# alu_exec_seq

**config.mk**
```make
export PLATFORM = sky130hd
export DESIGN_NAME = alu_exec_seq
export DESIGN_NICKNAME = d
export VERILOG_FILES = /design/src/rtl/alu_exec_seq.sv
export SDC_FILE = /design/constraint.sdc
export NUM_CORES = 2
export LEC_CHECK = 0
export ABC_AREA = 0
export CAP_MARGIN = 10
export CORE_MARGIN = 10
export CORE_UTILIZATION = 27
export CTS_CLUSTER_DIAMETER = 30
export CTS_CLUSTER_SIZE = 16
export DETAILED_ROUTE_END_ITERATION = 7
export SYNTH_ARGS = -nofsm -noshare
export SYNTH_HDL_FRONTEND = slang
export SYNTH_SLANG_ARGS = --single-unit
```
**constraint.sdc**
```tcl
create_clock -name clk -period 7.9 [get_ports clk]
set_input_delay 0.79 -clock clk [delete_from_list [all_inputs] [get_ports clk]]
set_output_delay 0.79 -clock clk [all_outputs]
set_load 0.01 [all_outputs]
```
**src/rtl/alu_exec_seq.sv**
```systemverilog
// Execute unit: RV32I ALU ops, branch compare and RV32M multiply/divide.
// Latency: 1 cycle for single-cycle and illegal ops, XLEN+1 cycles for M ops.
// Backpressure: the result holds in DONE until out_ready; in_ready is low while iterating.
module alu_exec_seq #(
  parameter int XLEN     = 32,
  parameter bit ENABLE_M = 1'b1,
  parameter int SHW      = $clog2(XLEN)
) (
  input  logic            clk,
  input  logic            rst,
  input  logic            in_valid,
  output logic            in_ready,
  input  logic [2:0]      aluop,
  input  logic [2:0]      funct3,
  input  logic [6:0]      funct7,
  input  logic [XLEN-1:0] op_a,
  input  logic [XLEN-1:0] op_b,
  output logic            out_valid,
  input  logic            out_ready,
  output logic [XLEN-1:0] result,
  output logic            cmp_true,
  output logic            illegal,
  output logic            busy
);

  typedef enum logic [1:0] {IDLE, ITER, DONE} state_t;

  state_t state, state_nxt;
  logic   accept;

  // Decode outputs for the op currently offered
  logic [XLEN-1:0] dec_result;
  logic            dec_cmp;
  logic            dec_illegal;
  logic            dec_is_m;

  // Iterative datapath: hi/lo double as product (mul) or remainder/quotient (div)
  logic [XLEN-1:0] hi, lo, mcand, a_raw;
  logic [2:0]      m_f3;
  logic            res_neg;   // product or quotient must be negated at the end
  logic            rem_neg;   // remainder takes the dividend's sign
  logic            div_zero;
  logic [SHW-1:0]  cnt;
  logic            last_iter;

  logic [XLEN-1:0] step_hi, step_lo, m_result;

  assign accept    = in_valid & in_ready;
  assign last_iter = (cnt == SHW'(XLEN - 1));

  // Single-cycle decode and compute
  always_comb begin
    logic [XLEN-1:0] sum, diff;
    logic [SHW-1:0]  shamt;
    logic            lt_s, lt_u, use_base, alt;
    dec_result  = '0;
    dec_cmp     = 1'b0;
    dec_illegal = 1'b0;
    dec_is_m    = 1'b0;
    use_base    = 1'b0;
    alt         = 1'b0;
    sum   = op_a + op_b;
    diff  = op_a - op_b;
    shamt = op_b[SHW-1:0];
    lt_s  = $signed(op_a) < $signed(op_b);
    lt_u  = op_a < op_b;
    case (aluop)
      3'b000: begin
        if (funct7 == 7'b0000000) begin
          use_base = 1'b1;
        end else if (funct7 == 7'b0100000) begin
          if (funct3 == 3'b000 || funct3 == 3'b101) begin
            use_base = 1'b1;
            alt      = 1'b1;
          end else begin
            dec_illegal = 1'b1;
          end
        end else if (funct7 == 7'b0000001) begin
          if (ENABLE_M) dec_is_m = 1'b1;
          else          dec_illegal = 1'b1;
        end else begin
          dec_illegal = 1'b1;
        end
      end
      3'b110: begin
        // I-type has no subtract; funct7 is immediate bits except for shifts
        if (funct3 == 3'b001 && funct7 != 7'b0000000) begin
          dec_illegal = 1'b1;
        end else begin
          use_base = 1'b1;
          alt      = (funct3 == 3'b101) & funct7[5];
        end
      end
      3'b001, 3'b010, 3'b111: dec_result = sum;
      3'b011: begin
        dec_result = diff;
        case (funct3)
          3'b000:  dec_cmp = (op_a == op_b);
          3'b001:  dec_cmp = (op_a != op_b);
          3'b100:  dec_cmp = lt_s;
          3'b101:  dec_cmp = ~lt_s;
          3'b110:  dec_cmp = lt_u;
          3'b111:  dec_cmp = ~lt_u;
          default: dec_illegal = 1'b1;
        endcase
      end
      3'b101: dec_result = '0;
      default: dec_illegal = 1'b1;
    endcase
    if (use_base) begin
      case (funct3)
        3'b000:  dec_result = alt ? diff : sum;
        3'b001:  dec_result = op_a << shamt;
        3'b010:  dec_result = {{(XLEN-1){1'b0}}, lt_s};
        3'b011:  dec_result = {{(XLEN-1){1'b0}}, lt_u};
        3'b100:  dec_result = op_a ^ op_b;
        3'b101:  dec_result = alt ? XLEN'($signed(op_a) >>> shamt) : (op_a >> shamt);
        3'b110:  dec_result = op_a | op_b;
        default: dec_result = op_a & op_b;
      endcase
    end
    if (dec_illegal) begin
      dec_result = '0;
      dec_cmp    = 1'b0;
    end
  end

  // One shift-add (mul) or restoring-subtract (div) step, plus the final sign fix
  always_comb begin
    logic [XLEN:0]     mul_sum, rem_sh, rem_sub;
    logic [2*XLEN-1:0] prod, prod_f;
    logic [XLEN-1:0]   quo, rmd;
    mul_sum = {1'b0, hi} + (lo[0] ? {1'b0, mcand} : '0);
    rem_sh  = {hi, lo[XLEN-1]};
    rem_sub = rem_sh - {1'b0, mcand};
    if (m_f3[2]) begin
      if (!rem_sub[XLEN]) begin
        step_hi = rem_sub[XLEN-1:0];
        step_lo = {lo[XLEN-2:0], 1'b1};
      end else begin
        step_hi = rem_sh[XLEN-1:0];
        step_lo = {lo[XLEN-2:0], 1'b0};
      end
    end else begin
      step_hi = mul_sum[XLEN:1];
      step_lo = {mul_sum[0], lo[XLEN-1:1]};
    end
    prod   = {step_hi, step_lo};
    prod_f = res_neg ? -prod : prod;
    quo    = div_zero ? '1    : (res_neg ? -step_lo : step_lo);
    rmd    = div_zero ? a_raw : (rem_neg ? -step_hi : step_hi);
    if (m_f3[2])                m_result = m_f3[1] ? rmd : quo;
    else if (m_f3[1:0] == 2'b00) m_result = prod_f[XLEN-1:0];
    else                         m_result = prod_f[2*XLEN-1:XLEN];
  end

  // State register
  always_ff @(posedge clk) begin
    if (rst) state <= IDLE;
    else     state <= state_nxt;
  end

  // Next-state logic
  always_comb begin
    state_nxt = state;
    case (state)
      IDLE: if (accept) state_nxt = dec_is_m ? ITER : DONE;
      ITER: if (last_iter) state_nxt = DONE;
      DONE: if (out_ready) state_nxt = accept ? (dec_is_m ? ITER : DONE) : IDLE;
      default: state_nxt = IDLE;
    endcase
  end

  // Handshake and status outputs
  always_comb begin
    in_ready  = (state == IDLE) | ((state == DONE) & out_ready);
    out_valid = (state == DONE);
    busy      = (state == ITER);
  end

  // Operand capture, iteration and result registers
  always_ff @(posedge clk) begin
    if (rst) begin
      result   <= '0;
      cmp_true <= 1'b0;
      illegal  <= 1'b0;
      hi       <= '0;
      lo       <= '0;
      mcand    <= '0;
      a_raw    <= '0;
      m_f3     <= '0;
      res_neg  <= 1'b0;
      rem_neg  <= 1'b0;
      div_zero <= 1'b0;
      cnt      <= '0;
    end else if (accept) begin
      if (dec_is_m) begin
        logic a_sgn, b_sgn, a_neg, b_neg;
        logic [XLEN-1:0] mag_a, mag_b;
        a_sgn = funct3[2] ? ~funct3[0] : (funct3[1:0] == 2'b01 || funct3[1:0] == 2'b10);
        b_sgn = funct3[2] ? ~funct3[0] : (funct3[1:0] == 2'b01);
        a_neg = a_sgn & op_a[XLEN-1];
        b_neg = b_sgn & op_b[XLEN-1];
        mag_a = a_neg ? -op_a : op_a;
        mag_b = b_neg ? -op_b : op_b;
        m_f3     <= funct3;
        a_raw    <= op_a;
        hi       <= '0;
        lo       <= funct3[2] ? mag_a : mag_b;
        mcand    <= funct3[2] ? mag_b : mag_a;
        res_neg  <= a_neg ^ b_neg;
        rem_neg  <= a_neg;
        div_zero <= (op_b == '0);
        cnt      <= '0;
        result   <= '0;
        cmp_true <= 1'b0;
        illegal  <= 1'b0;
      end else begin
        result   <= dec_result;
        cmp_true <= dec_cmp;
        illegal  <= dec_illegal;
      end
    end else if (state == ITER) begin
      hi  <= step_hi;
      lo  <= step_lo;
      cnt <= cnt + 1'b1;
      if (last_iter) result <= m_result;
    end
  end

endmodule

```
# miim_phy_link_mgr

===== src/rtl/miim_phy_link_mgr.sv =====
// MIIM sequencer: BMCR init write, periodic PHY status poll, host access.
// Optional sticky status interrupt when MIIM_STATUS_IRQ_EN is defined.
module miim_phy_link_mgr #(
  parameter logic [4:0]  PHY_ADDR    = 5'd1,
  parameter logic [4:0]  STAT_REGAD  = 5'h11,
  parameter logic [15:0] INIT_BMCR   = 16'h1140,
  parameter int          POLL_CYC    = 5000000,
  parameter int          TIMEOUT_CYC = 4096
) (
  input  logic        clk,
  input  logic        rstn,
  input  logic        host_req,
  input  logic        host_wr,
  input  logic [4:0]  host_phyad,
  input  logic [4:0]  host_regad,
  input  logic [15:0] host_wrdata,
  output logic        host_ack,
  output logic [15:0] host_rddata,
  output logic        host_err,
  output logic [4:0]  miim_phyad,
  output logic [4:0]  miim_regad,
  output logic [15:0] miim_wrdata,
  output logic        miim_wren,
  output logic        miim_rden,
  input  logic [15:0] miim_rddata,
  input  logic        miim_rddata_valid,
  input  logic        miim_busy,
  output logic        link_up,
  output logic        speedis1000,
  output logic        speedis10,
  output logic        duplex_status,
  output logic        status_chg
`ifdef MIIM_STATUS_IRQ_EN
  ,
  output logic        status_irq,
  input  logic        status_irq_clr
`endif
);

  localparam int PW = (POLL_CYC > 1) ? $clog2(POLL_CYC) : 1;
  localparam int TW = (TIMEOUT_CYC > 1) ? $clog2(TIMEOUT_CYC) : 1;
  localparam logic [PW-1:0] POLL_LAST = PW'(POLL_CYC - 1);
  localparam logic [TW-1:0] TMO_LAST = TW'(TIMEOUT_CYC - 1);

  typedef enum logic [2:0] {
    S_INIT, S_IDLE, S_ISSUE, S_WAIT, S_DONE
  } state_e;

  typedef enum logic [1:0] {
    OWN_INIT, OWN_HOST, OWN_POLL
  } own_e;

  state_e        state_q, state_d;
  own_e          own_q, own_d;
  logic          wr_q, wr_d;
  logic          arm_q, arm_d;
  logic [4:0]    phyad_q, phyad_d;
  logic [4:0]    regad_q, regad_d;
  logic [15:0]   wrdata_q, wrdata_d;
  logic [TW-1:0] tmo_q, tmo_d;
  logic          seen_q, seen_d;
  logic          to_q, to_d;
  logic [15:0]   rd_q, rd_d;
  logic [15:0]   hrd_q, hrd_d;
  logic [PW-1:0] pcnt_q, pcnt_d;
  logic          pend_q, pend_d;
  logic          last_host_q, last_host_d;
  logic          link_q, link_d;
  logic          s1000_q, s1000_d;
  logic          s10_q, s10_d;
  logic          dup_q, dup_d;
  logic          chg_q, chg_d;

  logic issue_go;
  logic done_w;
  logic tmo_w;
  logic s1000_n;
  logic s10_n;
  logic dup_n;

  // A strobe only fires in a cycle where the MAC engine is idle
  assign issue_go = !miim_busy &&
                    ((state_q == S_ISSUE) ||
                     ((state_q == S_INIT) && arm_q));

  assign miim_wren     = issue_go && wr_q;
  assign miim_rden     = issue_go && !wr_q;
  assign miim_phyad    = phyad_q;
  assign miim_regad    = regad_q;
  assign miim_wrdata   = wrdata_q;
  assign host_ack      = (state_q == S_DONE) && (own_q == OWN_HOST);
  assign host_err      = host_ack && to_q;
  assign host_rddata   = hrd_q;
  assign link_up       = link_q;
  assign speedis1000   = s1000_q;
  assign speedis10     = s10_q;
  assign duplex_status = dup_q;
  assign status_chg    = chg_q;

  // Next-state: sequencing, arbitration, completion and poll decode
  always_comb begin
    state_d     = state_q;
    own_d       = own_q;
    wr_d        = wr_q;
    arm_d       = arm_q;
    phyad_d     = phyad_q;
    regad_d     = regad_q;
    wrdata_d    = wrdata_q;
    tmo_d       = tmo_q;
    seen_d      = seen_q;
    to_d        = to_q;
    rd_d        = rd_q;
    hrd_d       = hrd_q;
    pend_d      = pend_q;
    last_host_d = last_host_q;
    link_d      = link_q;
    s1000_d     = s1000_q;
    s10_d       = s10_q;
    dup_d       = dup_q;
    chg_d       = 1'b0;
    done_w      = 1'b0;
    tmo_w       = 1'b0;
    s1000_n     = s1000_q;
    s10_n       = s10_q;
    dup_n       = dup_q;

    unique case (state_q)
      S_INIT: begin
        if (!arm_q) begin
          phyad_d  = PHY_ADDR;
          regad_d  = 5'd0;
          wrdata_d = INIT_BMCR;
          wr_d     = 1'b1;
          own_d    = OWN_INIT;
          arm_d    = 1'b1;
        end else if (!miim_busy) begin
          arm_d   = 1'b0;
          tmo_d   = '0;
          seen_d  = 1'b0;
          state_d = S_WAIT;
        end
      end
      S_IDLE: begin
        if (host_req && (!pend_q || !last_host_q)) begin
          own_d       = OWN_HOST;
          wr_d        = host_wr;
          phyad_d     = host_phyad;
          regad_d     = host_regad;
          wrdata_d    = host_wrdata;
          last_host_d = 1'b1;
          state_d     = S_ISSUE;
        end else if (pend_q) begin
          own_d       = OWN_POLL;
          wr_d        = 1'b0;
          phyad_d     = PHY_ADDR;
          regad_d     = STAT_REGAD;
          wrdata_d    = 16'h0000;
          last_host_d = 1'b0;
          pend_d      = 1'b0;
          state_d     = S_ISSUE;
        end
      end
      S_ISSUE: begin
        if (!miim_busy) begin
          tmo_d   = '0;
          seen_d  = 1'b0;
          state_d = S_WAIT;
        end
      end
      S_WAIT: begin
        if (!wr_q && miim_rddata_valid) begin
          done_w = 1'b1;
          rd_d   = miim_rddata;
        end else if (wr_q && seen_q && !miim_busy) begin
          done_w = 1'b1;
        end else if (tmo_q == TMO_LAST) begin
          done_w = 1'b1;
          tmo_w  = 1'b1;
        end else begin
          tmo_d = tmo_q + TW'(1);
        end
        if (wr_q && miim_busy) begin
          seen_d = 1'b1;
        end
        if (done_w) begin
          to_d    = tmo_w;
          state_d = S_DONE;
          if (own_q == OWN_HOST) begin
            if (tmo_w) begin
              hrd_d = 16'hFFFF;
            end else if (!wr_q) begin
              hrd_d = miim_rddata;
            end
          end
        end
      end
      S_DONE: begin
        state_d = S_IDLE;
        if ((own_q == OWN_POLL) && !to_q) begin
          if (rd_q[10]) begin
            unique case (rd_q[15:14])
              2'b10: begin
                s1000_n = 1'b1;
                s10_n   = 1'b0;
              end
              2'b01: begin
                s1000_n = 1'b0;
                s10_n   = 1'b0;
              end
              2'b00: begin
                s1000_n = 1'b0;
                s10_n   = 1'b1;
              end
              2'b11: begin
                s1000_n = s1000_q;
                s10_n   = s10_q;
              end
            endcase
            dup_n = rd_q[13];
          end
          link_d  = rd_q[10];
          s1000_d = s1000_n;
          s10_d   = s10_n;
          dup_d   = dup_n;
          chg_d   = (rd_q[10] != link_q) ||
                    (s1000_n != s1000_q) ||
                    (s10_n != s10_q) ||
                    (dup_n != dup_q);
        end
      end
      default: state_d = S_INIT;
    endcase

    if (pcnt_q == POLL_LAST) begin
      pcnt_d = '0;
      pend_d = 1'b1;
    end else begin
      pcnt_d = pcnt_q + PW'(1);
    end
  end

  // State and datapath registers
  always_ff @(posedge clk) begin
    if (!rstn) begin
      state_q     <= S_INIT;
      own_q       <= OWN_INIT;
      wr_q        <= 1'b0;
      arm_q       <= 1'b0;
      phyad_q     <= 5'd0;
      regad_q     <= 5'd0;
      wrdata_q    <= 16'h0000;
      tmo_q       <= '0;
      seen_q      <= 1'b0;
      to_q        <= 1'b0;
      rd_q        <= 16'h0000;
      hrd_q       <= 16'h0000;
      pcnt_q      <= '0;
      pend_q      <= 1'b0;
      last_host_q <= 1'b0;
      link_q      <= 1'b0;
      s1000_q     <= 1'b0;
      s10_q       <= 1'b0;
      dup_q       <= 1'b1;
      chg_q       <= 1'b0;
    end else begin
      state_q     <= state_d;
      own_q       <= own_d;
      wr_q        <= wr_d;
      arm_q       <= arm_d;
      phyad_q     <= phyad_d;
      regad_q     <= regad_d;
      wrdata_q    <= wrdata_d;
      tmo_q       <= tmo_d;
      seen_q      <= seen_d;
      to_q        <= to_d;
      rd_q        <= rd_d;
      hrd_q       <= hrd_d;
      pcnt_q      <= pcnt_d;
      pend_q      <= pend_d;
      last_host_q <= last_host_d;
      link_q      <= link_d;
      s1000_q     <= s1000_d;
      s10_q       <= s10_d;
      dup_q       <= dup_d;
      chg_q       <= chg_d;
    end
  end

`ifdef MIIM_STATUS_IRQ_EN
  logic irq_q, irq_d;

  // Sticky flag: a status change outranks a clear in the same cycle
  always_comb begin
    irq_d = chg_q | (irq_q & ~status_irq_clr);
  end

  // Interrupt flag register
  always_ff @(posedge clk) begin
    if (!rstn) begin
      irq_q <= 1'b0;
    end else begin
      irq_q <= irq_d;
    end
  end

  assign status_irq = irq_q;
`endif

endmodule


===== config.mk =====
export PLATFORM = sky130hd
export DESIGN_NAME = miim_phy_link_mgr
export DESIGN_NICKNAME = d
export VERILOG_FILES = /design/src/rtl/miim_phy_link_mgr.sv
export SDC_FILE = /design/constraint.sdc
export NUM_CORES = 1
export LEC_CHECK = 0
export ABC_AREA = 1
export CORE_UTILIZATION = 25
export CTS_BUF_LIST = sky130_fd_sc_hd__clkbuf_2 sky130_fd_sc_hd__clkbuf_4 sky130_fd_sc_hd__clkbuf_8
export CTS_CLUSTER_DIAMETER = 200
export DETAILED_ROUTE_END_ITERATION = 10
export GPL_TIMING_DRIVEN = 0
export PLACE_DENSITY = 0.52
export RECOVER_POWER = 25
export SLEW_MARGIN = 20
export SYNTH_ARGS = -nofsm -noshare
export SYNTH_HDL_FRONTEND = slang
export SYNTH_SLANG_ARGS = --single-unit

===== constraint.sdc =====
create_clock -name clk -period 4.2 [get_ports clk]
set_input_delay 1.05 -clock clk [delete_from_list [all_inputs] [get_ports clk]]
set_output_delay 1.05 -clock clk [all_outputs]
set_load 0.03 [all_outputs]

# spi_wb_sequencer

**src/rtl/spi_seq_pkg.sv**
```systemverilog
// Shared constants and FSM state type for the simple_spi Wishbone sequencer.
package spi_seq_pkg;

  // simple_spi register map
  localparam logic [2:0] AdrSpcr = 3'd0;
  localparam logic [2:0] AdrSpsr = 3'd1;
  localparam logic [2:0] AdrSpdr = 3'd2;
  localparam logic [2:0] AdrSper = 3'd3;
  localparam logic [2:0] AdrSsr  = 3'd4;

  localparam int unsigned SpifBit = 7;

  typedef enum logic [3:0] {
    StCfgSpcr,
    StCfgSper,
    StIdle,
    StSsOn,
    StWrDat,
    StPoll,
    StClrIf,
    StRdDat,
    StRsp,
    StSsOff
  } seq_state_e;

endpackage

```
**src/rtl/spi_wb_sequencer_wb_single_master.sv**
```systemverilog
// Wishbone B3 classic single-access master: one request in, one done pulse out.
module wb_single_master (
  input  logic       clk_i,
  input  logic       rst_ni,
  input  logic       req_i,
  input  logic       we_i,
  input  logic [2:0] adr_i,
  input  logic [7:0] wdat_i,
  output logic       done_o,
  output logic [7:0] rdat_o,
  output logic       wb_cyc_o,
  output logic       wb_stb_o,
  output logic       wb_we_o,
  output logic [2:0] wb_adr_o,
  output logic [7:0] wb_dat_o,
  input  logic [7:0] wb_dat_i,
  input  logic       wb_ack_i
);

  logic       cyc_q, cyc_d;
  logic       we_q, we_d;
  logic [2:0] adr_q, adr_d;
  logic [7:0] dat_q, dat_d;

  // Ack only counts while our strobe is up; read data is valid alongside done.
  assign done_o = cyc_q & wb_ack_i;
  assign rdat_o = wb_dat_i;

  // Start an access when idle; drop the cycle on ack, which forces one idle cycle.
  always_comb begin
    cyc_d = cyc_q;
    we_d  = we_q;
    adr_d = adr_q;
    dat_d = dat_q;
    if (cyc_q) begin
      if (wb_ack_i) cyc_d = 1'b0;
    end else if (req_i) begin
      cyc_d = 1'b1;
      we_d  = we_i;
      adr_d = adr_i;
      dat_d = wdat_i;
    end
  end

  // Bus registers; reset drops the cycle asynchronously.
  always_ff @(posedge clk_i or negedge rst_ni) begin
    if (!rst_ni) begin
      cyc_q <= 1'b0;
      we_q  <= 1'b0;
      adr_q <= 3'd0;
      dat_q <= 8'h00;
    end else begin
      cyc_q <= cyc_d;
      we_q  <= we_d;
      adr_q <= adr_d;
      dat_q <= dat_d;
    end
  end

  assign wb_cyc_o = cyc_q;
  assign wb_stb_o = cyc_q;
  assign wb_we_o  = we_q;
  assign wb_adr_o = adr_q;
  assign wb_dat_o = dat_q;

endmodule

```
**src/rtl/spi_wb_sequencer.sv**
```systemverilog
// Sequences simple_spi register accesses: post-reset configuration, then one
// byte per command with SPIF polling, framed by slave-select writes.
module spi_wb_sequencer
  import spi_seq_pkg::*;
#(
  parameter int unsigned          SS_WIDTH  = 1,
  parameter logic [7:0]           SPCR_INIT = 8'h58,
  parameter logic [7:0]           SPER_INIT = 8'h02,
  parameter logic [SS_WIDTH-1:0]  SS_MASK   = 1,
  parameter int unsigned          POLL_MAX  = 1024
) (
  input  logic       clk_i,
  input  logic       rst_ni,
  input  logic       cmd_valid_i,
  output logic       cmd_ready_o,
  input  logic [7:0] cmd_data_i,
  input  logic       cmd_last_i,
  output logic       rsp_valid_o,
  input  logic       rsp_ready_i,
  output logic [7:0] rsp_data_o,
  output logic       rsp_err_o,
  output logic       busy_o,
  output logic       cfg_done_o,
  output logic       wb_cyc_o,
  output logic       wb_stb_o,
  output logic       wb_we_o,
  output logic [2:0] wb_adr_o,
  output logic [7:0] wb_dat_o,
  input  logic [7:0] wb_dat_i,
  input  logic       wb_ack_i
);

  localparam int unsigned CntW = $clog2(POLL_MAX + 1);

  seq_state_e state_q, state_d;
  logic [7:0]      data_q, data_d;
  logic            last_q, last_d;
  logic            open_q, open_d;
  logic            err_q, err_d;
  logic [CntW-1:0] cnt_q, cnt_d, cnt_inc;
  logic [7:0]      rsp_data_q, rsp_data_d;
  logic            rsp_err_q, rsp_err_d;
  logic            cfg_done_q, cfg_done_d;

  logic       req, we, done;
  logic [2:0] adr;
  logic [7:0] wdat, rdat;

  wb_single_master u_wb (
    .clk_i    (clk_i),
    .rst_ni   (rst_ni),
    .req_i    (req),
    .we_i     (we),
    .adr_i    (adr),
    .wdat_i   (wdat),
    .done_o   (done),
    .rdat_o   (rdat),
    .wb_cyc_o (wb_cyc_o),
    .wb_stb_o (wb_stb_o),
    .wb_we_o  (wb_we_o),
    .wb_adr_o (wb_adr_o),
    .wb_dat_o (wb_dat_o),
    .wb_dat_i (wb_dat_i),
    .wb_ack_i (wb_ack_i)
  );

  assign cnt_inc = cnt_q + CntW'(1);

  // Next state, bus request and datapath updates; transitions happen on access done.
  always_comb begin
    state_d    = state_q;
    data_d     = data_q;
    last_d     = last_q;
    open_d     = open_q;
    err_d      = err_q;
    cnt_d      = cnt_q;
    rsp_data_d = rsp_data_q;
    rsp_err_d  = rsp_err_q;
    cfg_done_d = cfg_done_q;
    req        = 1'b0;
    we         = 1'b0;
    adr        = AdrSpcr;
    wdat       = 8'h00;
    unique case (state_q)
      StCfgSpcr: begin
        req = 1'b1; we = 1'b1; adr = AdrSpcr; wdat = SPCR_INIT;
        if (done) state_d = StCfgSper;
      end
      StCfgSper: begin
        req = 1'b1; we = 1'b1; adr = AdrSper; wdat = SPER_INIT;
        if (done) begin
          cfg_done_d = 1'b1;
          state_d    = StIdle;
        end
      end
      StIdle: begin
        if (cmd_valid_i) begin
          data_d  = cmd_data_i;
          last_d  = cmd_last_i;
          state_d = open_q ? StWrDat : StSsOn;
        end
      end
      StSsOn: begin
        req = 1'b1; we = 1'b1; adr = AdrSsr; wdat = 8'(SS_MASK);
        if (done) begin
          open_d  = 1'b1;
          state_d = StWrDat;
        end
      end
      StWrDat: begin
        req = 1'b1; we = 1'b1; adr = AdrSpdr; wdat = data_q;
        if (done) begin
          cnt_d   = '0;
          err_d   = 1'b0;
          state_d = StPoll;
        end
      end
      StPoll: begin
        req = 1'b1; adr = AdrSpsr;
        if (done) begin
          cnt_d = cnt_inc;
          if (rdat[SpifBit]) begin
            state_d = StClrIf;
          end else if (cnt_inc == CntW'(POLL_MAX)) begin
            // Give up on this byte; the counter stops here so it never wraps.
            err_d   = 1'b1;
            state_d = StClrIf;
          end
        end
      end
      StClrIf: begin
        req = 1'b1; we = 1'b1; adr = AdrSpsr; wdat = 8'h80;
        if (done) state_d = StRdDat;
      end
      StRdDat: begin
        req = 1'b1; adr = AdrSpdr;
        if (done) begin
          rsp_data_d = rdat;
          rsp_err_d  = err_q;
          state_d    = StRsp;
        end
      end
      StRsp: begin
        if (rsp_ready_i) state_d = (last_q || err_q) ? StSsOff : StIdle;
      end
      StSsOff: begin
        req = 1'b1; we = 1'b1; adr = AdrSsr; wdat = 8'h00;
        if (done) begin
          open_d  = 1'b0;
          state_d = StIdle;
        end
      end
      default: state_d = StCfgSpcr;
    endcase
  end

  // State and datapath registers.
  always_ff @(posedge clk_i or negedge rst_ni) begin
    if (!rst_ni) begin
      state_q    <= StCfgSpcr;
      data_q     <= 8'h00;
      last_q     <= 1'b0;
      open_q     <= 1'b0;
      err_q      <= 1'b0;
      cnt_q      <= '0;
      rsp_data_q <= 8'h00;
      rsp_err_q  <= 1'b0;
      cfg_done_q <= 1'b0;
    end else begin
      state_q    <= state_d;
      data_q     <= data_d;
      last_q     <= last_d;
      open_q     <= open_d;
      err_q      <= err_d;
      cnt_q      <= cnt_d;
      rsp_data_q <= rsp_data_d;
      rsp_err_q  <= rsp_err_d;
      cfg_done_q <= cfg_done_d;
    end
  end

  assign cmd_ready_o = (state_q == StIdle);
  assign rsp_valid_o = (state_q == StRsp);
  assign rsp_data_o  = rsp_data_q;
  assign rsp_err_o   = rsp_err_q;
  assign cfg_done_o  = cfg_done_q;
  // Busy reflects command processing only, so it stays low during configuration.
  assign busy_o      = cfg_done_q && (state_q != StIdle);

endmodule

```
**config.mk**
```make
export PLATFORM = sky130hd
export DESIGN_NAME = spi_wb_sequencer
export DESIGN_NICKNAME = d
export VERILOG_FILES = /design/src/rtl/spi_seq_pkg.sv /design/src/rtl/spi_wb_sequencer_wb_single_master.sv /design/src/rtl/spi_wb_sequencer.sv
export SDC_FILE = /design/constraint.sdc
export NUM_CORES = 1
export LEC_CHECK = 0
export CAP_MARGIN = 25
export CORE_UTILIZATION = 45
export CTS_CLUSTER_DIAMETER = 200
export DETAILED_ROUTE_END_ITERATION = 6
export PLACE_DENSITY_LB_ADDON = 0.05
export SYNTH_ARGS = -nofsm -noshare
export SYNTH_HDL_FRONTEND = slang
export SYNTH_HIERARCHICAL = 1
export SYNTH_SLANG_ARGS = --single-unit
```
**constraint.sdc**
```tcl
create_clock -name clk_i -period 2 [get_ports clk_i]
set_input_delay 0.2 -clock clk_i [delete_from_list [all_inputs] [get_ports clk_i]]
set_output_delay 0.2 -clock clk_i [all_outputs]
set_load 0.02 [all_outputs]
```
# alu_seq

## src/rtl/alu_seq.sv

```systemverilog
// alu_seq: multi-cycle VeriRISC ALU with shift-add multiply, restoring divide and valid/ready handshakes.
module alu_seq #(
    parameter int WIDTH = 32,
    parameter int CNT_W = $clog2(WIDTH) + 1
) (
    input  logic             clk_in,
    input  logic             rst_n_in,
    input  logic             valid_in,
    output logic             ready_out,
    input  logic [WIDTH-1:0] a_in,
    input  logic [WIDTH-1:0] b_in,
    input  logic [2:0]       op_in,
    output logic             valid_out,
    input  logic             ready_in,
    output logic [WIDTH-1:0] y_out,
    output logic             z_out,
    output logic             ovf_out,
    output logic             dz_out
);
    localparam logic [2:0] OP_ADD = 3'd0, OP_SUB = 3'd1, OP_MUL = 3'd2, OP_AND = 3'd3,
                           OP_DIV = 3'd4, OP_REM = 3'd5, OP_OR  = 3'd6, OP_XOR = 3'd7;
    typedef enum logic [1:0] {IDLE, CALC, DONE} state_t;
    state_t               state_q;
    logic [CNT_W-1:0]     cnt_q;
    logic [2*WIDTH-1:0]   acc_q, acc_d;
    logic [WIDTH-1:0]     b_q, y_q;
    logic [2:0]           op_q;
    logic                 z_q, ovf_q, dz_q;
    logic [WIDTH:0]       add_s, sub_s, mul_sum, div_sh;
    logic [WIDTH-1:0]     div_rem, fast_y, calc_y;
    logic                 div_ge, is_divop, is_long, fast_ovf, fast_dz, calc_ovf;
    // acc_q holds {high/remainder, low/quotient}; MUL and DIV both start from {0, a}
    always_comb begin
        add_s    = {1'b0, a_in} + {1'b0, b_in};
        sub_s    = {1'b0, a_in} - {1'b0, b_in};
        is_divop = (op_in == OP_DIV) || (op_in == OP_REM);
        is_long  = (op_in == OP_MUL) || (is_divop && b_in != '0);
        fast_dz  = is_divop && b_in == '0;
        fast_ovf = (op_in == OP_ADD) ? add_s[WIDTH] : (op_in == OP_SUB) ? sub_s[WIDTH] : 1'b0;
        fast_y   = (op_in == OP_ADD) ? add_s[WIDTH-1:0] :
                   (op_in == OP_SUB) ? sub_s[WIDTH-1:0] :
                   (op_in == OP_AND) ? (a_in & b_in) :
                   (op_in == OP_OR)  ? (a_in | b_in) :
                   (op_in == OP_XOR) ? (a_in ^ b_in) : '0;
        mul_sum  = {1'b0, acc_q[2*WIDTH-1:WIDTH]} + {1'b0, b_q};
        div_sh   = {acc_q[2*WIDTH-1:WIDTH], acc_q[WIDTH-1]};
        div_ge   = div_sh >= {1'b0, b_q};
        div_rem  = div_ge ? (div_sh[WIDTH-1:0] - b_q) : div_sh[WIDTH-1:0];
        acc_d    = (op_q == OP_MUL) ?
                   (acc_q[0] ? {mul_sum, acc_q[WIDTH-1:1]} : {1'b0, acc_q[2*WIDTH-1:1]}) :
                   {div_rem, acc_q[WIDTH-2:0], div_ge};
        calc_y   = (op_q == OP_REM) ? acc_d[2*WIDTH-1:WIDTH] : acc_d[WIDTH-1:0];
        calc_ovf = (op_q == OP_MUL) && (acc_d[2*WIDTH-1:WIDTH] != '0);
    end
    always_ff @(posedge clk_in) begin
        if (!rst_n_in) begin
            state_q <= IDLE;
            cnt_q   <= '0;
            acc_q   <= '0;
            b_q     <= '0;
            op_q    <= OP_ADD;
            y_q     <= '0;
            z_q     <= 1'b0;
            ovf_q   <= 1'b0;
            dz_q    <= 1'b0;
        end else begin
            case (state_q)
                IDLE: if (valid_in) begin
                    op_q  <= op_in;
                    b_q   <= b_in;
                    acc_q <= {{WIDTH{1'b0}}, a_in};
                    if (is_long) begin
                        state_q <= CALC;
                        cnt_q   <= CNT_W'(WIDTH - 1);
                    end else begin
                        state_q <= DONE;
                        y_q     <= fast_y;
                        z_q     <= fast_y == '0;
                        ovf_q   <= fast_ovf;
                        dz_q    <= fast_dz;
                    end
                end
                CALC: begin
                    acc_q <= acc_d;
                    cnt_q <= cnt_q - CNT_W'(1);
                    if (cnt_q == '0) begin
                        state_q <= DONE;
                        y_q     <= calc_y;
                        z_q     <= calc_y == '0;
                        ovf_q   <= calc_ovf;
                        dz_q    <= 1'b0;
                    end
                end
                DONE: if (ready_in) state_q <= IDLE;
                default: state_q <= IDLE;
            endcase
        end
    end
    assign ready_out = state_q == IDLE;
    assign valid_out = state_q == DONE;
    assign y_out     = y_q;
    assign z_out     = z_q;
    assign ovf_out   = ovf_q;
    assign dz_out    = dz_q;
endmodule
```

## config.mk

```make
export PLATFORM = sky130hd
export DESIGN_NAME = alu_seq
export DESIGN_NICKNAME = d
export VERILOG_FILES = /design/src/rtl/alu_seq.sv
export SDC_FILE = /design/constraint.sdc
export NUM_CORES = 1
export LEC_CHECK = 0
export CORE_MARGIN = 3
export CORE_UTILIZATION = 50
export CTS_BUF_LIST = sky130_fd_sc_hd__clkbuf_16
export DETAILED_ROUTE_END_ITERATION = 10
export PLACE_DENSITY_LB_ADDON = 0.3
export SETUP_SLACK_MARGIN = 0.05
export SLEW_MARGIN = 20
export SYNTH_ARGS = -nofsm -noshare
export SYNTH_HDL_FRONTEND = slang
export SYNTH_SLANG_ARGS = --single-unit
```

## constraint.sdc

```tcl
create_clock -name clk_in -period 5.6 [get_ports clk_in]
set_input_delay 0.84 -clock clk_in [delete_from_list [all_inputs] [get_ports clk_in]]
set_output_delay 0.84 -clock clk_in [all_outputs]
set_load 0.01 [all_outputs]
```

==> spi_wb_sequencer/logic_types.png <==
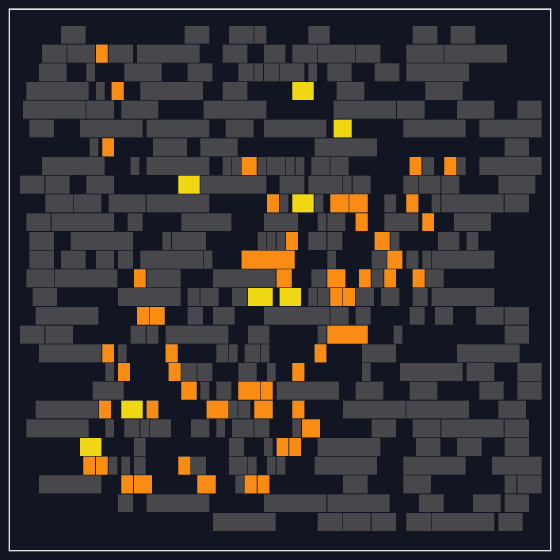
Key: AND-OR and OR-AND gates = yellow [cells 8]; inverting AOI/OAI gates = orange [cells 52]
logic share of the area: 37.51%
Commonest Layout Cell: dfrtp_1
final std cells w/o fill: 376

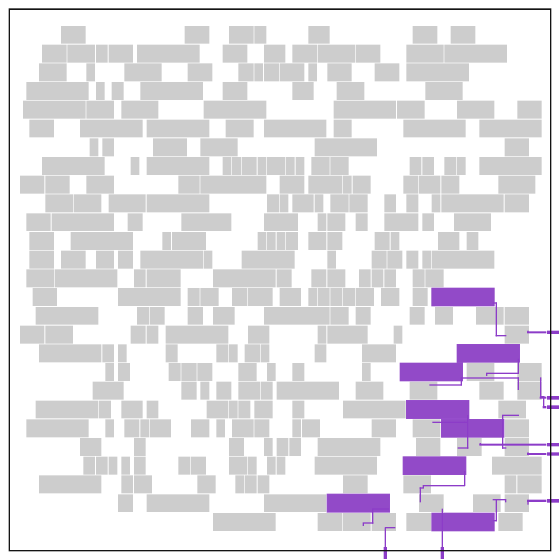
(spi_wb_sequencer/io_fan.png)
Key: rsp_data_o = purple [direction output, edge 6 right, 2 bottom, end cells 8, buffers 8, wire 104 um]
I/O pin cnt: 49
Port-buffer cells: 48

==> deck_impl_summary.md, spi_wb_sequencer <==
Implementation Results

Finish
  • Flip-flop and latch count: 49
  • Fillcell total: 504
  • Nets: 326

Global routing
  • Gr usage total: 19.79%
  • First-pass GRT wire length: 9.473 mm

Synthesis
  • Yosys warnings: 6
  • Post-synth seq share: 46.67%

Power and ir drop
  • Gate power share: 55.3%
  • PwrDens: 1452 mW/mm2

Route
  • Met3 Wirelength: 284 um
  • Drt first pass iters: 4
  • Via density: 5.465

Hold path
  • Hold WC Path Type: in -> async

Run status
  • Status: completed

Placed design
  • Dpl cell area: 0.003179 mm2

Clock tree
  • H-tree depth: 2
==> spi_wb_sequencer: flip-flops by register name, indices dropped and copies added, names as in the netlist <==
signal and flops:
rsp_data_o 8, u_wb/wb_adr_o 3, rsp_err_o 1, state_q 4, u_wb/wb_we_o 1, u_wb/wb_dat_o 8, open_q 1, u_wb/wb_cyc_o 1
data_q 8, last_q 1, cfg_done_o 1, cnt_q 11, err_q 1
==> spi_wb_sequencer: critical path: cells and delay by family, from the launching register on <==
| kind | cells | cell delay [ps] |
|---|---|---|
| buffers and inverters | 2 | 410 |
| DFF | 1 | 460 |
| and+or+nand+nor | 1 | 540 |
==> spi_wb_sequencer: stage by stage <==
stage	utilization, %	power [uW]	worst slack (ps)	hold WS [ps]	cells
2_1_floorplan	-	3349	168.5	-95.59	255
3_3_place_gp	57.04	4192	151.0	212.5	366
3_5_place_dp	57.04	4229	129.8	211.5	366
4_1_cts	58.63	4776	13.16	419.6	375
5_1_grt	58.88	5117	7.627	423.7	376
6_report	58.88	4764	90.17	397.9	376
==> spi_wb_sequencer: repair_timing <==
item	CTS	global route
endpoints found under the hold margin	49	0
setup buffers	0	1
endpoints found under the setup margin	3	3
hold buffers	1	0
gates resized	3	5
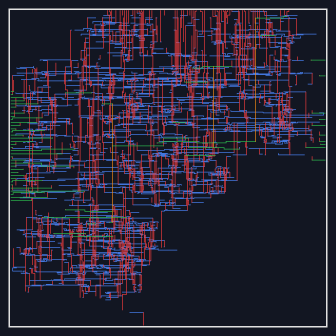
(miim_phy_link_mgr/wires.png)
Key: metal 2 = red [wire length 5280 um]; metal 1 = blue [wire length 5980 um]; metal 3 = green [wire length 647 um]; metal 4 = orange [wire length 141 um]
WL per Instance: 11.95 um
Post-Route WL: 12.05 mm
DR vias: 4419
gr usage total: 12.79%

==> deck_impl_summary.md, miim_phy_link_mgr <==
Implementation Results

Run status
  • Status: completed

Clock tree
  • H-tree depth: 3
  • CTS-repair resized insts: 0
  • Root Buffer: clkbuf_8
  • Clock Latency Late Sink: 380 ps

Finish
  • Commonest Layout Cell: nand2_1
  • Clock buffer count: 9

Timing
  • Final setup TNS: 0 ps

Power and ir drop
  • Clock net power: 574 uW
  • Sw frac: 34.05%

Job
  • Max-cap violations: 0

Synthesis
  • Asr flop ratio synth: 0%
  • Yosys warnings: 0
  • XOR-XNOR Cells, Area Fraction: 1.898%

Die
  • DIE HEIGHT: 137.9 um
## miim_phy_link_mgr: worst max-delay path by stage
stage | to | slack [ps] | cells after the start | from
2_1_floorplan | miim_rden | 1400 | 3 | miim_busy
3_3_place_gp | miim_wren | 360 | 5 | miim_busy
3_5_place_dp | miim_rden | 360 | 5 | miim_busy
4_1_cts | miim_rden | 350 | 5 | miim_busy
5_1_grt | miim_rden | 220 | 5 | miim_busy
6_report | miim_rden | 330 | 5 | miim_busy
## miim_phy_link_mgr: stage by stage
step	cell area, um2	instances	util [%]	setup WS [ps]
floorplan	4614	664	-	1404
global placement	5882	991	32.63	364.1
detailed placement	5882	991	32.63	358.9
CTS	6058	1007	33.61	352.7
global route	6055	1008	33.59	221.5
finish	6055	1008	33.59	334.0
## miim_phy_link_mgr: state kept, by name, summed over array words and instances, names as in the netlist, 2 cells and up
name	count
host_rddata	16
miim_regad	5
own_q	2
state_q	3
miim_phyad	5
pcnt_q	23
tmo_q	12
rd_q	4
miim_wrdata	16
## miim_phy_link_mgr: metal layers
layer,vias to the layer above,track usage [%],share of wire (%)
met5,-,0,0
met4,0,3.744,1.2
met3,8,4.020,5.4
met2,76,18.86,44
met1,1972,17.68,50
li1,2363,-,-
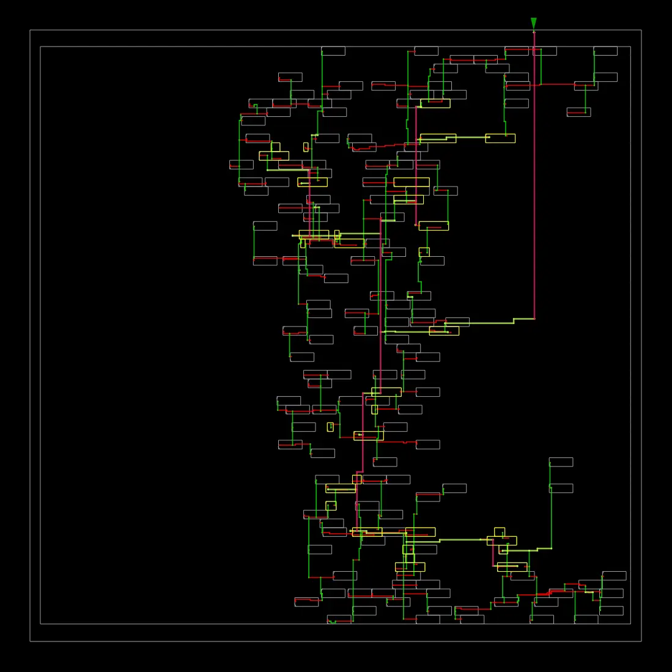
(alu_seq/clocks.png)
clk_skew: 8.139 ps
Num CTS Buffers: 17

==> deck_impl_summary.md, alu_seq <==
Implementation Results

Power and ir drop
  • Clock share of power: 26.1%
  • Gate power share: 46.8%

Finish
  • Non-clock buffers: 224
  • Flop area: 0.002843 mm2
  • Largest register FFs: 64
  • Most flops, register: acc_q
  • Non-clock buffering overhead: 10.24%
  • Commonest Layout Cell: nand2_1
  • Final std cells w/o fill: 2968
  • Clock buffer count: 17
  • Fraction of area in registers: 14.60%

Worst setup path
  • R2R Path Start: b_q[21]
  • Cell family with most CP delay: simple AND/OR/NAND/NOR gates
  • Crit. Startpoint: b_q[21]
  • CP required: 5950 ps
  • Startpoint Class: flop

Timing
  • Final hold vios: 0
  • Least-Margin Pin Slew: 923.6 ps

Global routing
  • Number of global-route vias before repair: 18.40k
  • Grt total ovfl: 0
  • First-pass GRT wire length: 107.6 mm

Route
  • Met2 Wirelength: 29.93 mm
  • Highest metal layer with signal wires: met4
  • Met3 Wirelength: 6.931 mm
  • Starting DRT DRC Count: 2641
  • M1 WL: 30.36 mm
  • Drt first pass iters: 6
  • WL per Instance: 23.61 um

Synthesis
  • Area of the mapped netlist: 0.01695 mm2
  • Area leader share: 16.77%
  • Yosys chip area: 0.01695 mm2
  • Synth cell types: 87
  • Top cells by area: dfxtp_1 (17%), ha_1 (12%), nand2_1 (7.6%)
  • Post-synth EDFFs: 0

Run status
  • Status: completed

Clock tree
  • Num Clock Sinks: 142

Die
  • Number of core rows: 66
alu_seq: worst min-delay path, cell delays in order (launching register included):
cell	delay, ps
dfxtp_1	310
nand2_1	50
a21oi_1	50
alu_seq: power groups by stage:
stage | logic [uW] | clock network [uW] | registers [uW]
after detailed placement | 1970 | 0 | 1200
after global placement | 1960 | 0 | 1200
after CTS | 1980 | 1140 | 1180
after floorplan | 1220 | 0 | 1180
after global routing | 2190 | 1170 | 1190
final | 2050 | 1140 | 1180
alu_seq: what timing repair did:
action,4_1_cts,5_1_grt
gates resized,0,2
buffers inserted,0,0
endpoints found under the setup margin,0,2
alu_seq: kinds of logic (layout without fill, tap and decap cells):
group	count (synthesis)	after routing	synth area share, %
and+or+nand+nor	861	861	24.01
AOI/OAI and AO/OA	824	824	32.62
xor gates and xnor gates	49	49	2.532
DFF	142	142	16.77
muxes	72	72	4.274
adders and majority gates	166	166	12.43
buffers and inverters	323	412	7.359
alu_seq: path summary, 6_finish.rpt:
| path | to | slack, ps | cells past startpoint |
|---|---|---|---|
| worst max-delay path | z_out | 430 | 17 |
| worst min-delay path | y_out[30] | 460 | 2 |
| worst max register to register | z_out | 430 | 17 |
| worst min register to register | y_out[30] | 460 | 2 |
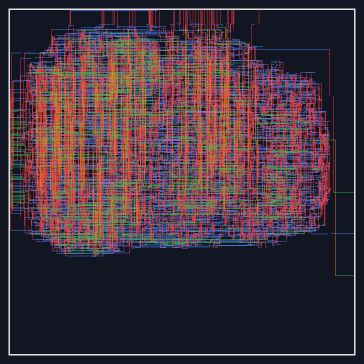
(alu_exec_seq/wires.png)
Key: metal 3 = green [wire length 15400 um]; metal 2 = red [wire length 57.8 mm]; metal 4 = orange [wire length 8120 um]; metal 5 = purple [wire length 38.6 um]; metal 1 = blue [wire length 56.9 mm]
Post-Route WL: 138.3 mm
DR vias: 31.26k
gr usage total: 24.04%
WL per Instance: 27.15 um

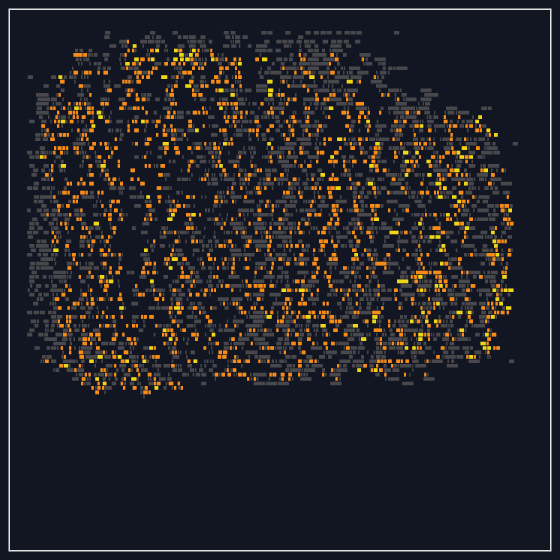
(alu_exec_seq/logic_types.png)
Key: AND-OR and OR-AND gates = yellow [cells 159]; inverting AOI/OAI gates = orange [cells 1221]
Commonest Layout Cell: nand2_1
final std cells w/o fill: 5093

==> deck_impl_summary.md, alu_exec_seq <==
Implementation Results

Finish
  • Final Core Density: 30.46%

Route
  • Routed Antenna Nets: 0
  • Drt first pass iters: 8
  • Met2 Wirelength: 57.79 mm

Power and ir drop
  • Peak VDD IR: 0.0001630 V
  • P_seq: 920 uW

Die
  • Die W: 330.8 um

Placed design
  • Port-buffer cells: 117
  • Dpl cell area: 0.02849 mm2
  • Placed Cells: 5061

Timing
  • Final hold vios: 0
  • Final hold slack: 459.4 ps

Clock tree
  • Clock Latency Late Sink: 490 ps

Run status
  • Status: completed

Synthesis
  • Cell taking the most area after synthesis: dfxtp_1
  • Synth cell types: 105
-- alu_exec_seq: synth_stat cells, drive strengths merged (66+ instances only) --
library cell	n
a21oi	371
xor2	66
ha	171
clkbuf	236
nor3	107
dfxtp	175
inv	164
o211ai	99
o21ai	336
nand2	437
xnor2	158
nor2	421
mux2i	111
-- alu_exec_seq: area by class of cell --
class,count,area (um2),area share [%]
Antenna cell,1,2.502,0.008608
Clock buffer,20,457.9,1.575
Clock inverter,11,120.1,0.4132
Inverter,167,626.9,2.156
Multi-Input combinational cell,3234,20850,71.73
Sequential cell,175,3508,12.07
Tap cell,1265,1583,5.444
Timing Repair Buffer,220,1921,6.606
-- alu_exec_seq: worst reg2reg max path: stages (launching register included) --
cell	delay, ps
dfxtp_1	350
inv_1	70
ha_1	220
fa_1	410
nand2b_1	200
a21oi_1	300
o211a_1	310
a31oi_4	160
mux2_4	430
nand2_4	350
o21ai_0	350
inv_1	200
ha_1	250
inv_1	60
or3_1	420
or2_2	360
inv_1	90
nand3_1	270
or2_2	520
a21oi_1	170
o21ai_0	90
o21ai_0	100
o21ai_0	110
o21ai_0	650
a211oi_1	160

# div_unit_flat

==> div_unit_flat/logic_types.png <==
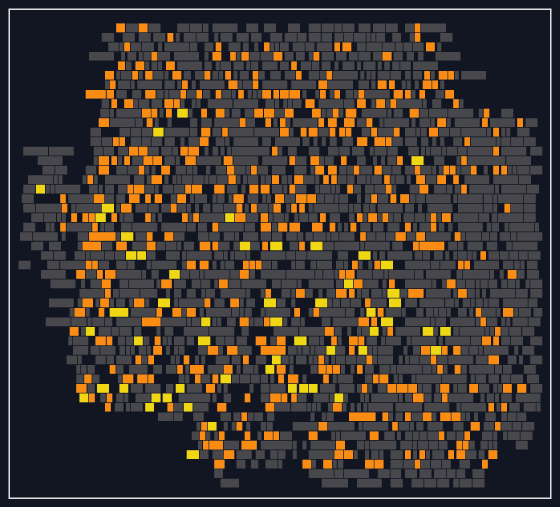

--- src/rtl/div_if.sv ---
// Request/response bundle for div_unit: request handshake, flush, and result handshake.
interface div_if #(
  parameter int WIDTH = 32
);
  logic             i_valid;
  logic             i_ready;
  logic [1:0]       i_op;
  logic [WIDTH-1:0] i_a;
  logic [WIDTH-1:0] i_b;
  logic             i_flush;
  logic             o_valid;
  logic             o_ready;
  logic [WIDTH-1:0] o_result;

  modport master (
    output i_valid, i_op, i_a, i_b, i_flush, o_ready,
    input  i_ready, o_valid, o_result
  );

  modport slave (
    input  i_valid, i_op, i_a, i_b, i_flush, o_ready,
    output i_ready, o_valid, o_result
  );
endinterface

--- src/rtl/div_unit.sv ---
// Iterative restoring divider (DIV/DIVU/REM/REMU), one quotient bit per clock.
// Optional macro DIV_EARLY_OUT_EN finishes in one edge when |a| < |b|.
module div_unit #(
  parameter int WIDTH = 32
) (
  input  logic  clk,
  input  logic  rst,
  div_if.slave  bus
);

  localparam logic [1:0] S_IDLE = 2'd0;
  localparam logic [1:0] S_CALC = 2'd1;
  localparam logic [1:0] S_DONE = 2'd2;
  localparam logic [5:0] LAST_CNT = 6'(WIDTH);

  logic [1:0]       state_q;
  logic [5:0]       cnt_q;
  logic [1:0]       op_q;
  logic             a_neg_q;
  logic             b_neg_q;
  logic [WIDTH-1:0] quo_q;
  logic [WIDTH-1:0] rem_q;
  logic [WIDTH-1:0] div_q;
  logic [WIDTH-1:0] result_q;

  logic [WIDTH:0]   rem_sh;
  logic [WIDTH:0]   rem_sub;
  logic             sub_ok;
  logic             early_out;
  logic             a_is_signed;
  logic signed [WIDTH-1:0] a_s;
  logic signed [WIDTH-1:0] b_s;

  function automatic logic [WIDTH-1:0] abs_mag(input logic signed [WIDTH-1:0] x,
                                               input logic is_signed);
    abs_mag = (is_signed && x[WIDTH-1]) ? WIDTH'(-x) : WIDTH'(x);
  endfunction

  function automatic logic [WIDTH-1:0] apply_sign(input logic [WIDTH-1:0] mag,
                                                  input logic neg);
    apply_sign = neg ? (~mag + 1'b1) : mag;
  endfunction

  assign a_s         = bus.i_a;
  assign b_s         = bus.i_b;
  assign a_is_signed = ~bus.i_op[0];

  // Partial remainder shifted left with the next dividend bit, then trial subtract
  assign rem_sh  = {rem_q, quo_q[WIDTH-1]};
  assign rem_sub = rem_sh - {1'b0, div_q};
  assign sub_ok  = ~rem_sub[WIDTH];

`ifdef DIV_EARLY_OUT_EN
  assign early_out = (quo_q < div_q);
`else
  assign early_out = 1'b0;
`endif

  always_ff @(posedge clk) begin
    if (rst) begin
      state_q  <= S_IDLE;
      cnt_q    <= '0;
      op_q     <= '0;
      a_neg_q  <= 1'b0;
      b_neg_q  <= 1'b0;
      quo_q    <= '0;
      rem_q    <= '0;
      div_q    <= '0;
      result_q <= '0;
    end else if (bus.i_flush) begin
      state_q <= S_IDLE;
    end else begin
      case (state_q)
        S_IDLE: begin
          if (bus.i_valid) begin
            op_q    <= bus.i_op;
            a_neg_q <= a_is_signed & bus.i_a[WIDTH-1];
            b_neg_q <= a_is_signed & bus.i_b[WIDTH-1];
            quo_q   <= abs_mag(a_s, a_is_signed);
            div_q   <= abs_mag(b_s, a_is_signed);
            rem_q   <= '0;
            cnt_q   <= '0;
            state_q <= S_CALC;
          end
        end
        S_CALC: begin
          // On the first edge quo_q still holds |a|, so re-signing it restores the raw dividend
          if (cnt_q == 6'd0 && div_q == '0) begin
            result_q <= op_q[1] ? apply_sign(quo_q, a_neg_q) : '1;
            state_q  <= S_DONE;
          end else if (cnt_q == 6'd0 && early_out) begin
            result_q <= op_q[1] ? apply_sign(quo_q, a_neg_q) : '0;
            state_q  <= S_DONE;
          end else if (cnt_q == LAST_CNT) begin
            result_q <= op_q[1] ? apply_sign(rem_q, a_neg_q)
                                : apply_sign(quo_q, a_neg_q ^ b_neg_q);
            state_q  <= S_DONE;
          end else begin
            quo_q <= {quo_q[WIDTH-2:0], sub_ok};
            rem_q <= sub_ok ? rem_sub[WIDTH-1:0] : rem_sh[WIDTH-1:0];
            cnt_q <= cnt_q + 6'd1;
          end
        end
        S_DONE: begin
          if (bus.o_ready) state_q <= S_IDLE;
        end
        default: state_q <= S_IDLE;
      endcase
    end
  end

  assign bus.i_ready  = (state_q == S_IDLE);
  assign bus.o_valid  = (state_q == S_DONE);
  assign bus.o_result = result_q;

endmodule

--- src/flat_wrapper.sv ---
// flat-port wrapper written by rule: the top's interface ports become plain ports
module div_unit_flat 
#(
  parameter int WIDTH = 32
)
  (clk, rst, bus_i_valid, bus_i_op, bus_i_a, bus_i_b, bus_i_flush, bus_o_ready, bus_i_ready, bus_o_valid, bus_o_result);
  div_if #(.WIDTH(WIDTH)) bus_i ();
  input  logic clk;
  input  logic rst;
  input wire logic [$bits(bus_i.i_valid)-1:0] bus_i_valid;
  input wire logic [$bits(bus_i.i_op)-1:0] bus_i_op;
  input wire logic [$bits(bus_i.i_a)-1:0] bus_i_a;
  input wire logic [$bits(bus_i.i_b)-1:0] bus_i_b;
  input wire logic [$bits(bus_i.i_flush)-1:0] bus_i_flush;
  input wire logic [$bits(bus_i.o_ready)-1:0] bus_o_ready;
  output wire logic [$bits(bus_i.i_ready)-1:0] bus_i_ready;
  output wire logic [$bits(bus_i.o_valid)-1:0] bus_o_valid;
  output wire logic [$bits(bus_i.o_result)-1:0] bus_o_result;
  assign bus_i.i_valid = bus_i_valid;
  assign bus_i.i_op = bus_i_op;
  assign bus_i.i_a = bus_i_a;
  assign bus_i.i_b = bus_i_b;
  assign bus_i.i_flush = bus_i_flush;
  assign bus_i.o_ready = bus_o_ready;
  assign bus_i_ready = bus_i.i_ready;
  assign bus_o_valid = bus_i.o_valid;
  assign bus_o_result = bus_i.o_result;
  div_unit #(.WIDTH(WIDTH)) u_core (.clk(clk), .rst(rst), .bus(bus_i));
endmodule
--- config.mk ---
export PLATFORM = sky130hd
export DESIGN_NAME = div_unit_flat
export DESIGN_NICKNAME = d
export VERILOG_FILES = /design/src/rtl/div_if.sv /design/src/rtl/div_unit.sv /design/src/flat_wrapper.sv
export SDC_FILE = /design/constraint.sdc
export NUM_CORES = 1
export LEC_CHECK = 0
export CAP_MARGIN = 20
export CORE_ASPECT_RATIO = 0.9
export CORE_MARGIN = 2
export CORE_UTILIZATION = 55
export CTS_BUF_LIST = sky130_fd_sc_hd__clkbuf_4
export DETAILED_ROUTE_END_ITERATION = 8
export PLACE_DENSITY = 0.9
export SYNTH_ARGS = -nofsm -noshare
export SYNTH_HDL_FRONTEND = slang
export SYNTH_SLANG_ARGS = --single-unit
--- constraint.sdc ---
create_clock -name clk -period 3.18 [get_ports clk]
set_input_delay 0.636 -clock clk [delete_from_list [all_inputs] [get_ports clk]]
set_output_delay 0.636 -clock clk [all_outputs]
set_load 0.01 [all_outputs]
# pipelined_fixed_add_tree

`src/rtl/fixed_point_pkg.sv`:
```
// Shared fixed-point helpers: width bookkeeping for the adder tree and a
// width-parametrised signed saturation with clamp flag.
package fixed_point_pkg;

    // Widest signed value the saturation helper can handle.
    localparam int unsigned SatMaxW = 128;

    typedef struct packed {
        logic               clamp;
        logic [SatMaxW-1:0] value;
    } sat_t;

    function automatic int unsigned clog2(input int unsigned n);
        int unsigned r;
        r = 0;
        while ((64'd1 << r) < 64'(n)) begin
            r++;
        end
        return r;
    endfunction

    function automatic int unsigned calc_sw(input int unsigned dw, input int unsigned n);
        return dw + clog2(n);
    endfunction

    function automatic int unsigned calc_acc_w(input int unsigned dw, input int unsigned n,
                                               input int unsigned guard);
        return calc_sw(dw, n) + guard;
    endfunction

    function automatic int unsigned tree_levels(input int unsigned n);
        return (n > 1) ? clog2(n) : 1;
    endfunction

    // Number of operands left after k pairwise-add levels.
    function automatic int unsigned level_count(input int unsigned n, input int unsigned k);
        int unsigned c;
        c = n;
        for (int unsigned i = 0; i < k; i++) begin
            c = (c + 1) / 2;
        end
        return c;
    endfunction

    function automatic sat_t saturate(input logic signed [SatMaxW-1:0] x, input int unsigned w);
        logic signed [SatMaxW-1:0] max_v;
        logic signed [SatMaxW-1:0] min_v;
        sat_t                      r;
        max_v   = (SatMaxW'(1) <<< (w - 1)) - SatMaxW'(1);
        min_v   = ~max_v;
        r.clamp = 1'b0;
        r.value = x;
        if (x > max_v) begin
            r.value = max_v;
            r.clamp = 1'b1;
        end else if (x < min_v) begin
            r.value = min_v;
            r.clamp = 1'b1;
        end
        return r;
    endfunction

endpackage

```
`src/rtl/pipelined_fixed_add_tree_stage.sv`:
```
// One registered level of the adder tree: adjacent pairs are summed, an odd
// trailing operand is passed through. Operands are already sign-extended.
module add_tree_stage
    import fixed_point_pkg::*;
#(
    parameter int unsigned NIn   = 2,
    parameter int unsigned Width = 16
) (
    input  logic                           clk_i,
    input  logic                           rst_i,
    input  logic                           en_i,
    input  logic                           valid_i,
    input  logic                           last_i,
    input  logic [NIn*Width-1:0]           data_i,
    output logic                           valid_o,
    output logic                           last_o,
    output logic [((NIn+1)/2)*Width-1:0]   data_o
);
    localparam int unsigned NOut = (NIn + 1) / 2;

    logic [NOut*Width-1:0] data_d;
    logic [NOut*Width-1:0] data_q;
    logic                  valid_q;
    logic                  last_q;

    for (genvar i = 0; i < NOut; i++) begin : g_pair
        if (2 * i + 1 < NIn) begin : g_add
            assign data_d[i*Width +: Width] = data_i[2*i*Width +: Width]
                                            + data_i[(2*i+1)*Width +: Width];
        end else begin : g_pass
            assign data_d[i*Width +: Width] = data_i[2*i*Width +: Width];
        end
    end

    always_ff @(posedge clk_i) begin
        if (rst_i) begin
            valid_q <= 1'b0;
            last_q  <= 1'b0;
            data_q  <= '0;
        end else if (en_i) begin
            valid_q <= valid_i;
            last_q  <= last_i;
            data_q  <= data_d;
        end
    end

    assign valid_o = valid_q;
    assign last_o  = last_q;
    assign data_o  = data_q;

endmodule

```
`src/rtl/pipelined_fixed_add_tree.sv`:
```
// N-lane signed fixed-point adder: registered pairwise tree, optional packet
// accumulator, saturating output, valid/ready on both sides with global stall.
module pipelined_fixed_add_tree
    import fixed_point_pkg::*;
#(
    parameter int unsigned DATA_WIDTH  = 16,
    parameter int unsigned FRACT_WIDTH = 8,
    parameter int unsigned N_IN        = 3,
    parameter int unsigned ACCUM       = 0,
    parameter int unsigned ACC_GUARD   = 8
) (
    input  logic                       clk,
    input  logic                       rst,
    input  logic [N_IN*DATA_WIDTH-1:0] in_data,
    input  logic                       in_valid,
    input  logic                       in_last,
    output logic                       in_ready,
    output logic [DATA_WIDTH-1:0]      out_data,
    output logic                       out_sat,
    output logic                       out_valid,
    input  logic                       out_ready
);
    localparam int unsigned SW    = calc_sw(DATA_WIDTH, N_IN);
    localparam int unsigned ACC_W = calc_acc_w(DATA_WIDTH, N_IN, ACC_GUARD);
    localparam int unsigned LT    = tree_levels(N_IN);

    if (N_IN < 1 || N_IN > 64 || FRACT_WIDTH > DATA_WIDTH || ACC_W >= SatMaxW) begin : g_check
        $error("pipelined_fixed_add_tree: unsupported parameter set");
    end

    logic                    adv;
    logic [N_IN*SW-1:0]      in_ext;
    logic signed [SW-1:0]    tree_sum;
    logic                    tree_valid;
    logic                    tree_last;
    logic signed [ACC_W:0]   acc_total;
    logic signed [ACC_W-1:0] acc_next;
    logic signed [ACC_W-1:0] acc_d, acc_q;
    logic                    sticky_d, sticky_q;
    logic                    out_valid_d, out_valid_q;
    logic                    out_sat_d, out_sat_q;
    logic [DATA_WIDTH-1:0]   out_data_d, out_data_q;
    logic                    is_last;
    sat_t                    acc_sat;
    sat_t                    out_sat_r;
    logic                    unused_sat_hi;

    // Whole pipeline advances together; a held output freezes every stage.
    assign adv      = ~out_valid_q | out_ready;
    assign in_ready = adv;

    for (genvar i = 0; i < N_IN; i++) begin : g_ext
        assign in_ext[i*SW +: SW] = SW'($signed(in_data[i*DATA_WIDTH +: DATA_WIDTH]));
    end

    for (genvar k = 0; k < LT; k++) begin : g_stage
        localparam int unsigned NIn  = level_count(N_IN, k);
        localparam int unsigned NOut = level_count(N_IN, k + 1);

        logic [NIn*SW-1:0]  d_in;
        logic               v_in;
        logic               l_in;
        logic [NOut*SW-1:0] d_out;
        logic               v_out;
        logic               l_out;

        if (k == 0) begin : g_first
            assign d_in = in_ext;
            assign v_in = in_valid;
            assign l_in = in_last & in_valid;
        end else begin : g_next
            assign d_in = g_stage[k-1].d_out;
            assign v_in = g_stage[k-1].v_out;
            assign l_in = g_stage[k-1].l_out;
        end

        add_tree_stage #(
            .NIn   (NIn),
            .Width (SW)
        ) u_stage (
            .clk_i   (clk),
            .rst_i   (rst),
            .en_i    (adv),
            .valid_i (v_in),
            .last_i  (l_in),
            .data_i  (d_in),
            .valid_o (v_out),
            .last_o  (l_out),
            .data_o  (d_out)
        );
    end

    assign tree_sum   = g_stage[LT-1].d_out;
    assign tree_valid = g_stage[LT-1].v_out;
    assign tree_last  = g_stage[LT-1].l_out;

    // Without accumulation every beat closes its own packet, so acc_q stays zero.
    assign is_last   = (ACCUM == 0) || tree_last;
    assign acc_total = (ACC_W+1)'(tree_sum) + (ACC_W+1)'(acc_q);
    assign acc_sat   = saturate(SatMaxW'(acc_total), ACC_W);
    assign acc_next  = acc_sat.value[ACC_W-1:0];
    assign out_sat_r = saturate(SatMaxW'(acc_next), DATA_WIDTH);

    assign unused_sat_hi = ^{acc_sat.value[SatMaxW-1:ACC_W],
                             out_sat_r.value[SatMaxW-1:DATA_WIDTH]};

    always_comb begin
        acc_d       = acc_q;
        sticky_d    = sticky_q;
        out_valid_d = out_valid_q;
        out_data_d  = out_data_q;
        out_sat_d   = out_sat_q;
        if (adv) begin
            out_valid_d = 1'b0;
            if (tree_valid) begin
                if (is_last) begin
                    out_valid_d = 1'b1;
                    out_data_d  = out_sat_r.value[DATA_WIDTH-1:0];
                    out_sat_d   = out_sat_r.clamp | acc_sat.clamp | sticky_q;
                    acc_d       = '0;
                    sticky_d    = 1'b0;
                end else begin
                    acc_d    = acc_next;
                    sticky_d = sticky_q | acc_sat.clamp;
                end
            end
        end
    end

    always_ff @(posedge clk) begin
        if (rst) begin
            acc_q       <= '0;
            sticky_q    <= 1'b0;
            out_valid_q <= 1'b0;
            out_data_q  <= '0;
            out_sat_q   <= 1'b0;
        end else begin
            acc_q       <= acc_d;
            sticky_q    <= sticky_d;
            out_valid_q <= out_valid_d;
            out_data_q  <= out_data_d;
            out_sat_q   <= out_sat_d;
        end
    end

    assign out_valid = out_valid_q;
    assign out_data  = out_data_q;
    assign out_sat   = out_sat_q;

endmodule

```
`config.mk`:
```
export PLATFORM = sky130hd
export DESIGN_NAME = pipelined_fixed_add_tree
export DESIGN_NICKNAME = d
export VERILOG_FILES = /design/src/rtl/fixed_point_pkg.sv /design/src/rtl/pipelined_fixed_add_tree_stage.sv /design/src/rtl/pipelined_fixed_add_tree.sv
export SDC_FILE = /design/constraint.sdc
export NUM_CORES = 1
export LEC_CHECK = 0
export ABC_AREA = 1
export CORE_MARGIN = 4
export CORE_UTILIZATION = 46
export CTS_CLUSTER_DIAMETER = 50
export DETAILED_ROUTE_END_ITERATION = 6
export GPL_TIMING_DRIVEN = 0
export PLACE_DENSITY = 0.77
export SYNTH_ARGS = -nofsm -noshare
export SYNTH_HDL_FRONTEND = slang
export SYNTH_SLANG_ARGS = --single-unit
export TNS_END_PERCENT = 30
```
`constraint.sdc`:
```
create_clock -name clk -period 1.9 [get_ports clk]
set_clock_uncertainty 0.05 [all_clocks]
set_input_delay 0.19 -clock clk [delete_from_list [all_inputs] [get_ports clk]]
set_output_delay 0.19 -clock clk [all_outputs]
set_load 0.01 [all_outputs]
```
# pattern_scheduler

## src/rtl/pattern_pkg.sv

```systemverilog
// Shared pattern IDs, generator count and scheduler state encoding for the
// VGA pattern pipeline.
package pattern_pkg;

  localparam int unsigned NUM_PATTERNS = 3;

  localparam logic [1:0] PATTERN_CHECKERBOARD = 2'd0;
  localparam logic [1:0] PATTERN_RADIENT      = 2'd1;
  localparam logic [1:0] PATTERN_SPIRAL       = 2'd2;

  typedef enum logic {
    SHOW  = 1'b0,
    BLANK = 1'b1
  } sched_state_e;

endpackage

```

## src/rtl/rise_detect.sv

```systemverilog
// Registered rising-edge detector; RST_VAL seeds the history flop so a level
// that is already high at reset release can be kept from looking like an edge.
module rise_detect #(
  parameter logic RST_VAL = 1'b0
) (
  input  logic clk,
  input  logic rst_n,
  input  logic d,
  output logic rise
);

  logic d_q;

  always_ff @(posedge clk or negedge rst_n) begin
    if (!rst_n) begin
      d_q <= RST_VAL;
    end else begin
      d_q <= d;
    end
  end

  assign rise = d & ~d_q;

endmodule

```

## src/rtl/pattern_scheduler.sv

```systemverilog
// Frame-synchronous owner selection for the pattern generators.
// Define PATTERN_SCHED_BLANK_EN to build the blanked transition between patterns.
module pattern_scheduler #(
  parameter int unsigned NUM_PATTERNS       = pattern_pkg::NUM_PATTERNS,
  parameter int unsigned FRAMES_PER_PATTERN = 300,
  parameter int unsigned BLANK_FRAMES       = 4,
  parameter int unsigned CNT_W              = 10
) (
  input  logic                    clk,
  input  logic                    rst_n,
  input  logic                    vsync,
  input  logic                    btn_next,
  input  logic                    btn_pause,
  input  logic                    auto_en,
  output logic [1:0]              pattern_sel,
  output logic [NUM_PATTERNS-1:0] next_frame,
  output logic [NUM_PATTERNS-1:0] pattern_rst,
  output logic                    blank,
  output logic                    paused
);
  import pattern_pkg::*;

  if (BLANK_FRAMES < 1) begin : g_bad_blank
    $error("BLANK_FRAMES must be at least 1");
  end
  if (FRAMES_PER_PATTERN < 1 || FRAMES_PER_PATTERN > (1 << CNT_W)) begin : g_bad_dwell
    $error("FRAMES_PER_PATTERN-1 must fit in CNT_W bits");
  end

  localparam logic [CNT_W-1:0] DWELL_LAST = CNT_W'(FRAMES_PER_PATTERN - 1);
  localparam logic [1:0]       LAST_ID    = 2'(NUM_PATTERNS - 1);

  logic ft;
  logic next_rise;
  logic pause_rise;

  rise_detect #(.RST_VAL(1'b1)) u_vsync_rise (
    .clk   (clk),
    .rst_n (rst_n),
    .d     (vsync),
    .rise  (ft)
  );

  rise_detect #(.RST_VAL(1'b0)) u_next_rise (
    .clk   (clk),
    .rst_n (rst_n),
    .d     (btn_next),
    .rise  (next_rise)
  );

  rise_detect #(.RST_VAL(1'b0)) u_pause_rise (
    .clk   (clk),
    .rst_n (rst_n),
    .d     (btn_pause),
    .rise  (pause_rise)
  );

  logic [1:0]              sel_q, sel_d;
  logic [NUM_PATTERNS-1:0] next_frame_q, next_frame_d;
  logic [NUM_PATTERNS-1:0] pattern_rst_q, pattern_rst_d;
  logic                    paused_q, paused_d;
  logic                    pending_q, pending_d;
  logic [CNT_W-1:0]        frame_cnt_q, frame_cnt_d;

  logic [1:0]              next_id;
  logic                    advance;
  logic [CNT_W-1:0]        frame_cnt_step;

  // Dwell counter saturates so auto_en can be raised late and still advance.
  always_comb begin
    next_id        = (sel_q == LAST_ID) ? PATTERN_CHECKERBOARD : sel_q + 2'd1;
    advance        = pending_q | (auto_en & ~paused_q & (frame_cnt_q == DWELL_LAST));
    frame_cnt_step = frame_cnt_q;
    if (!paused_q && frame_cnt_q != DWELL_LAST) begin
      frame_cnt_step = frame_cnt_q + CNT_W'(1);
    end
  end

`ifdef PATTERN_SCHED_BLANK_EN
  localparam int unsigned      BLK_W    = $clog2(BLANK_FRAMES + 1);
  localparam logic [BLK_W-1:0] BLK_LAST = BLK_W'(BLANK_FRAMES - 1);

  sched_state_e     state_q, state_d;
  logic [BLK_W-1:0] blank_cnt_q, blank_cnt_d;
  logic             blank_q, blank_d;

  always_comb begin
    state_d       = state_q;
    blank_cnt_d   = blank_cnt_q;
    blank_d       = blank_q;
    sel_d         = sel_q;
    next_frame_d  = '0;
    pattern_rst_d = '0;
    frame_cnt_d   = frame_cnt_q;
    pending_d     = pending_q | next_rise;
    paused_d      = paused_q ^ pause_rise;

    case (state_q)
      SHOW: begin
        if (ft) begin
          if (!paused_q) begin
            next_frame_d = NUM_PATTERNS'(1) << sel_q;
          end
          if (advance) begin
            state_d     = BLANK;
            pending_d   = 1'b0;
            frame_cnt_d = '0;
            blank_d     = 1'b1;
            blank_cnt_d = '0;
          end else begin
            frame_cnt_d = frame_cnt_step;
          end
        end
      end
      BLANK: begin
        pending_d = pending_q;
        if (ft) begin
          if (blank_cnt_q == BLK_LAST) begin
            state_d       = SHOW;
            sel_d         = next_id;
            pattern_rst_d = NUM_PATTERNS'(1) << next_id;
            blank_d       = 1'b0;
            blank_cnt_d   = '0;
          end else begin
            blank_cnt_d = blank_cnt_q + BLK_W'(1);
          end
        end
      end
      default: state_d = SHOW;
    endcase
  end

  always_ff @(posedge clk or negedge rst_n) begin
    if (!rst_n) begin
      state_q     <= SHOW;
      blank_cnt_q <= '0;
      blank_q     <= 1'b0;
    end else begin
      state_q     <= state_d;
      blank_cnt_q <= blank_cnt_d;
      blank_q     <= blank_d;
    end
  end

  assign blank = blank_q;
`else
  // Without the blanked gap the switching frame belongs to neither pattern's animation.
  always_comb begin
    sel_d         = sel_q;
    next_frame_d  = '0;
    pattern_rst_d = '0;
    frame_cnt_d   = frame_cnt_q;
    pending_d     = pending_q | next_rise;
    paused_d      = paused_q ^ pause_rise;

    if (ft) begin
      if (advance) begin
        sel_d         = next_id;
        pattern_rst_d = NUM_PATTERNS'(1) << next_id;
        pending_d     = 1'b0;
        frame_cnt_d   = '0;
      end else begin
        if (!paused_q) begin
          next_frame_d = NUM_PATTERNS'(1) << sel_q;
        end
        frame_cnt_d = frame_cnt_step;
      end
    end
  end

  assign blank = 1'b0;
`endif

  always_ff @(posedge clk or negedge rst_n) begin
    if (!rst_n) begin
      sel_q         <= PATTERN_CHECKERBOARD;
      next_frame_q  <= '0;
      pattern_rst_q <= '0;
      paused_q      <= 1'b0;
      pending_q     <= 1'b0;
      frame_cnt_q   <= '0;
    end else begin
      sel_q         <= sel_d;
      next_frame_q  <= next_frame_d;
      pattern_rst_q <= pattern_rst_d;
      paused_q      <= paused_d;
      pending_q     <= pending_d;
      frame_cnt_q   <= frame_cnt_d;
    end
  end

  assign pattern_sel = sel_q;
  assign next_frame  = next_frame_q;
  assign pattern_rst = pattern_rst_q;
  assign paused      = paused_q;

endmodule
```

## config.mk

```make
export PLATFORM = sky130hd
export DESIGN_NAME = pattern_scheduler
export DESIGN_NICKNAME = d
export VERILOG_FILES = /design/src/rtl/pattern_pkg.sv /design/src/rtl/rise_detect.sv /design/src/rtl/pattern_scheduler.sv
export SDC_FILE = /design/constraint.sdc
export NUM_CORES = 1
export LEC_CHECK = 0
export CAP_MARGIN = 20
export CORE_ASPECT_RATIO = 1.75
export CORE_MARGIN = 8
export CORE_UTILIZATION = 47
export DETAILED_ROUTE_END_ITERATION = 8
export PLACE_DENSITY = 0.74
export REMOVE_ABC_BUFFERS = 1
export SYNTH_ARGS = -nofsm -noshare
export SYNTH_HDL_FRONTEND = slang
export SYNTH_HIERARCHICAL = 1
export SYNTH_SLANG_ARGS = --single-unit
export TNS_END_PERCENT = 100
```

## constraint.sdc

```tcl
create_clock -name clk -period 1.6 [get_ports clk]
set_input_delay 0.32 -clock clk [delete_from_list [all_inputs] [get_ports clk]]
set_output_delay 0.32 -clock clk [all_outputs]
set_load 0.01 [all_outputs]
```

# mp_addsub_seq

==> src/rtl/mp_addsub_seq.sv <==
// rtl/mp_addsub_seq.sv - slice-serial multi-precision adder/subtractor/comparator
//
// Processes OPERAND_WIDTH-bit operands ADDER_WIDTH bits per cycle through one
// narrow adder and a registered carry. N = OPERAND_WIDTH/ADDER_WIDTH slices,
// start-to-done latency N+1 cycles, back-to-back start accepted in DONE.
//
// Optional feature macro: MP_ADDSUB_OVF_EN (adds oOvf signed-overflow flag).
//
// Ports:
//   iClk    clock, rising edge
//   iRstN   asynchronous active-low reset
//   iStart  start request, accepted in IDLE and DONE
//   iMode   00 ADD, 01 SUB, 10 ADDC, 11 CMP
//   iCarry  carry-in for ADDC
//   iOpA    operand A
//   iOpB    operand B
//   oRes    result; top bit is carry-out (ADD/ADDC) or sign of A-B (SUB/CMP)
//   oDone   one-cycle result-valid pulse
//   oBusy   calculation in progress
//   oZero   low OPERAND_WIDTH bits of result are zero
//   oOvf    signed overflow of the OPERAND_WIDTH-bit result (MP_ADDSUB_OVF_EN only)
//   oLt     unsigned A<B for SUB/CMP, 0 for ADD/ADDC

module mp_addsub_seq #(
    parameter int OPERAND_WIDTH = 128,
    parameter int ADDER_WIDTH   = 32
) (
    input  logic                     iClk,
    input  logic                     iRstN,
    input  logic                     iStart,
    input  logic [1:0]               iMode,
    input  logic                     iCarry,
    input  logic [OPERAND_WIDTH-1:0] iOpA,
    input  logic [OPERAND_WIDTH-1:0] iOpB,
    output logic [OPERAND_WIDTH:0]   oRes,
    output logic                     oDone,
    output logic                     oBusy,
    output logic                     oZero,
`ifdef MP_ADDSUB_OVF_EN
    output logic                     oOvf,
`endif
    output logic                     oLt
);

    localparam int W  = OPERAND_WIDTH;
    localparam int AW = ADDER_WIDTH;
    localparam int N  = OPERAND_WIDTH / ADDER_WIDTH;
    localparam int CW = (N > 1) ? $clog2(N) : 1;

    localparam logic [1:0] MODE_ADDC = 2'b10;

    typedef enum logic [1:0] {
        IDLE = 2'd0,
        CALC = 2'd1,
        DONE = 2'd2
    } state_t;

    state_t          state;
    logic [W-1:0]    a_reg;
    logic [W-1:0]    b_reg;     // holds ~B for SUB/CMP
    logic [W-1:0]    res_sr;
    logic            carry_q;
    logic            sub_q;     // SUB and CMP both have iMode[0]=1
    logic [CW-1:0]   cnt;

    logic [AW:0]     slice_sum;
    logic [W-1:0]    sum_top;
    logic [W-1:0]    res_next;
    logic            last_slice;

    // Operand registers shift right each CALC cycle, so the current slice is
    // always the low ADDER_WIDTH bits.
    always_comb begin
        slice_sum  = {1'b0, a_reg[AW-1:0]} + {1'b0, b_reg[AW-1:0]} + {{AW{1'b0}}, carry_q};
        sum_top    = W'(slice_sum[AW-1:0]) << (W - AW);
        res_next   = (res_sr >> AW) | sum_top;
        last_slice = (cnt == CW'(N - 1));
    end

`ifdef MP_ADDSUB_OVF_EN
    // Carry into the MSB recovered from the MSB sum bit and its two inputs;
    // only meaningful on the last slice, where it is consumed.
    logic msb_cin;
    always_comb begin
        msb_cin = a_reg[AW-1] ^ b_reg[AW-1] ^ slice_sum[AW-1];
    end
`endif

    always_ff @(posedge iClk or negedge iRstN) begin
        if (!iRstN) begin
            state   <= IDLE;
            a_reg   <= '0;
            b_reg   <= '0;
            res_sr  <= '0;
            carry_q <= 1'b0;
            sub_q   <= 1'b0;
            cnt     <= '0;
            oRes    <= '0;
            oDone   <= 1'b0;
            oBusy   <= 1'b0;
            oZero   <= 1'b0;
            oLt     <= 1'b0;
`ifdef MP_ADDSUB_OVF_EN
            oOvf    <= 1'b0;
`endif
        end else begin
            case (state)
                IDLE, DONE: begin
                    oDone <= 1'b0;
                    if (iStart) begin
                        a_reg   <= iOpA;
                        b_reg   <= iMode[0] ? ~iOpB : iOpB;
                        carry_q <= iMode[0] ? 1'b1 : ((iMode == MODE_ADDC) ? iCarry : 1'b0);
                        sub_q   <= iMode[0];
                        cnt     <= '0;
                        oBusy   <= 1'b1;
                        state   <= CALC;
                    end else begin
                        state   <= IDLE;
                    end
                end
                CALC: begin
                    a_reg   <= a_reg >> AW;
                    b_reg   <= b_reg >> AW;
                    carry_q <= slice_sum[AW];
                    res_sr  <= res_next;
                    cnt     <= cnt + CW'(1);
                    if (last_slice) begin
                        // Subtraction is A + ~B + 1: no final carry means a borrow.
                        oRes  <= {sub_q ? ~slice_sum[AW] : slice_sum[AW], res_next};
                        oZero <= (res_next == '0);
                        oLt   <= sub_q & ~slice_sum[AW];
`ifdef MP_ADDSUB_OVF_EN
                        oOvf  <= msb_cin ^ slice_sum[AW];
`endif
                        oDone <= 1'b1;
                        oBusy <= 1'b0;
                        state <= DONE;
                    end
                end
                default: begin
                    oDone <= 1'b0;
                    oBusy <= 1'b0;
                    state <= IDLE;
                end
            endcase
        end
    end

endmodule

==> config.mk <==
export PLATFORM = sky130hd
export DESIGN_NAME = mp_addsub_seq
export DESIGN_NICKNAME = d
export VERILOG_FILES = /design/src/rtl/mp_addsub_seq.sv
export SDC_FILE = /design/constraint.sdc
export NUM_CORES = 1
export LEC_CHECK = 0
export CAP_MARGIN = 20
export CORE_AREA = 2 2 274 276
export CTS_BUF_LIST = sky130_fd_sc_hd__clkbuf_16
export DETAILED_ROUTE_END_ITERATION = 8
export DIE_AREA = 0 0 276 278
export GPL_TIMING_DRIVEN = 0
export PLACE_DENSITY = 0.55
export RECOVER_POWER = 100
export SYNTH_ARGS = -nofsm -noshare
export SYNTH_HDL_FRONTEND = slang
export SYNTH_SLANG_ARGS = --single-unit
==> constraint.sdc <==
create_clock -name iClk -period 8.7 [get_ports iClk]
set_clock_uncertainty 0.2 [all_clocks]
set_input_delay 0.87 -clock iClk [delete_from_list [all_inputs] [get_ports iClk]]
set_output_delay 0.87 -clock iClk [all_outputs]
set_load 0.02 [all_outputs]

## Gallery

I/O nets highlighted.
shot_01.png
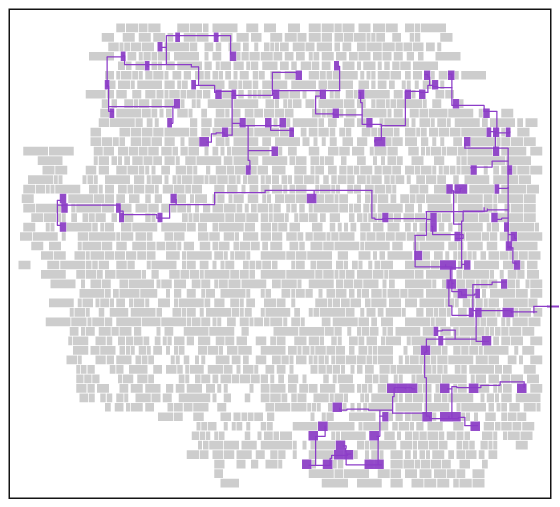
shot_02.png
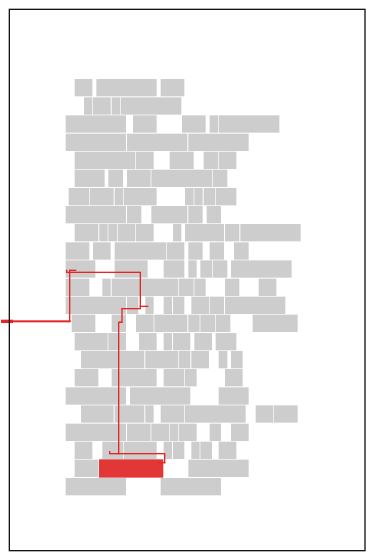
shot_03.png
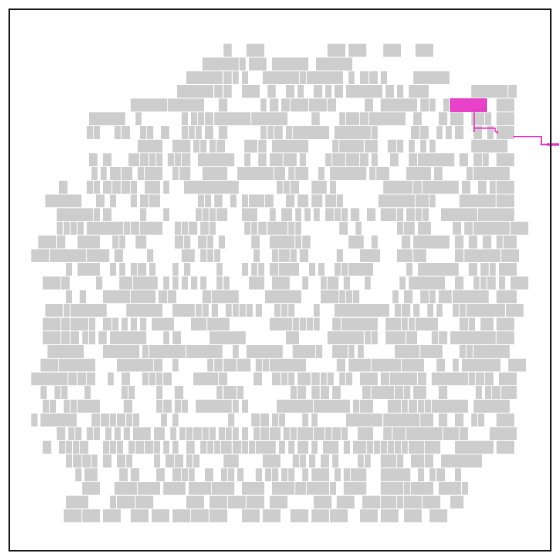
shot_04.png
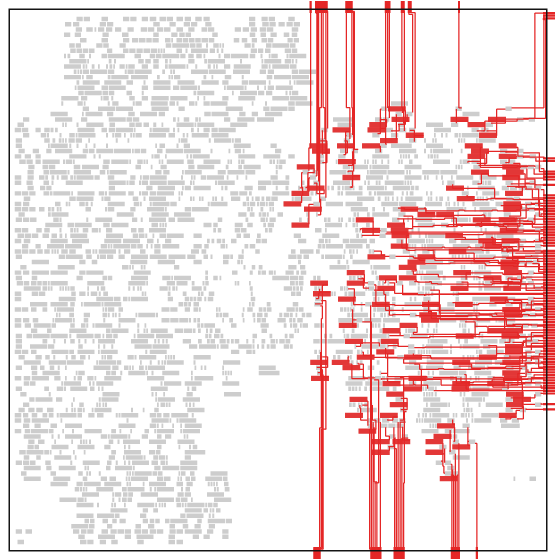
div_unit_flat is shot_01.png.
pipelined_fixed_add_tree is shot_03.png.
mp_addsub_seq is shot_04.png.
pattern_scheduler is shot_02.png.
- most cells: shot_04.png
- fewest cells: shot_02.png

==> pattern_scheduler/logic_types.png <==
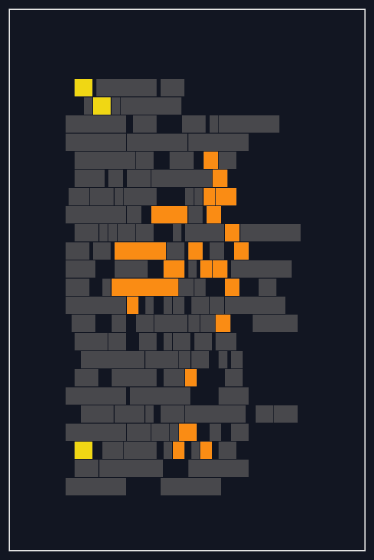
Key: inverting AOI/OAI gates = orange [cells 21]; AND-OR and OR-AND gates = yellow [cells 3]
Commonest Layout Cell: dfrtp_1
final std cells w/o fill: 157
logic share of the area: 36.62%

==> deck_impl_summary.md, pattern_scheduler <==
Implementation Results

Run status
  • Status: completed

Clock tree
  • Setup bufs post-CTS: 0
  • Num CTS Buffers: 3
  • Hold_buf cts: 0

Worst setup path
  • Slowest Stage Delay on Critical Path: 560 ps
  • Critical Path AT: 1230 ps
  • Critical path, cell by cell: clkdlybuf4s50_1
  • Crit-path max FO: 5

Die
  • Number of well taps: 25
  • Die ar.: 0.004308 mm2
  • DIE HEIGHT: 81.04 um

Finish
  • Non-clock buffers: 31
  • Clock-cell share of area: 3.030%
  • Flop area: 578.1 um2
  • Multi-input gates: 70

Synthesis
  • Cell taking the most area after synthesis: dfrtp_1
  • XOR-XNOR Cells, Area Fraction: 1.542%

Timing
  • Ratio of final minimum period to clock period: 97.12%
  • Clk_skew: 3.950 ps
  • Max Slew Vio Count: 0
  • Final hold vios: 0

Power and ir drop
  • Peak VDD IR: 0.0008177 V

Route
  • DR vias: 898

Placed design
  • Port-buffer cells: 14
pattern_scheduler: final timing paths:
path	startpoint	end	slack, ps	depth (start not counted)
worst max-delay path	pattern_sel[1]	pattern_sel[1]	50	1
worst min-delay path	rst_n	frame_cnt_q[0]	410	2
worst max register to register	frame_cnt_q[0]	pattern_sel[1]	70	6
worst min register to register	pattern_sel[0]	next_frame[2]	530	1
max in group asynchronous	rst_n	u_vsync_rise/d_q	910	2
min in group clk	vsync	u_vsync_rise/d_q	490	1
pattern_scheduler: cell usage after synthesis (all sizes together), types with 2 or more instances:
cell	count
a41oi	2
nor2b	4
inv	4
a31oi	10
o21ai	6
a21o	2
xor2	2
nor2	7
nand4	2
nand3	6
nand2	8
nor3b	3
and3	3
nand2b	2
dfrtp	22
pattern_scheduler: metal layers:
metal	vias to the layer above	global-route usage, %	routed length (um)	part of all wire [%]
met3	8	3.291	86	3.2
li1	428	-	-	-
met4	0	6.853	82	3.0
met1	447	12.29	995	37
met2	15	25.47	1534	57
met5	-	0	0	0
pattern_scheduler: report_power, final:
part	switching [uW]	total (uW)	internal (uW)
sequential	99.9	776	676
clock	177	354	178
combinational	228	493	266
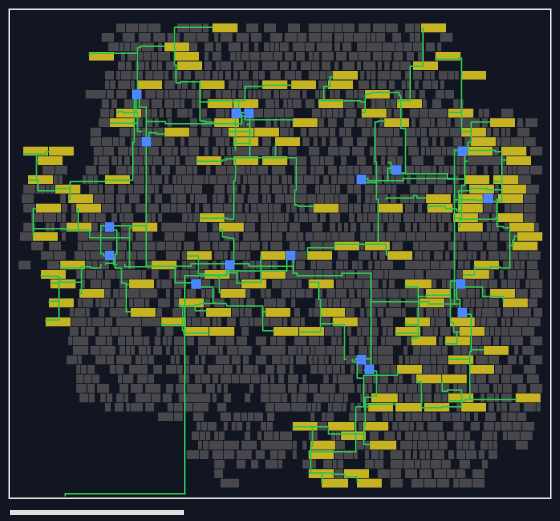
(div_unit_flat/clk_routes.png)
Bar = 50 um.
Key: clock wires = green [length 1940 um]; clock drivers = blue [count 17]; flip-flops = yellow [count 139]
Position of the flops: all over the die.
clk_skew: 24.60 ps
Clock Latency Late Sink: 600 ps
clock share of power: 27.9%
Clock net power: 1260 uW

## Picture notes: div_unit_flat/logic_types.png
Key: AND-OR and OR-AND gates = yellow [cells 54]; inverting AOI/OAI gates = orange [cells 408, where all over the die]
final std cells w/o fill: 1977
logic share of the area: 57.86%
Commonest Layout Cell: nand2_1

==> deck_impl_summary.md, div_unit_flat <==
Implementation Results

Timing
  • Worst setup margin: -28.94 ps
  • Final critical-path required period: 3209 ps
  • Count of final setup violators: 4

Worst setup path
  • Worst R2R Setup Slack: -30 ps
  • Startpoint Class: flop

Job
  • Max-cap violations: 0

Route
  • Drt first pass iters: 7
  • Met2 Wirelength: 16.65 mm

Run status
  • Failing checks: negative setup slack
  • Status: finished, violations left

Placed design
  • Dpl ws: -193.2 ps
  • Dpl cell area: 0.01334 mm2

Die
  • I/O pin cnt: 105

Global routing
  • First-pass GRT wire length: 57.77 mm

Synthesis
  • Yosys warnings: 0
  • Post-synth EDFFs: 0
  • # Cells Yosys: 1558

Clock tree
  • Clock transition at path regs: 130 ps
div_unit_flat: area by class of cell:
cell class	instances	area share [%]
multi-input cells	1249	57.86
repair buffers	249	16.11
diodes	1	0.01811
inverters	52	1.412
flip-flops and latches	139	20.20
clock buffers	17	0.9234
clock inverters	15	1.168
well taps	255	2.309
div_unit_flat: state kept, by name, indices dropped and copies added (netlist names):
| name | cells |
|---|---|
| u_core.state_q | 2 |
| u_core.quo_q | 32 |
| u_core.div_q | 32 |
| u_core.a_neg_q | 1 |
| u_core.cnt_q | 6 |
| u_core.op_q | 1 |
| u_core.bus.o_result | 32 |
| u_core.b_neg_q | 1 |
| u_core.rem_q | 32 |
div_unit_flat: worst min-delay path by stage:
stage          slack (ps)  cells after the start                     from                      end
2_1_floorplan         450                      2           u_core.b_neg_q           u_core.b_neg_q
3_3_place_gp          430                      2  u_core.bus.o_result[30]  u_core.bus.o_result[30]
3_5_place_dp          430                      2  u_core.bus.o_result[30]  u_core.bus.o_result[30]
4_1_cts               460                      2  u_core.bus.o_result[30]  u_core.bus.o_result[30]
5_1_grt               480                      2  u_core.bus.o_result[30]  u_core.bus.o_result[30]
6_report              450                      2  u_core.bus.o_result[30]  u_core.bus.o_result[30]
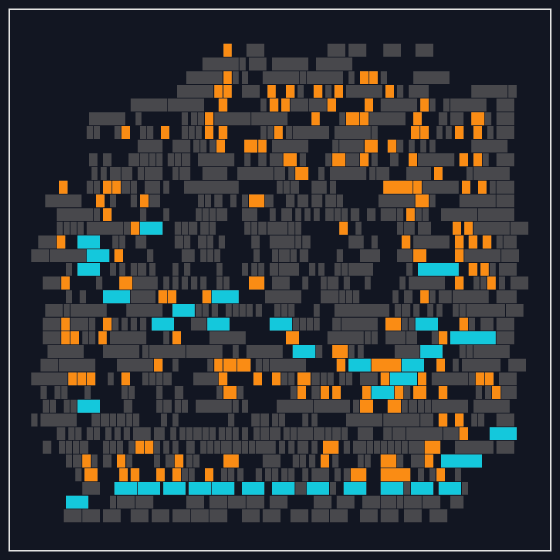
(pipelined_fixed_add_tree/logic_types.png)
Key: inverting AOI/OAI gates = orange [cells 145, where all over the die]; adder and majority cells = cyan [cells 35]
Commonest Layout Cell: nand2_1
logic share of the area: 47.18%
final std cells w/o fill: 912

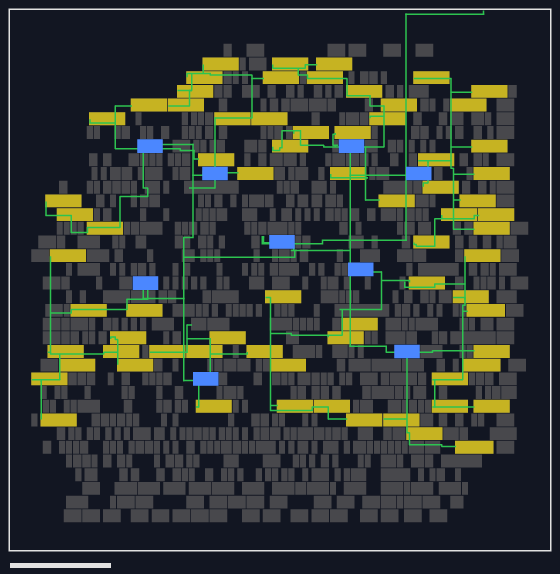
(pipelined_fixed_add_tree/clk_routes.png)
Bar = 20 um.
Key: clock drivers = blue [count 9]; flip-flops = yellow [count 71]; clock wires = green [length 946 um]
There are 10 routed clock nets.
Clock Latency Late Sink: 350 ps
Clock net power: 1370 uW
clock share of power: 31.7%

==> deck_impl_summary.md, pipelined_fixed_add_tree <==
Implementation Results

Route
  • Met2 Wirelength: 5.830 mm
  • Residual DRC: 0
  • Starting DRT DRC Count: 254
  • Drt first pass iters: 5

Run status
  • Status: completed

Global routing
  • Gr busiest metal: met2
  • Pin count of the biggest net entering global routing: 14
  • Met2 GRT Util: 37.58%

Die
  • Core Util at FP: 48.16%
  • DIE HEIGHT: 107.3 um

Worst setup path
  • R2r worst-path depth: 13
  • CP required: 2150 ps
  • R2R Path Start: g_stage[0].u_stage.data_o[18]
  • Critical path, cell by cell: clkdlybuf4s50_1 > ha_2 > inv_2 > fa_2 > o21ai_4 > buf_4 > buf_4 > xor2_1 > o21bai_1 > inv_1
  • CP Buf/Inv Count: 5

Timing
  • Max Freq: 538.8 MHz
  • Final hold vios: 0
  • Final critical-path required period: 1856 ps
  • Ratio of final minimum period to clock period: 97.69%

Finish
  • Non-clock buffering overhead: 14.84%
  • Clock buffer count: 12
  • Fillcell total: 907
  • Nets: 866

Synthesis
  • Post-synth EDFFs: 0
  • Mapped Cells: 689
  • Area of the mapped netlist: 0.004534 mm2
  • Cell taking the most area after synthesis: dfxtp_1
  • Mean post-synth cell area: 6.581 um2

Clock tree
  • Root Buffer: clkbuf_8
  • Setup bufs post-CTS: 4

Power and ir drop
  • Peak VDD IR: 0.0004555 V
  • PwrDens: 745.2 mW/mm2

Hold path
  • Worst Hold Endpoint: out_data[2]
  • Hold path depth: 2

Placed design
  • Dpl cell area: 0.005386 mm2
  • Dpl ws: -418.4 ps
[pipelined_fixed_add_tree: metrics by stage]
step | power (uW) | utilization, % | setup TNS (ps) | hold WS [ps]
floorplan | 2516 | - | 0 | 305.4
finish | 4322 | 61.59 | 0 | 71.99
global placement | 2876 | 57.21 | -3204 | 401.3
global route | 4578 | 61.59 | -183.1 | 66.19
detailed placement | 2904 | 57.21 | -3850 | 406.0
CTS | 4283 | 60.27 | 0 | 63.61
[pipelined_fixed_add_tree: placed cells by master, fill, tap and decap left out, types with 13 or more instances in the layout]
cell / count
a21oi_1: 40
clkbuf_1: 13
clkdlybuf4s50_1: 68
dfxtp_1: 68
ha_1: 28
inv_1: 99
nand2_1: 144
nand2_2: 14
nand3_1: 41
nor2_1: 78
o21ai_0: 71
o21bai_1: 13
[pipelined_fixed_add_tree: report_power, final]
part	switching, uW	internal [uW]	leakage (uW)
logic	708	515	0.00224
clock network	585	784	0.000111
registers	89.1	1640	0.000588
total	1380	2940	0.00294
[pipelined_fixed_add_tree: state kept, by name, summed over array words and instances (netlist names)]
register                 cells
out_valid                    1
out_sat                      1
out_data                    16
g_stage.u_stage.valid_o      2
g_stage.u_stage.data_o      51
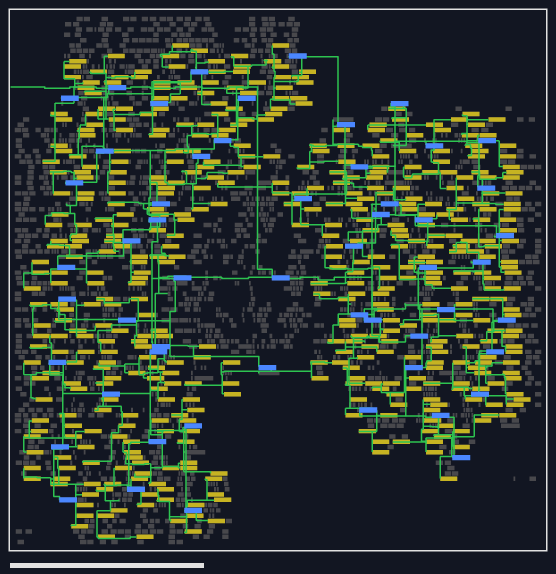
(mp_addsub_seq/clk_routes.png)
Bar = 100 um.
Key: flip-flops = yellow [count 490]; clock wires = green [length 6670 um]; clock drivers = blue [count 54]
Position of the flops: all over the die. There are 55 routed clock nets.
Clock net power: 2220 uW
Clock Latency Late Sink: 610 ps
clock share of power: 19.0%

==> deck_impl_summary.md, mp_addsub_seq <==
Implementation Results

Run status
  • Status: finished, violations left
  • Failing checks: design-rule violations, max-capacitance violations, max-slew violations

Worst setup path
  • Crit-path max FO: 7
  • Critical Path End: oZero
  • CP Capture Type: flop
  • R2R Path End: oZero

Global routing
  • Pin count of the biggest net entering global routing: 127

Power and ir drop
  • Switching pwr: 5020 uW
  • Lkg Pwr: 0.01293 uW
  • Leading power group: combinational cells
  • Gate power share: 45.0%

Finish
  • Commonest Layout Cell: nand2_1
  • Non-clock buffering overhead: 15.98%
  • Area delta synth->final: 31.36%
  • Fraction of area in registers: 42.50%

Route
  • WL per Instance: 21.34 um
  • Residual DRC: 21

Synthesis
  • Floorplan Nets: 2365
  • Yosys chip area: 0.02196 mm2
  • Cell taking the most area after synthesis: dfrtp_1

Timing
  • Max Slew Vio Count: 48
  • Final hold vios: 0
  • Final critical-path required period: 4459 ps

Job
  • Max-cap violations: 1
  • OpenROAD warning count: 32

Clock tree
  • Num CTS Buffers: 54
-- mp_addsub_seq: worst max-delay path: stages, from the launching register on --
cell and delay [ps]:
dfrtp_1 460, fa_1 540, fa_1 460, a211oi_1 330, o211ai_1 180, nand3_1 230
a41oi_1 440, and3_1 370, o41ai_1 380, xor2_1 470, nand4_1 140, o21ai_0 160
-- mp_addsub_seq: cells by family after synthesis --
| group | after synthesis |
|---|---|
| mux | 101 |
| simple gates | 720 |
| compound gates | 423 |
| buf+inv | 147 |
| fa+ha+maj | 35 |
| xor+xnor | 152 |
| flops | 490 |
-- mp_addsub_seq: stage by stage --
step | power (uW) | TNS [ps] | cells | hold WS [ps]
after floorplan | 7263 | 0 | 2068 | 246.3
after CTS | 11970 | 0 | 3534 | 279.7
after global placement | 9575 | -7138960 | 3430 | 258.0
final | 11680 | 0 | 3537 | 277.5
after global routing | 12470 | 0 | 3537 | 295.9
after detailed placement | 9722 | 0 | 3436 | 265.7
-- mp_addsub_seq: per-layer routing --
layer,GRT usage (%),up-vias,share of wire (%)
met3,3.568,110,5.6
met2,33.57,528,49
met1,24.87,8869,43
li1,-,8183,-
met4,4.988,14,2.4
met5,0,-,0.12


==> gallery <==
Wiring by layer.
image #1
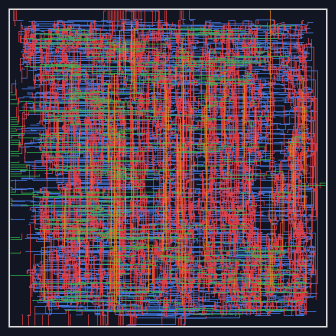
image #2
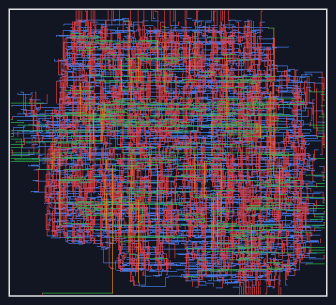
image #3
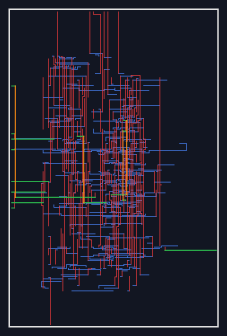
image #4
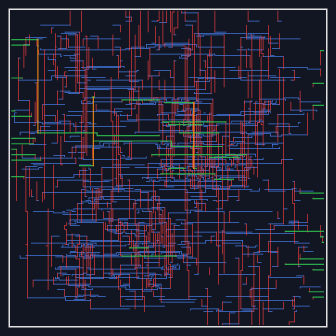
image #5
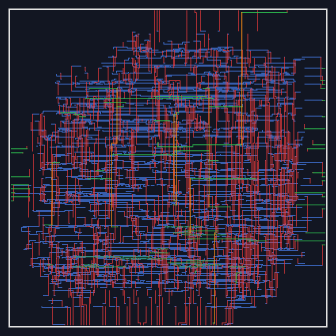
image #6
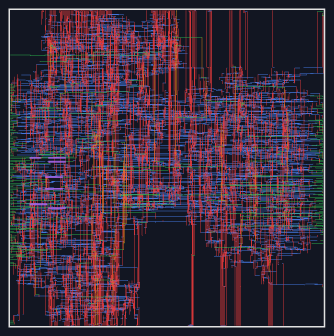
Of these, least wire: image #3
- div_unit_flat = image #2
- alu_seq = image #1
- pipelined_fixed_add_tree = image #5
- mp_addsub_seq = image #6
- spi_wb_sequencer = image #4
- pattern_scheduler = image #3


==> notes/layouts.md <==
Pictures saved along the way, in no particular order.

Logic cells by family.
picture 1
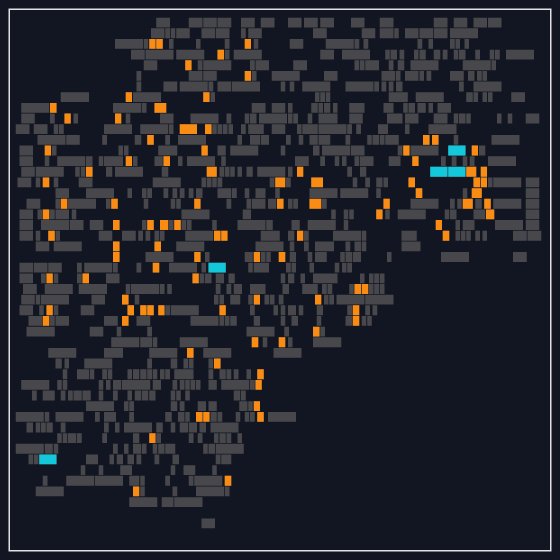
picture 2
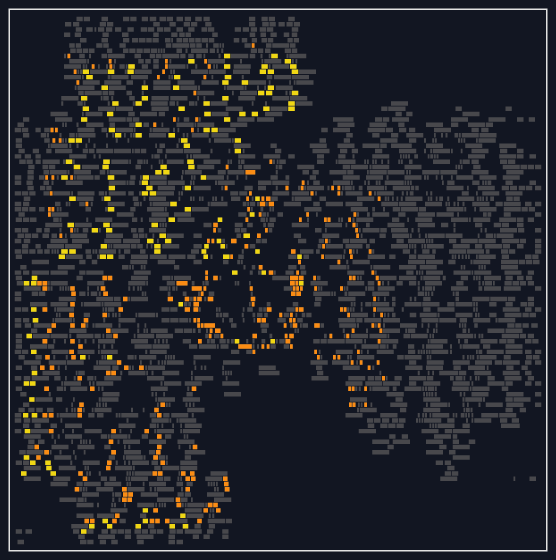
picture 3
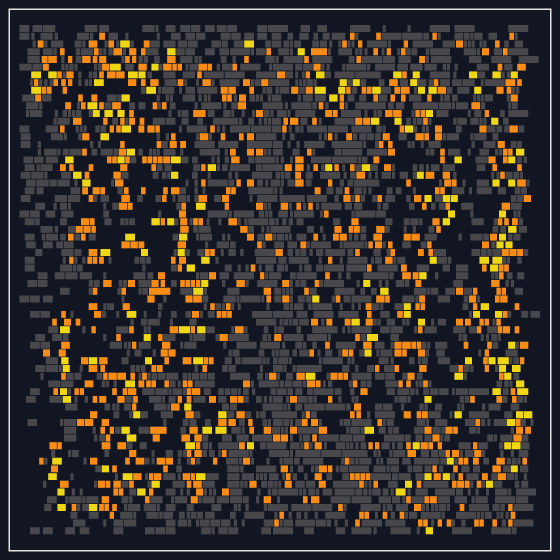
- most cells: picture 2
- fewest cells: picture 1
| picture | from |
|---|---|
| picture 3 | alu_seq |
| picture 1 | miim_phy_link_mgr |
| picture 2 | mp_addsub_seq |

Key to picture 3:
Key: AND-OR and OR-AND gates = yellow [cells 157, where all over the die]; inverting AOI/OAI gates = orange [cells 667, where all over the die]

Power is estimated from default activity; no workload was simulated.
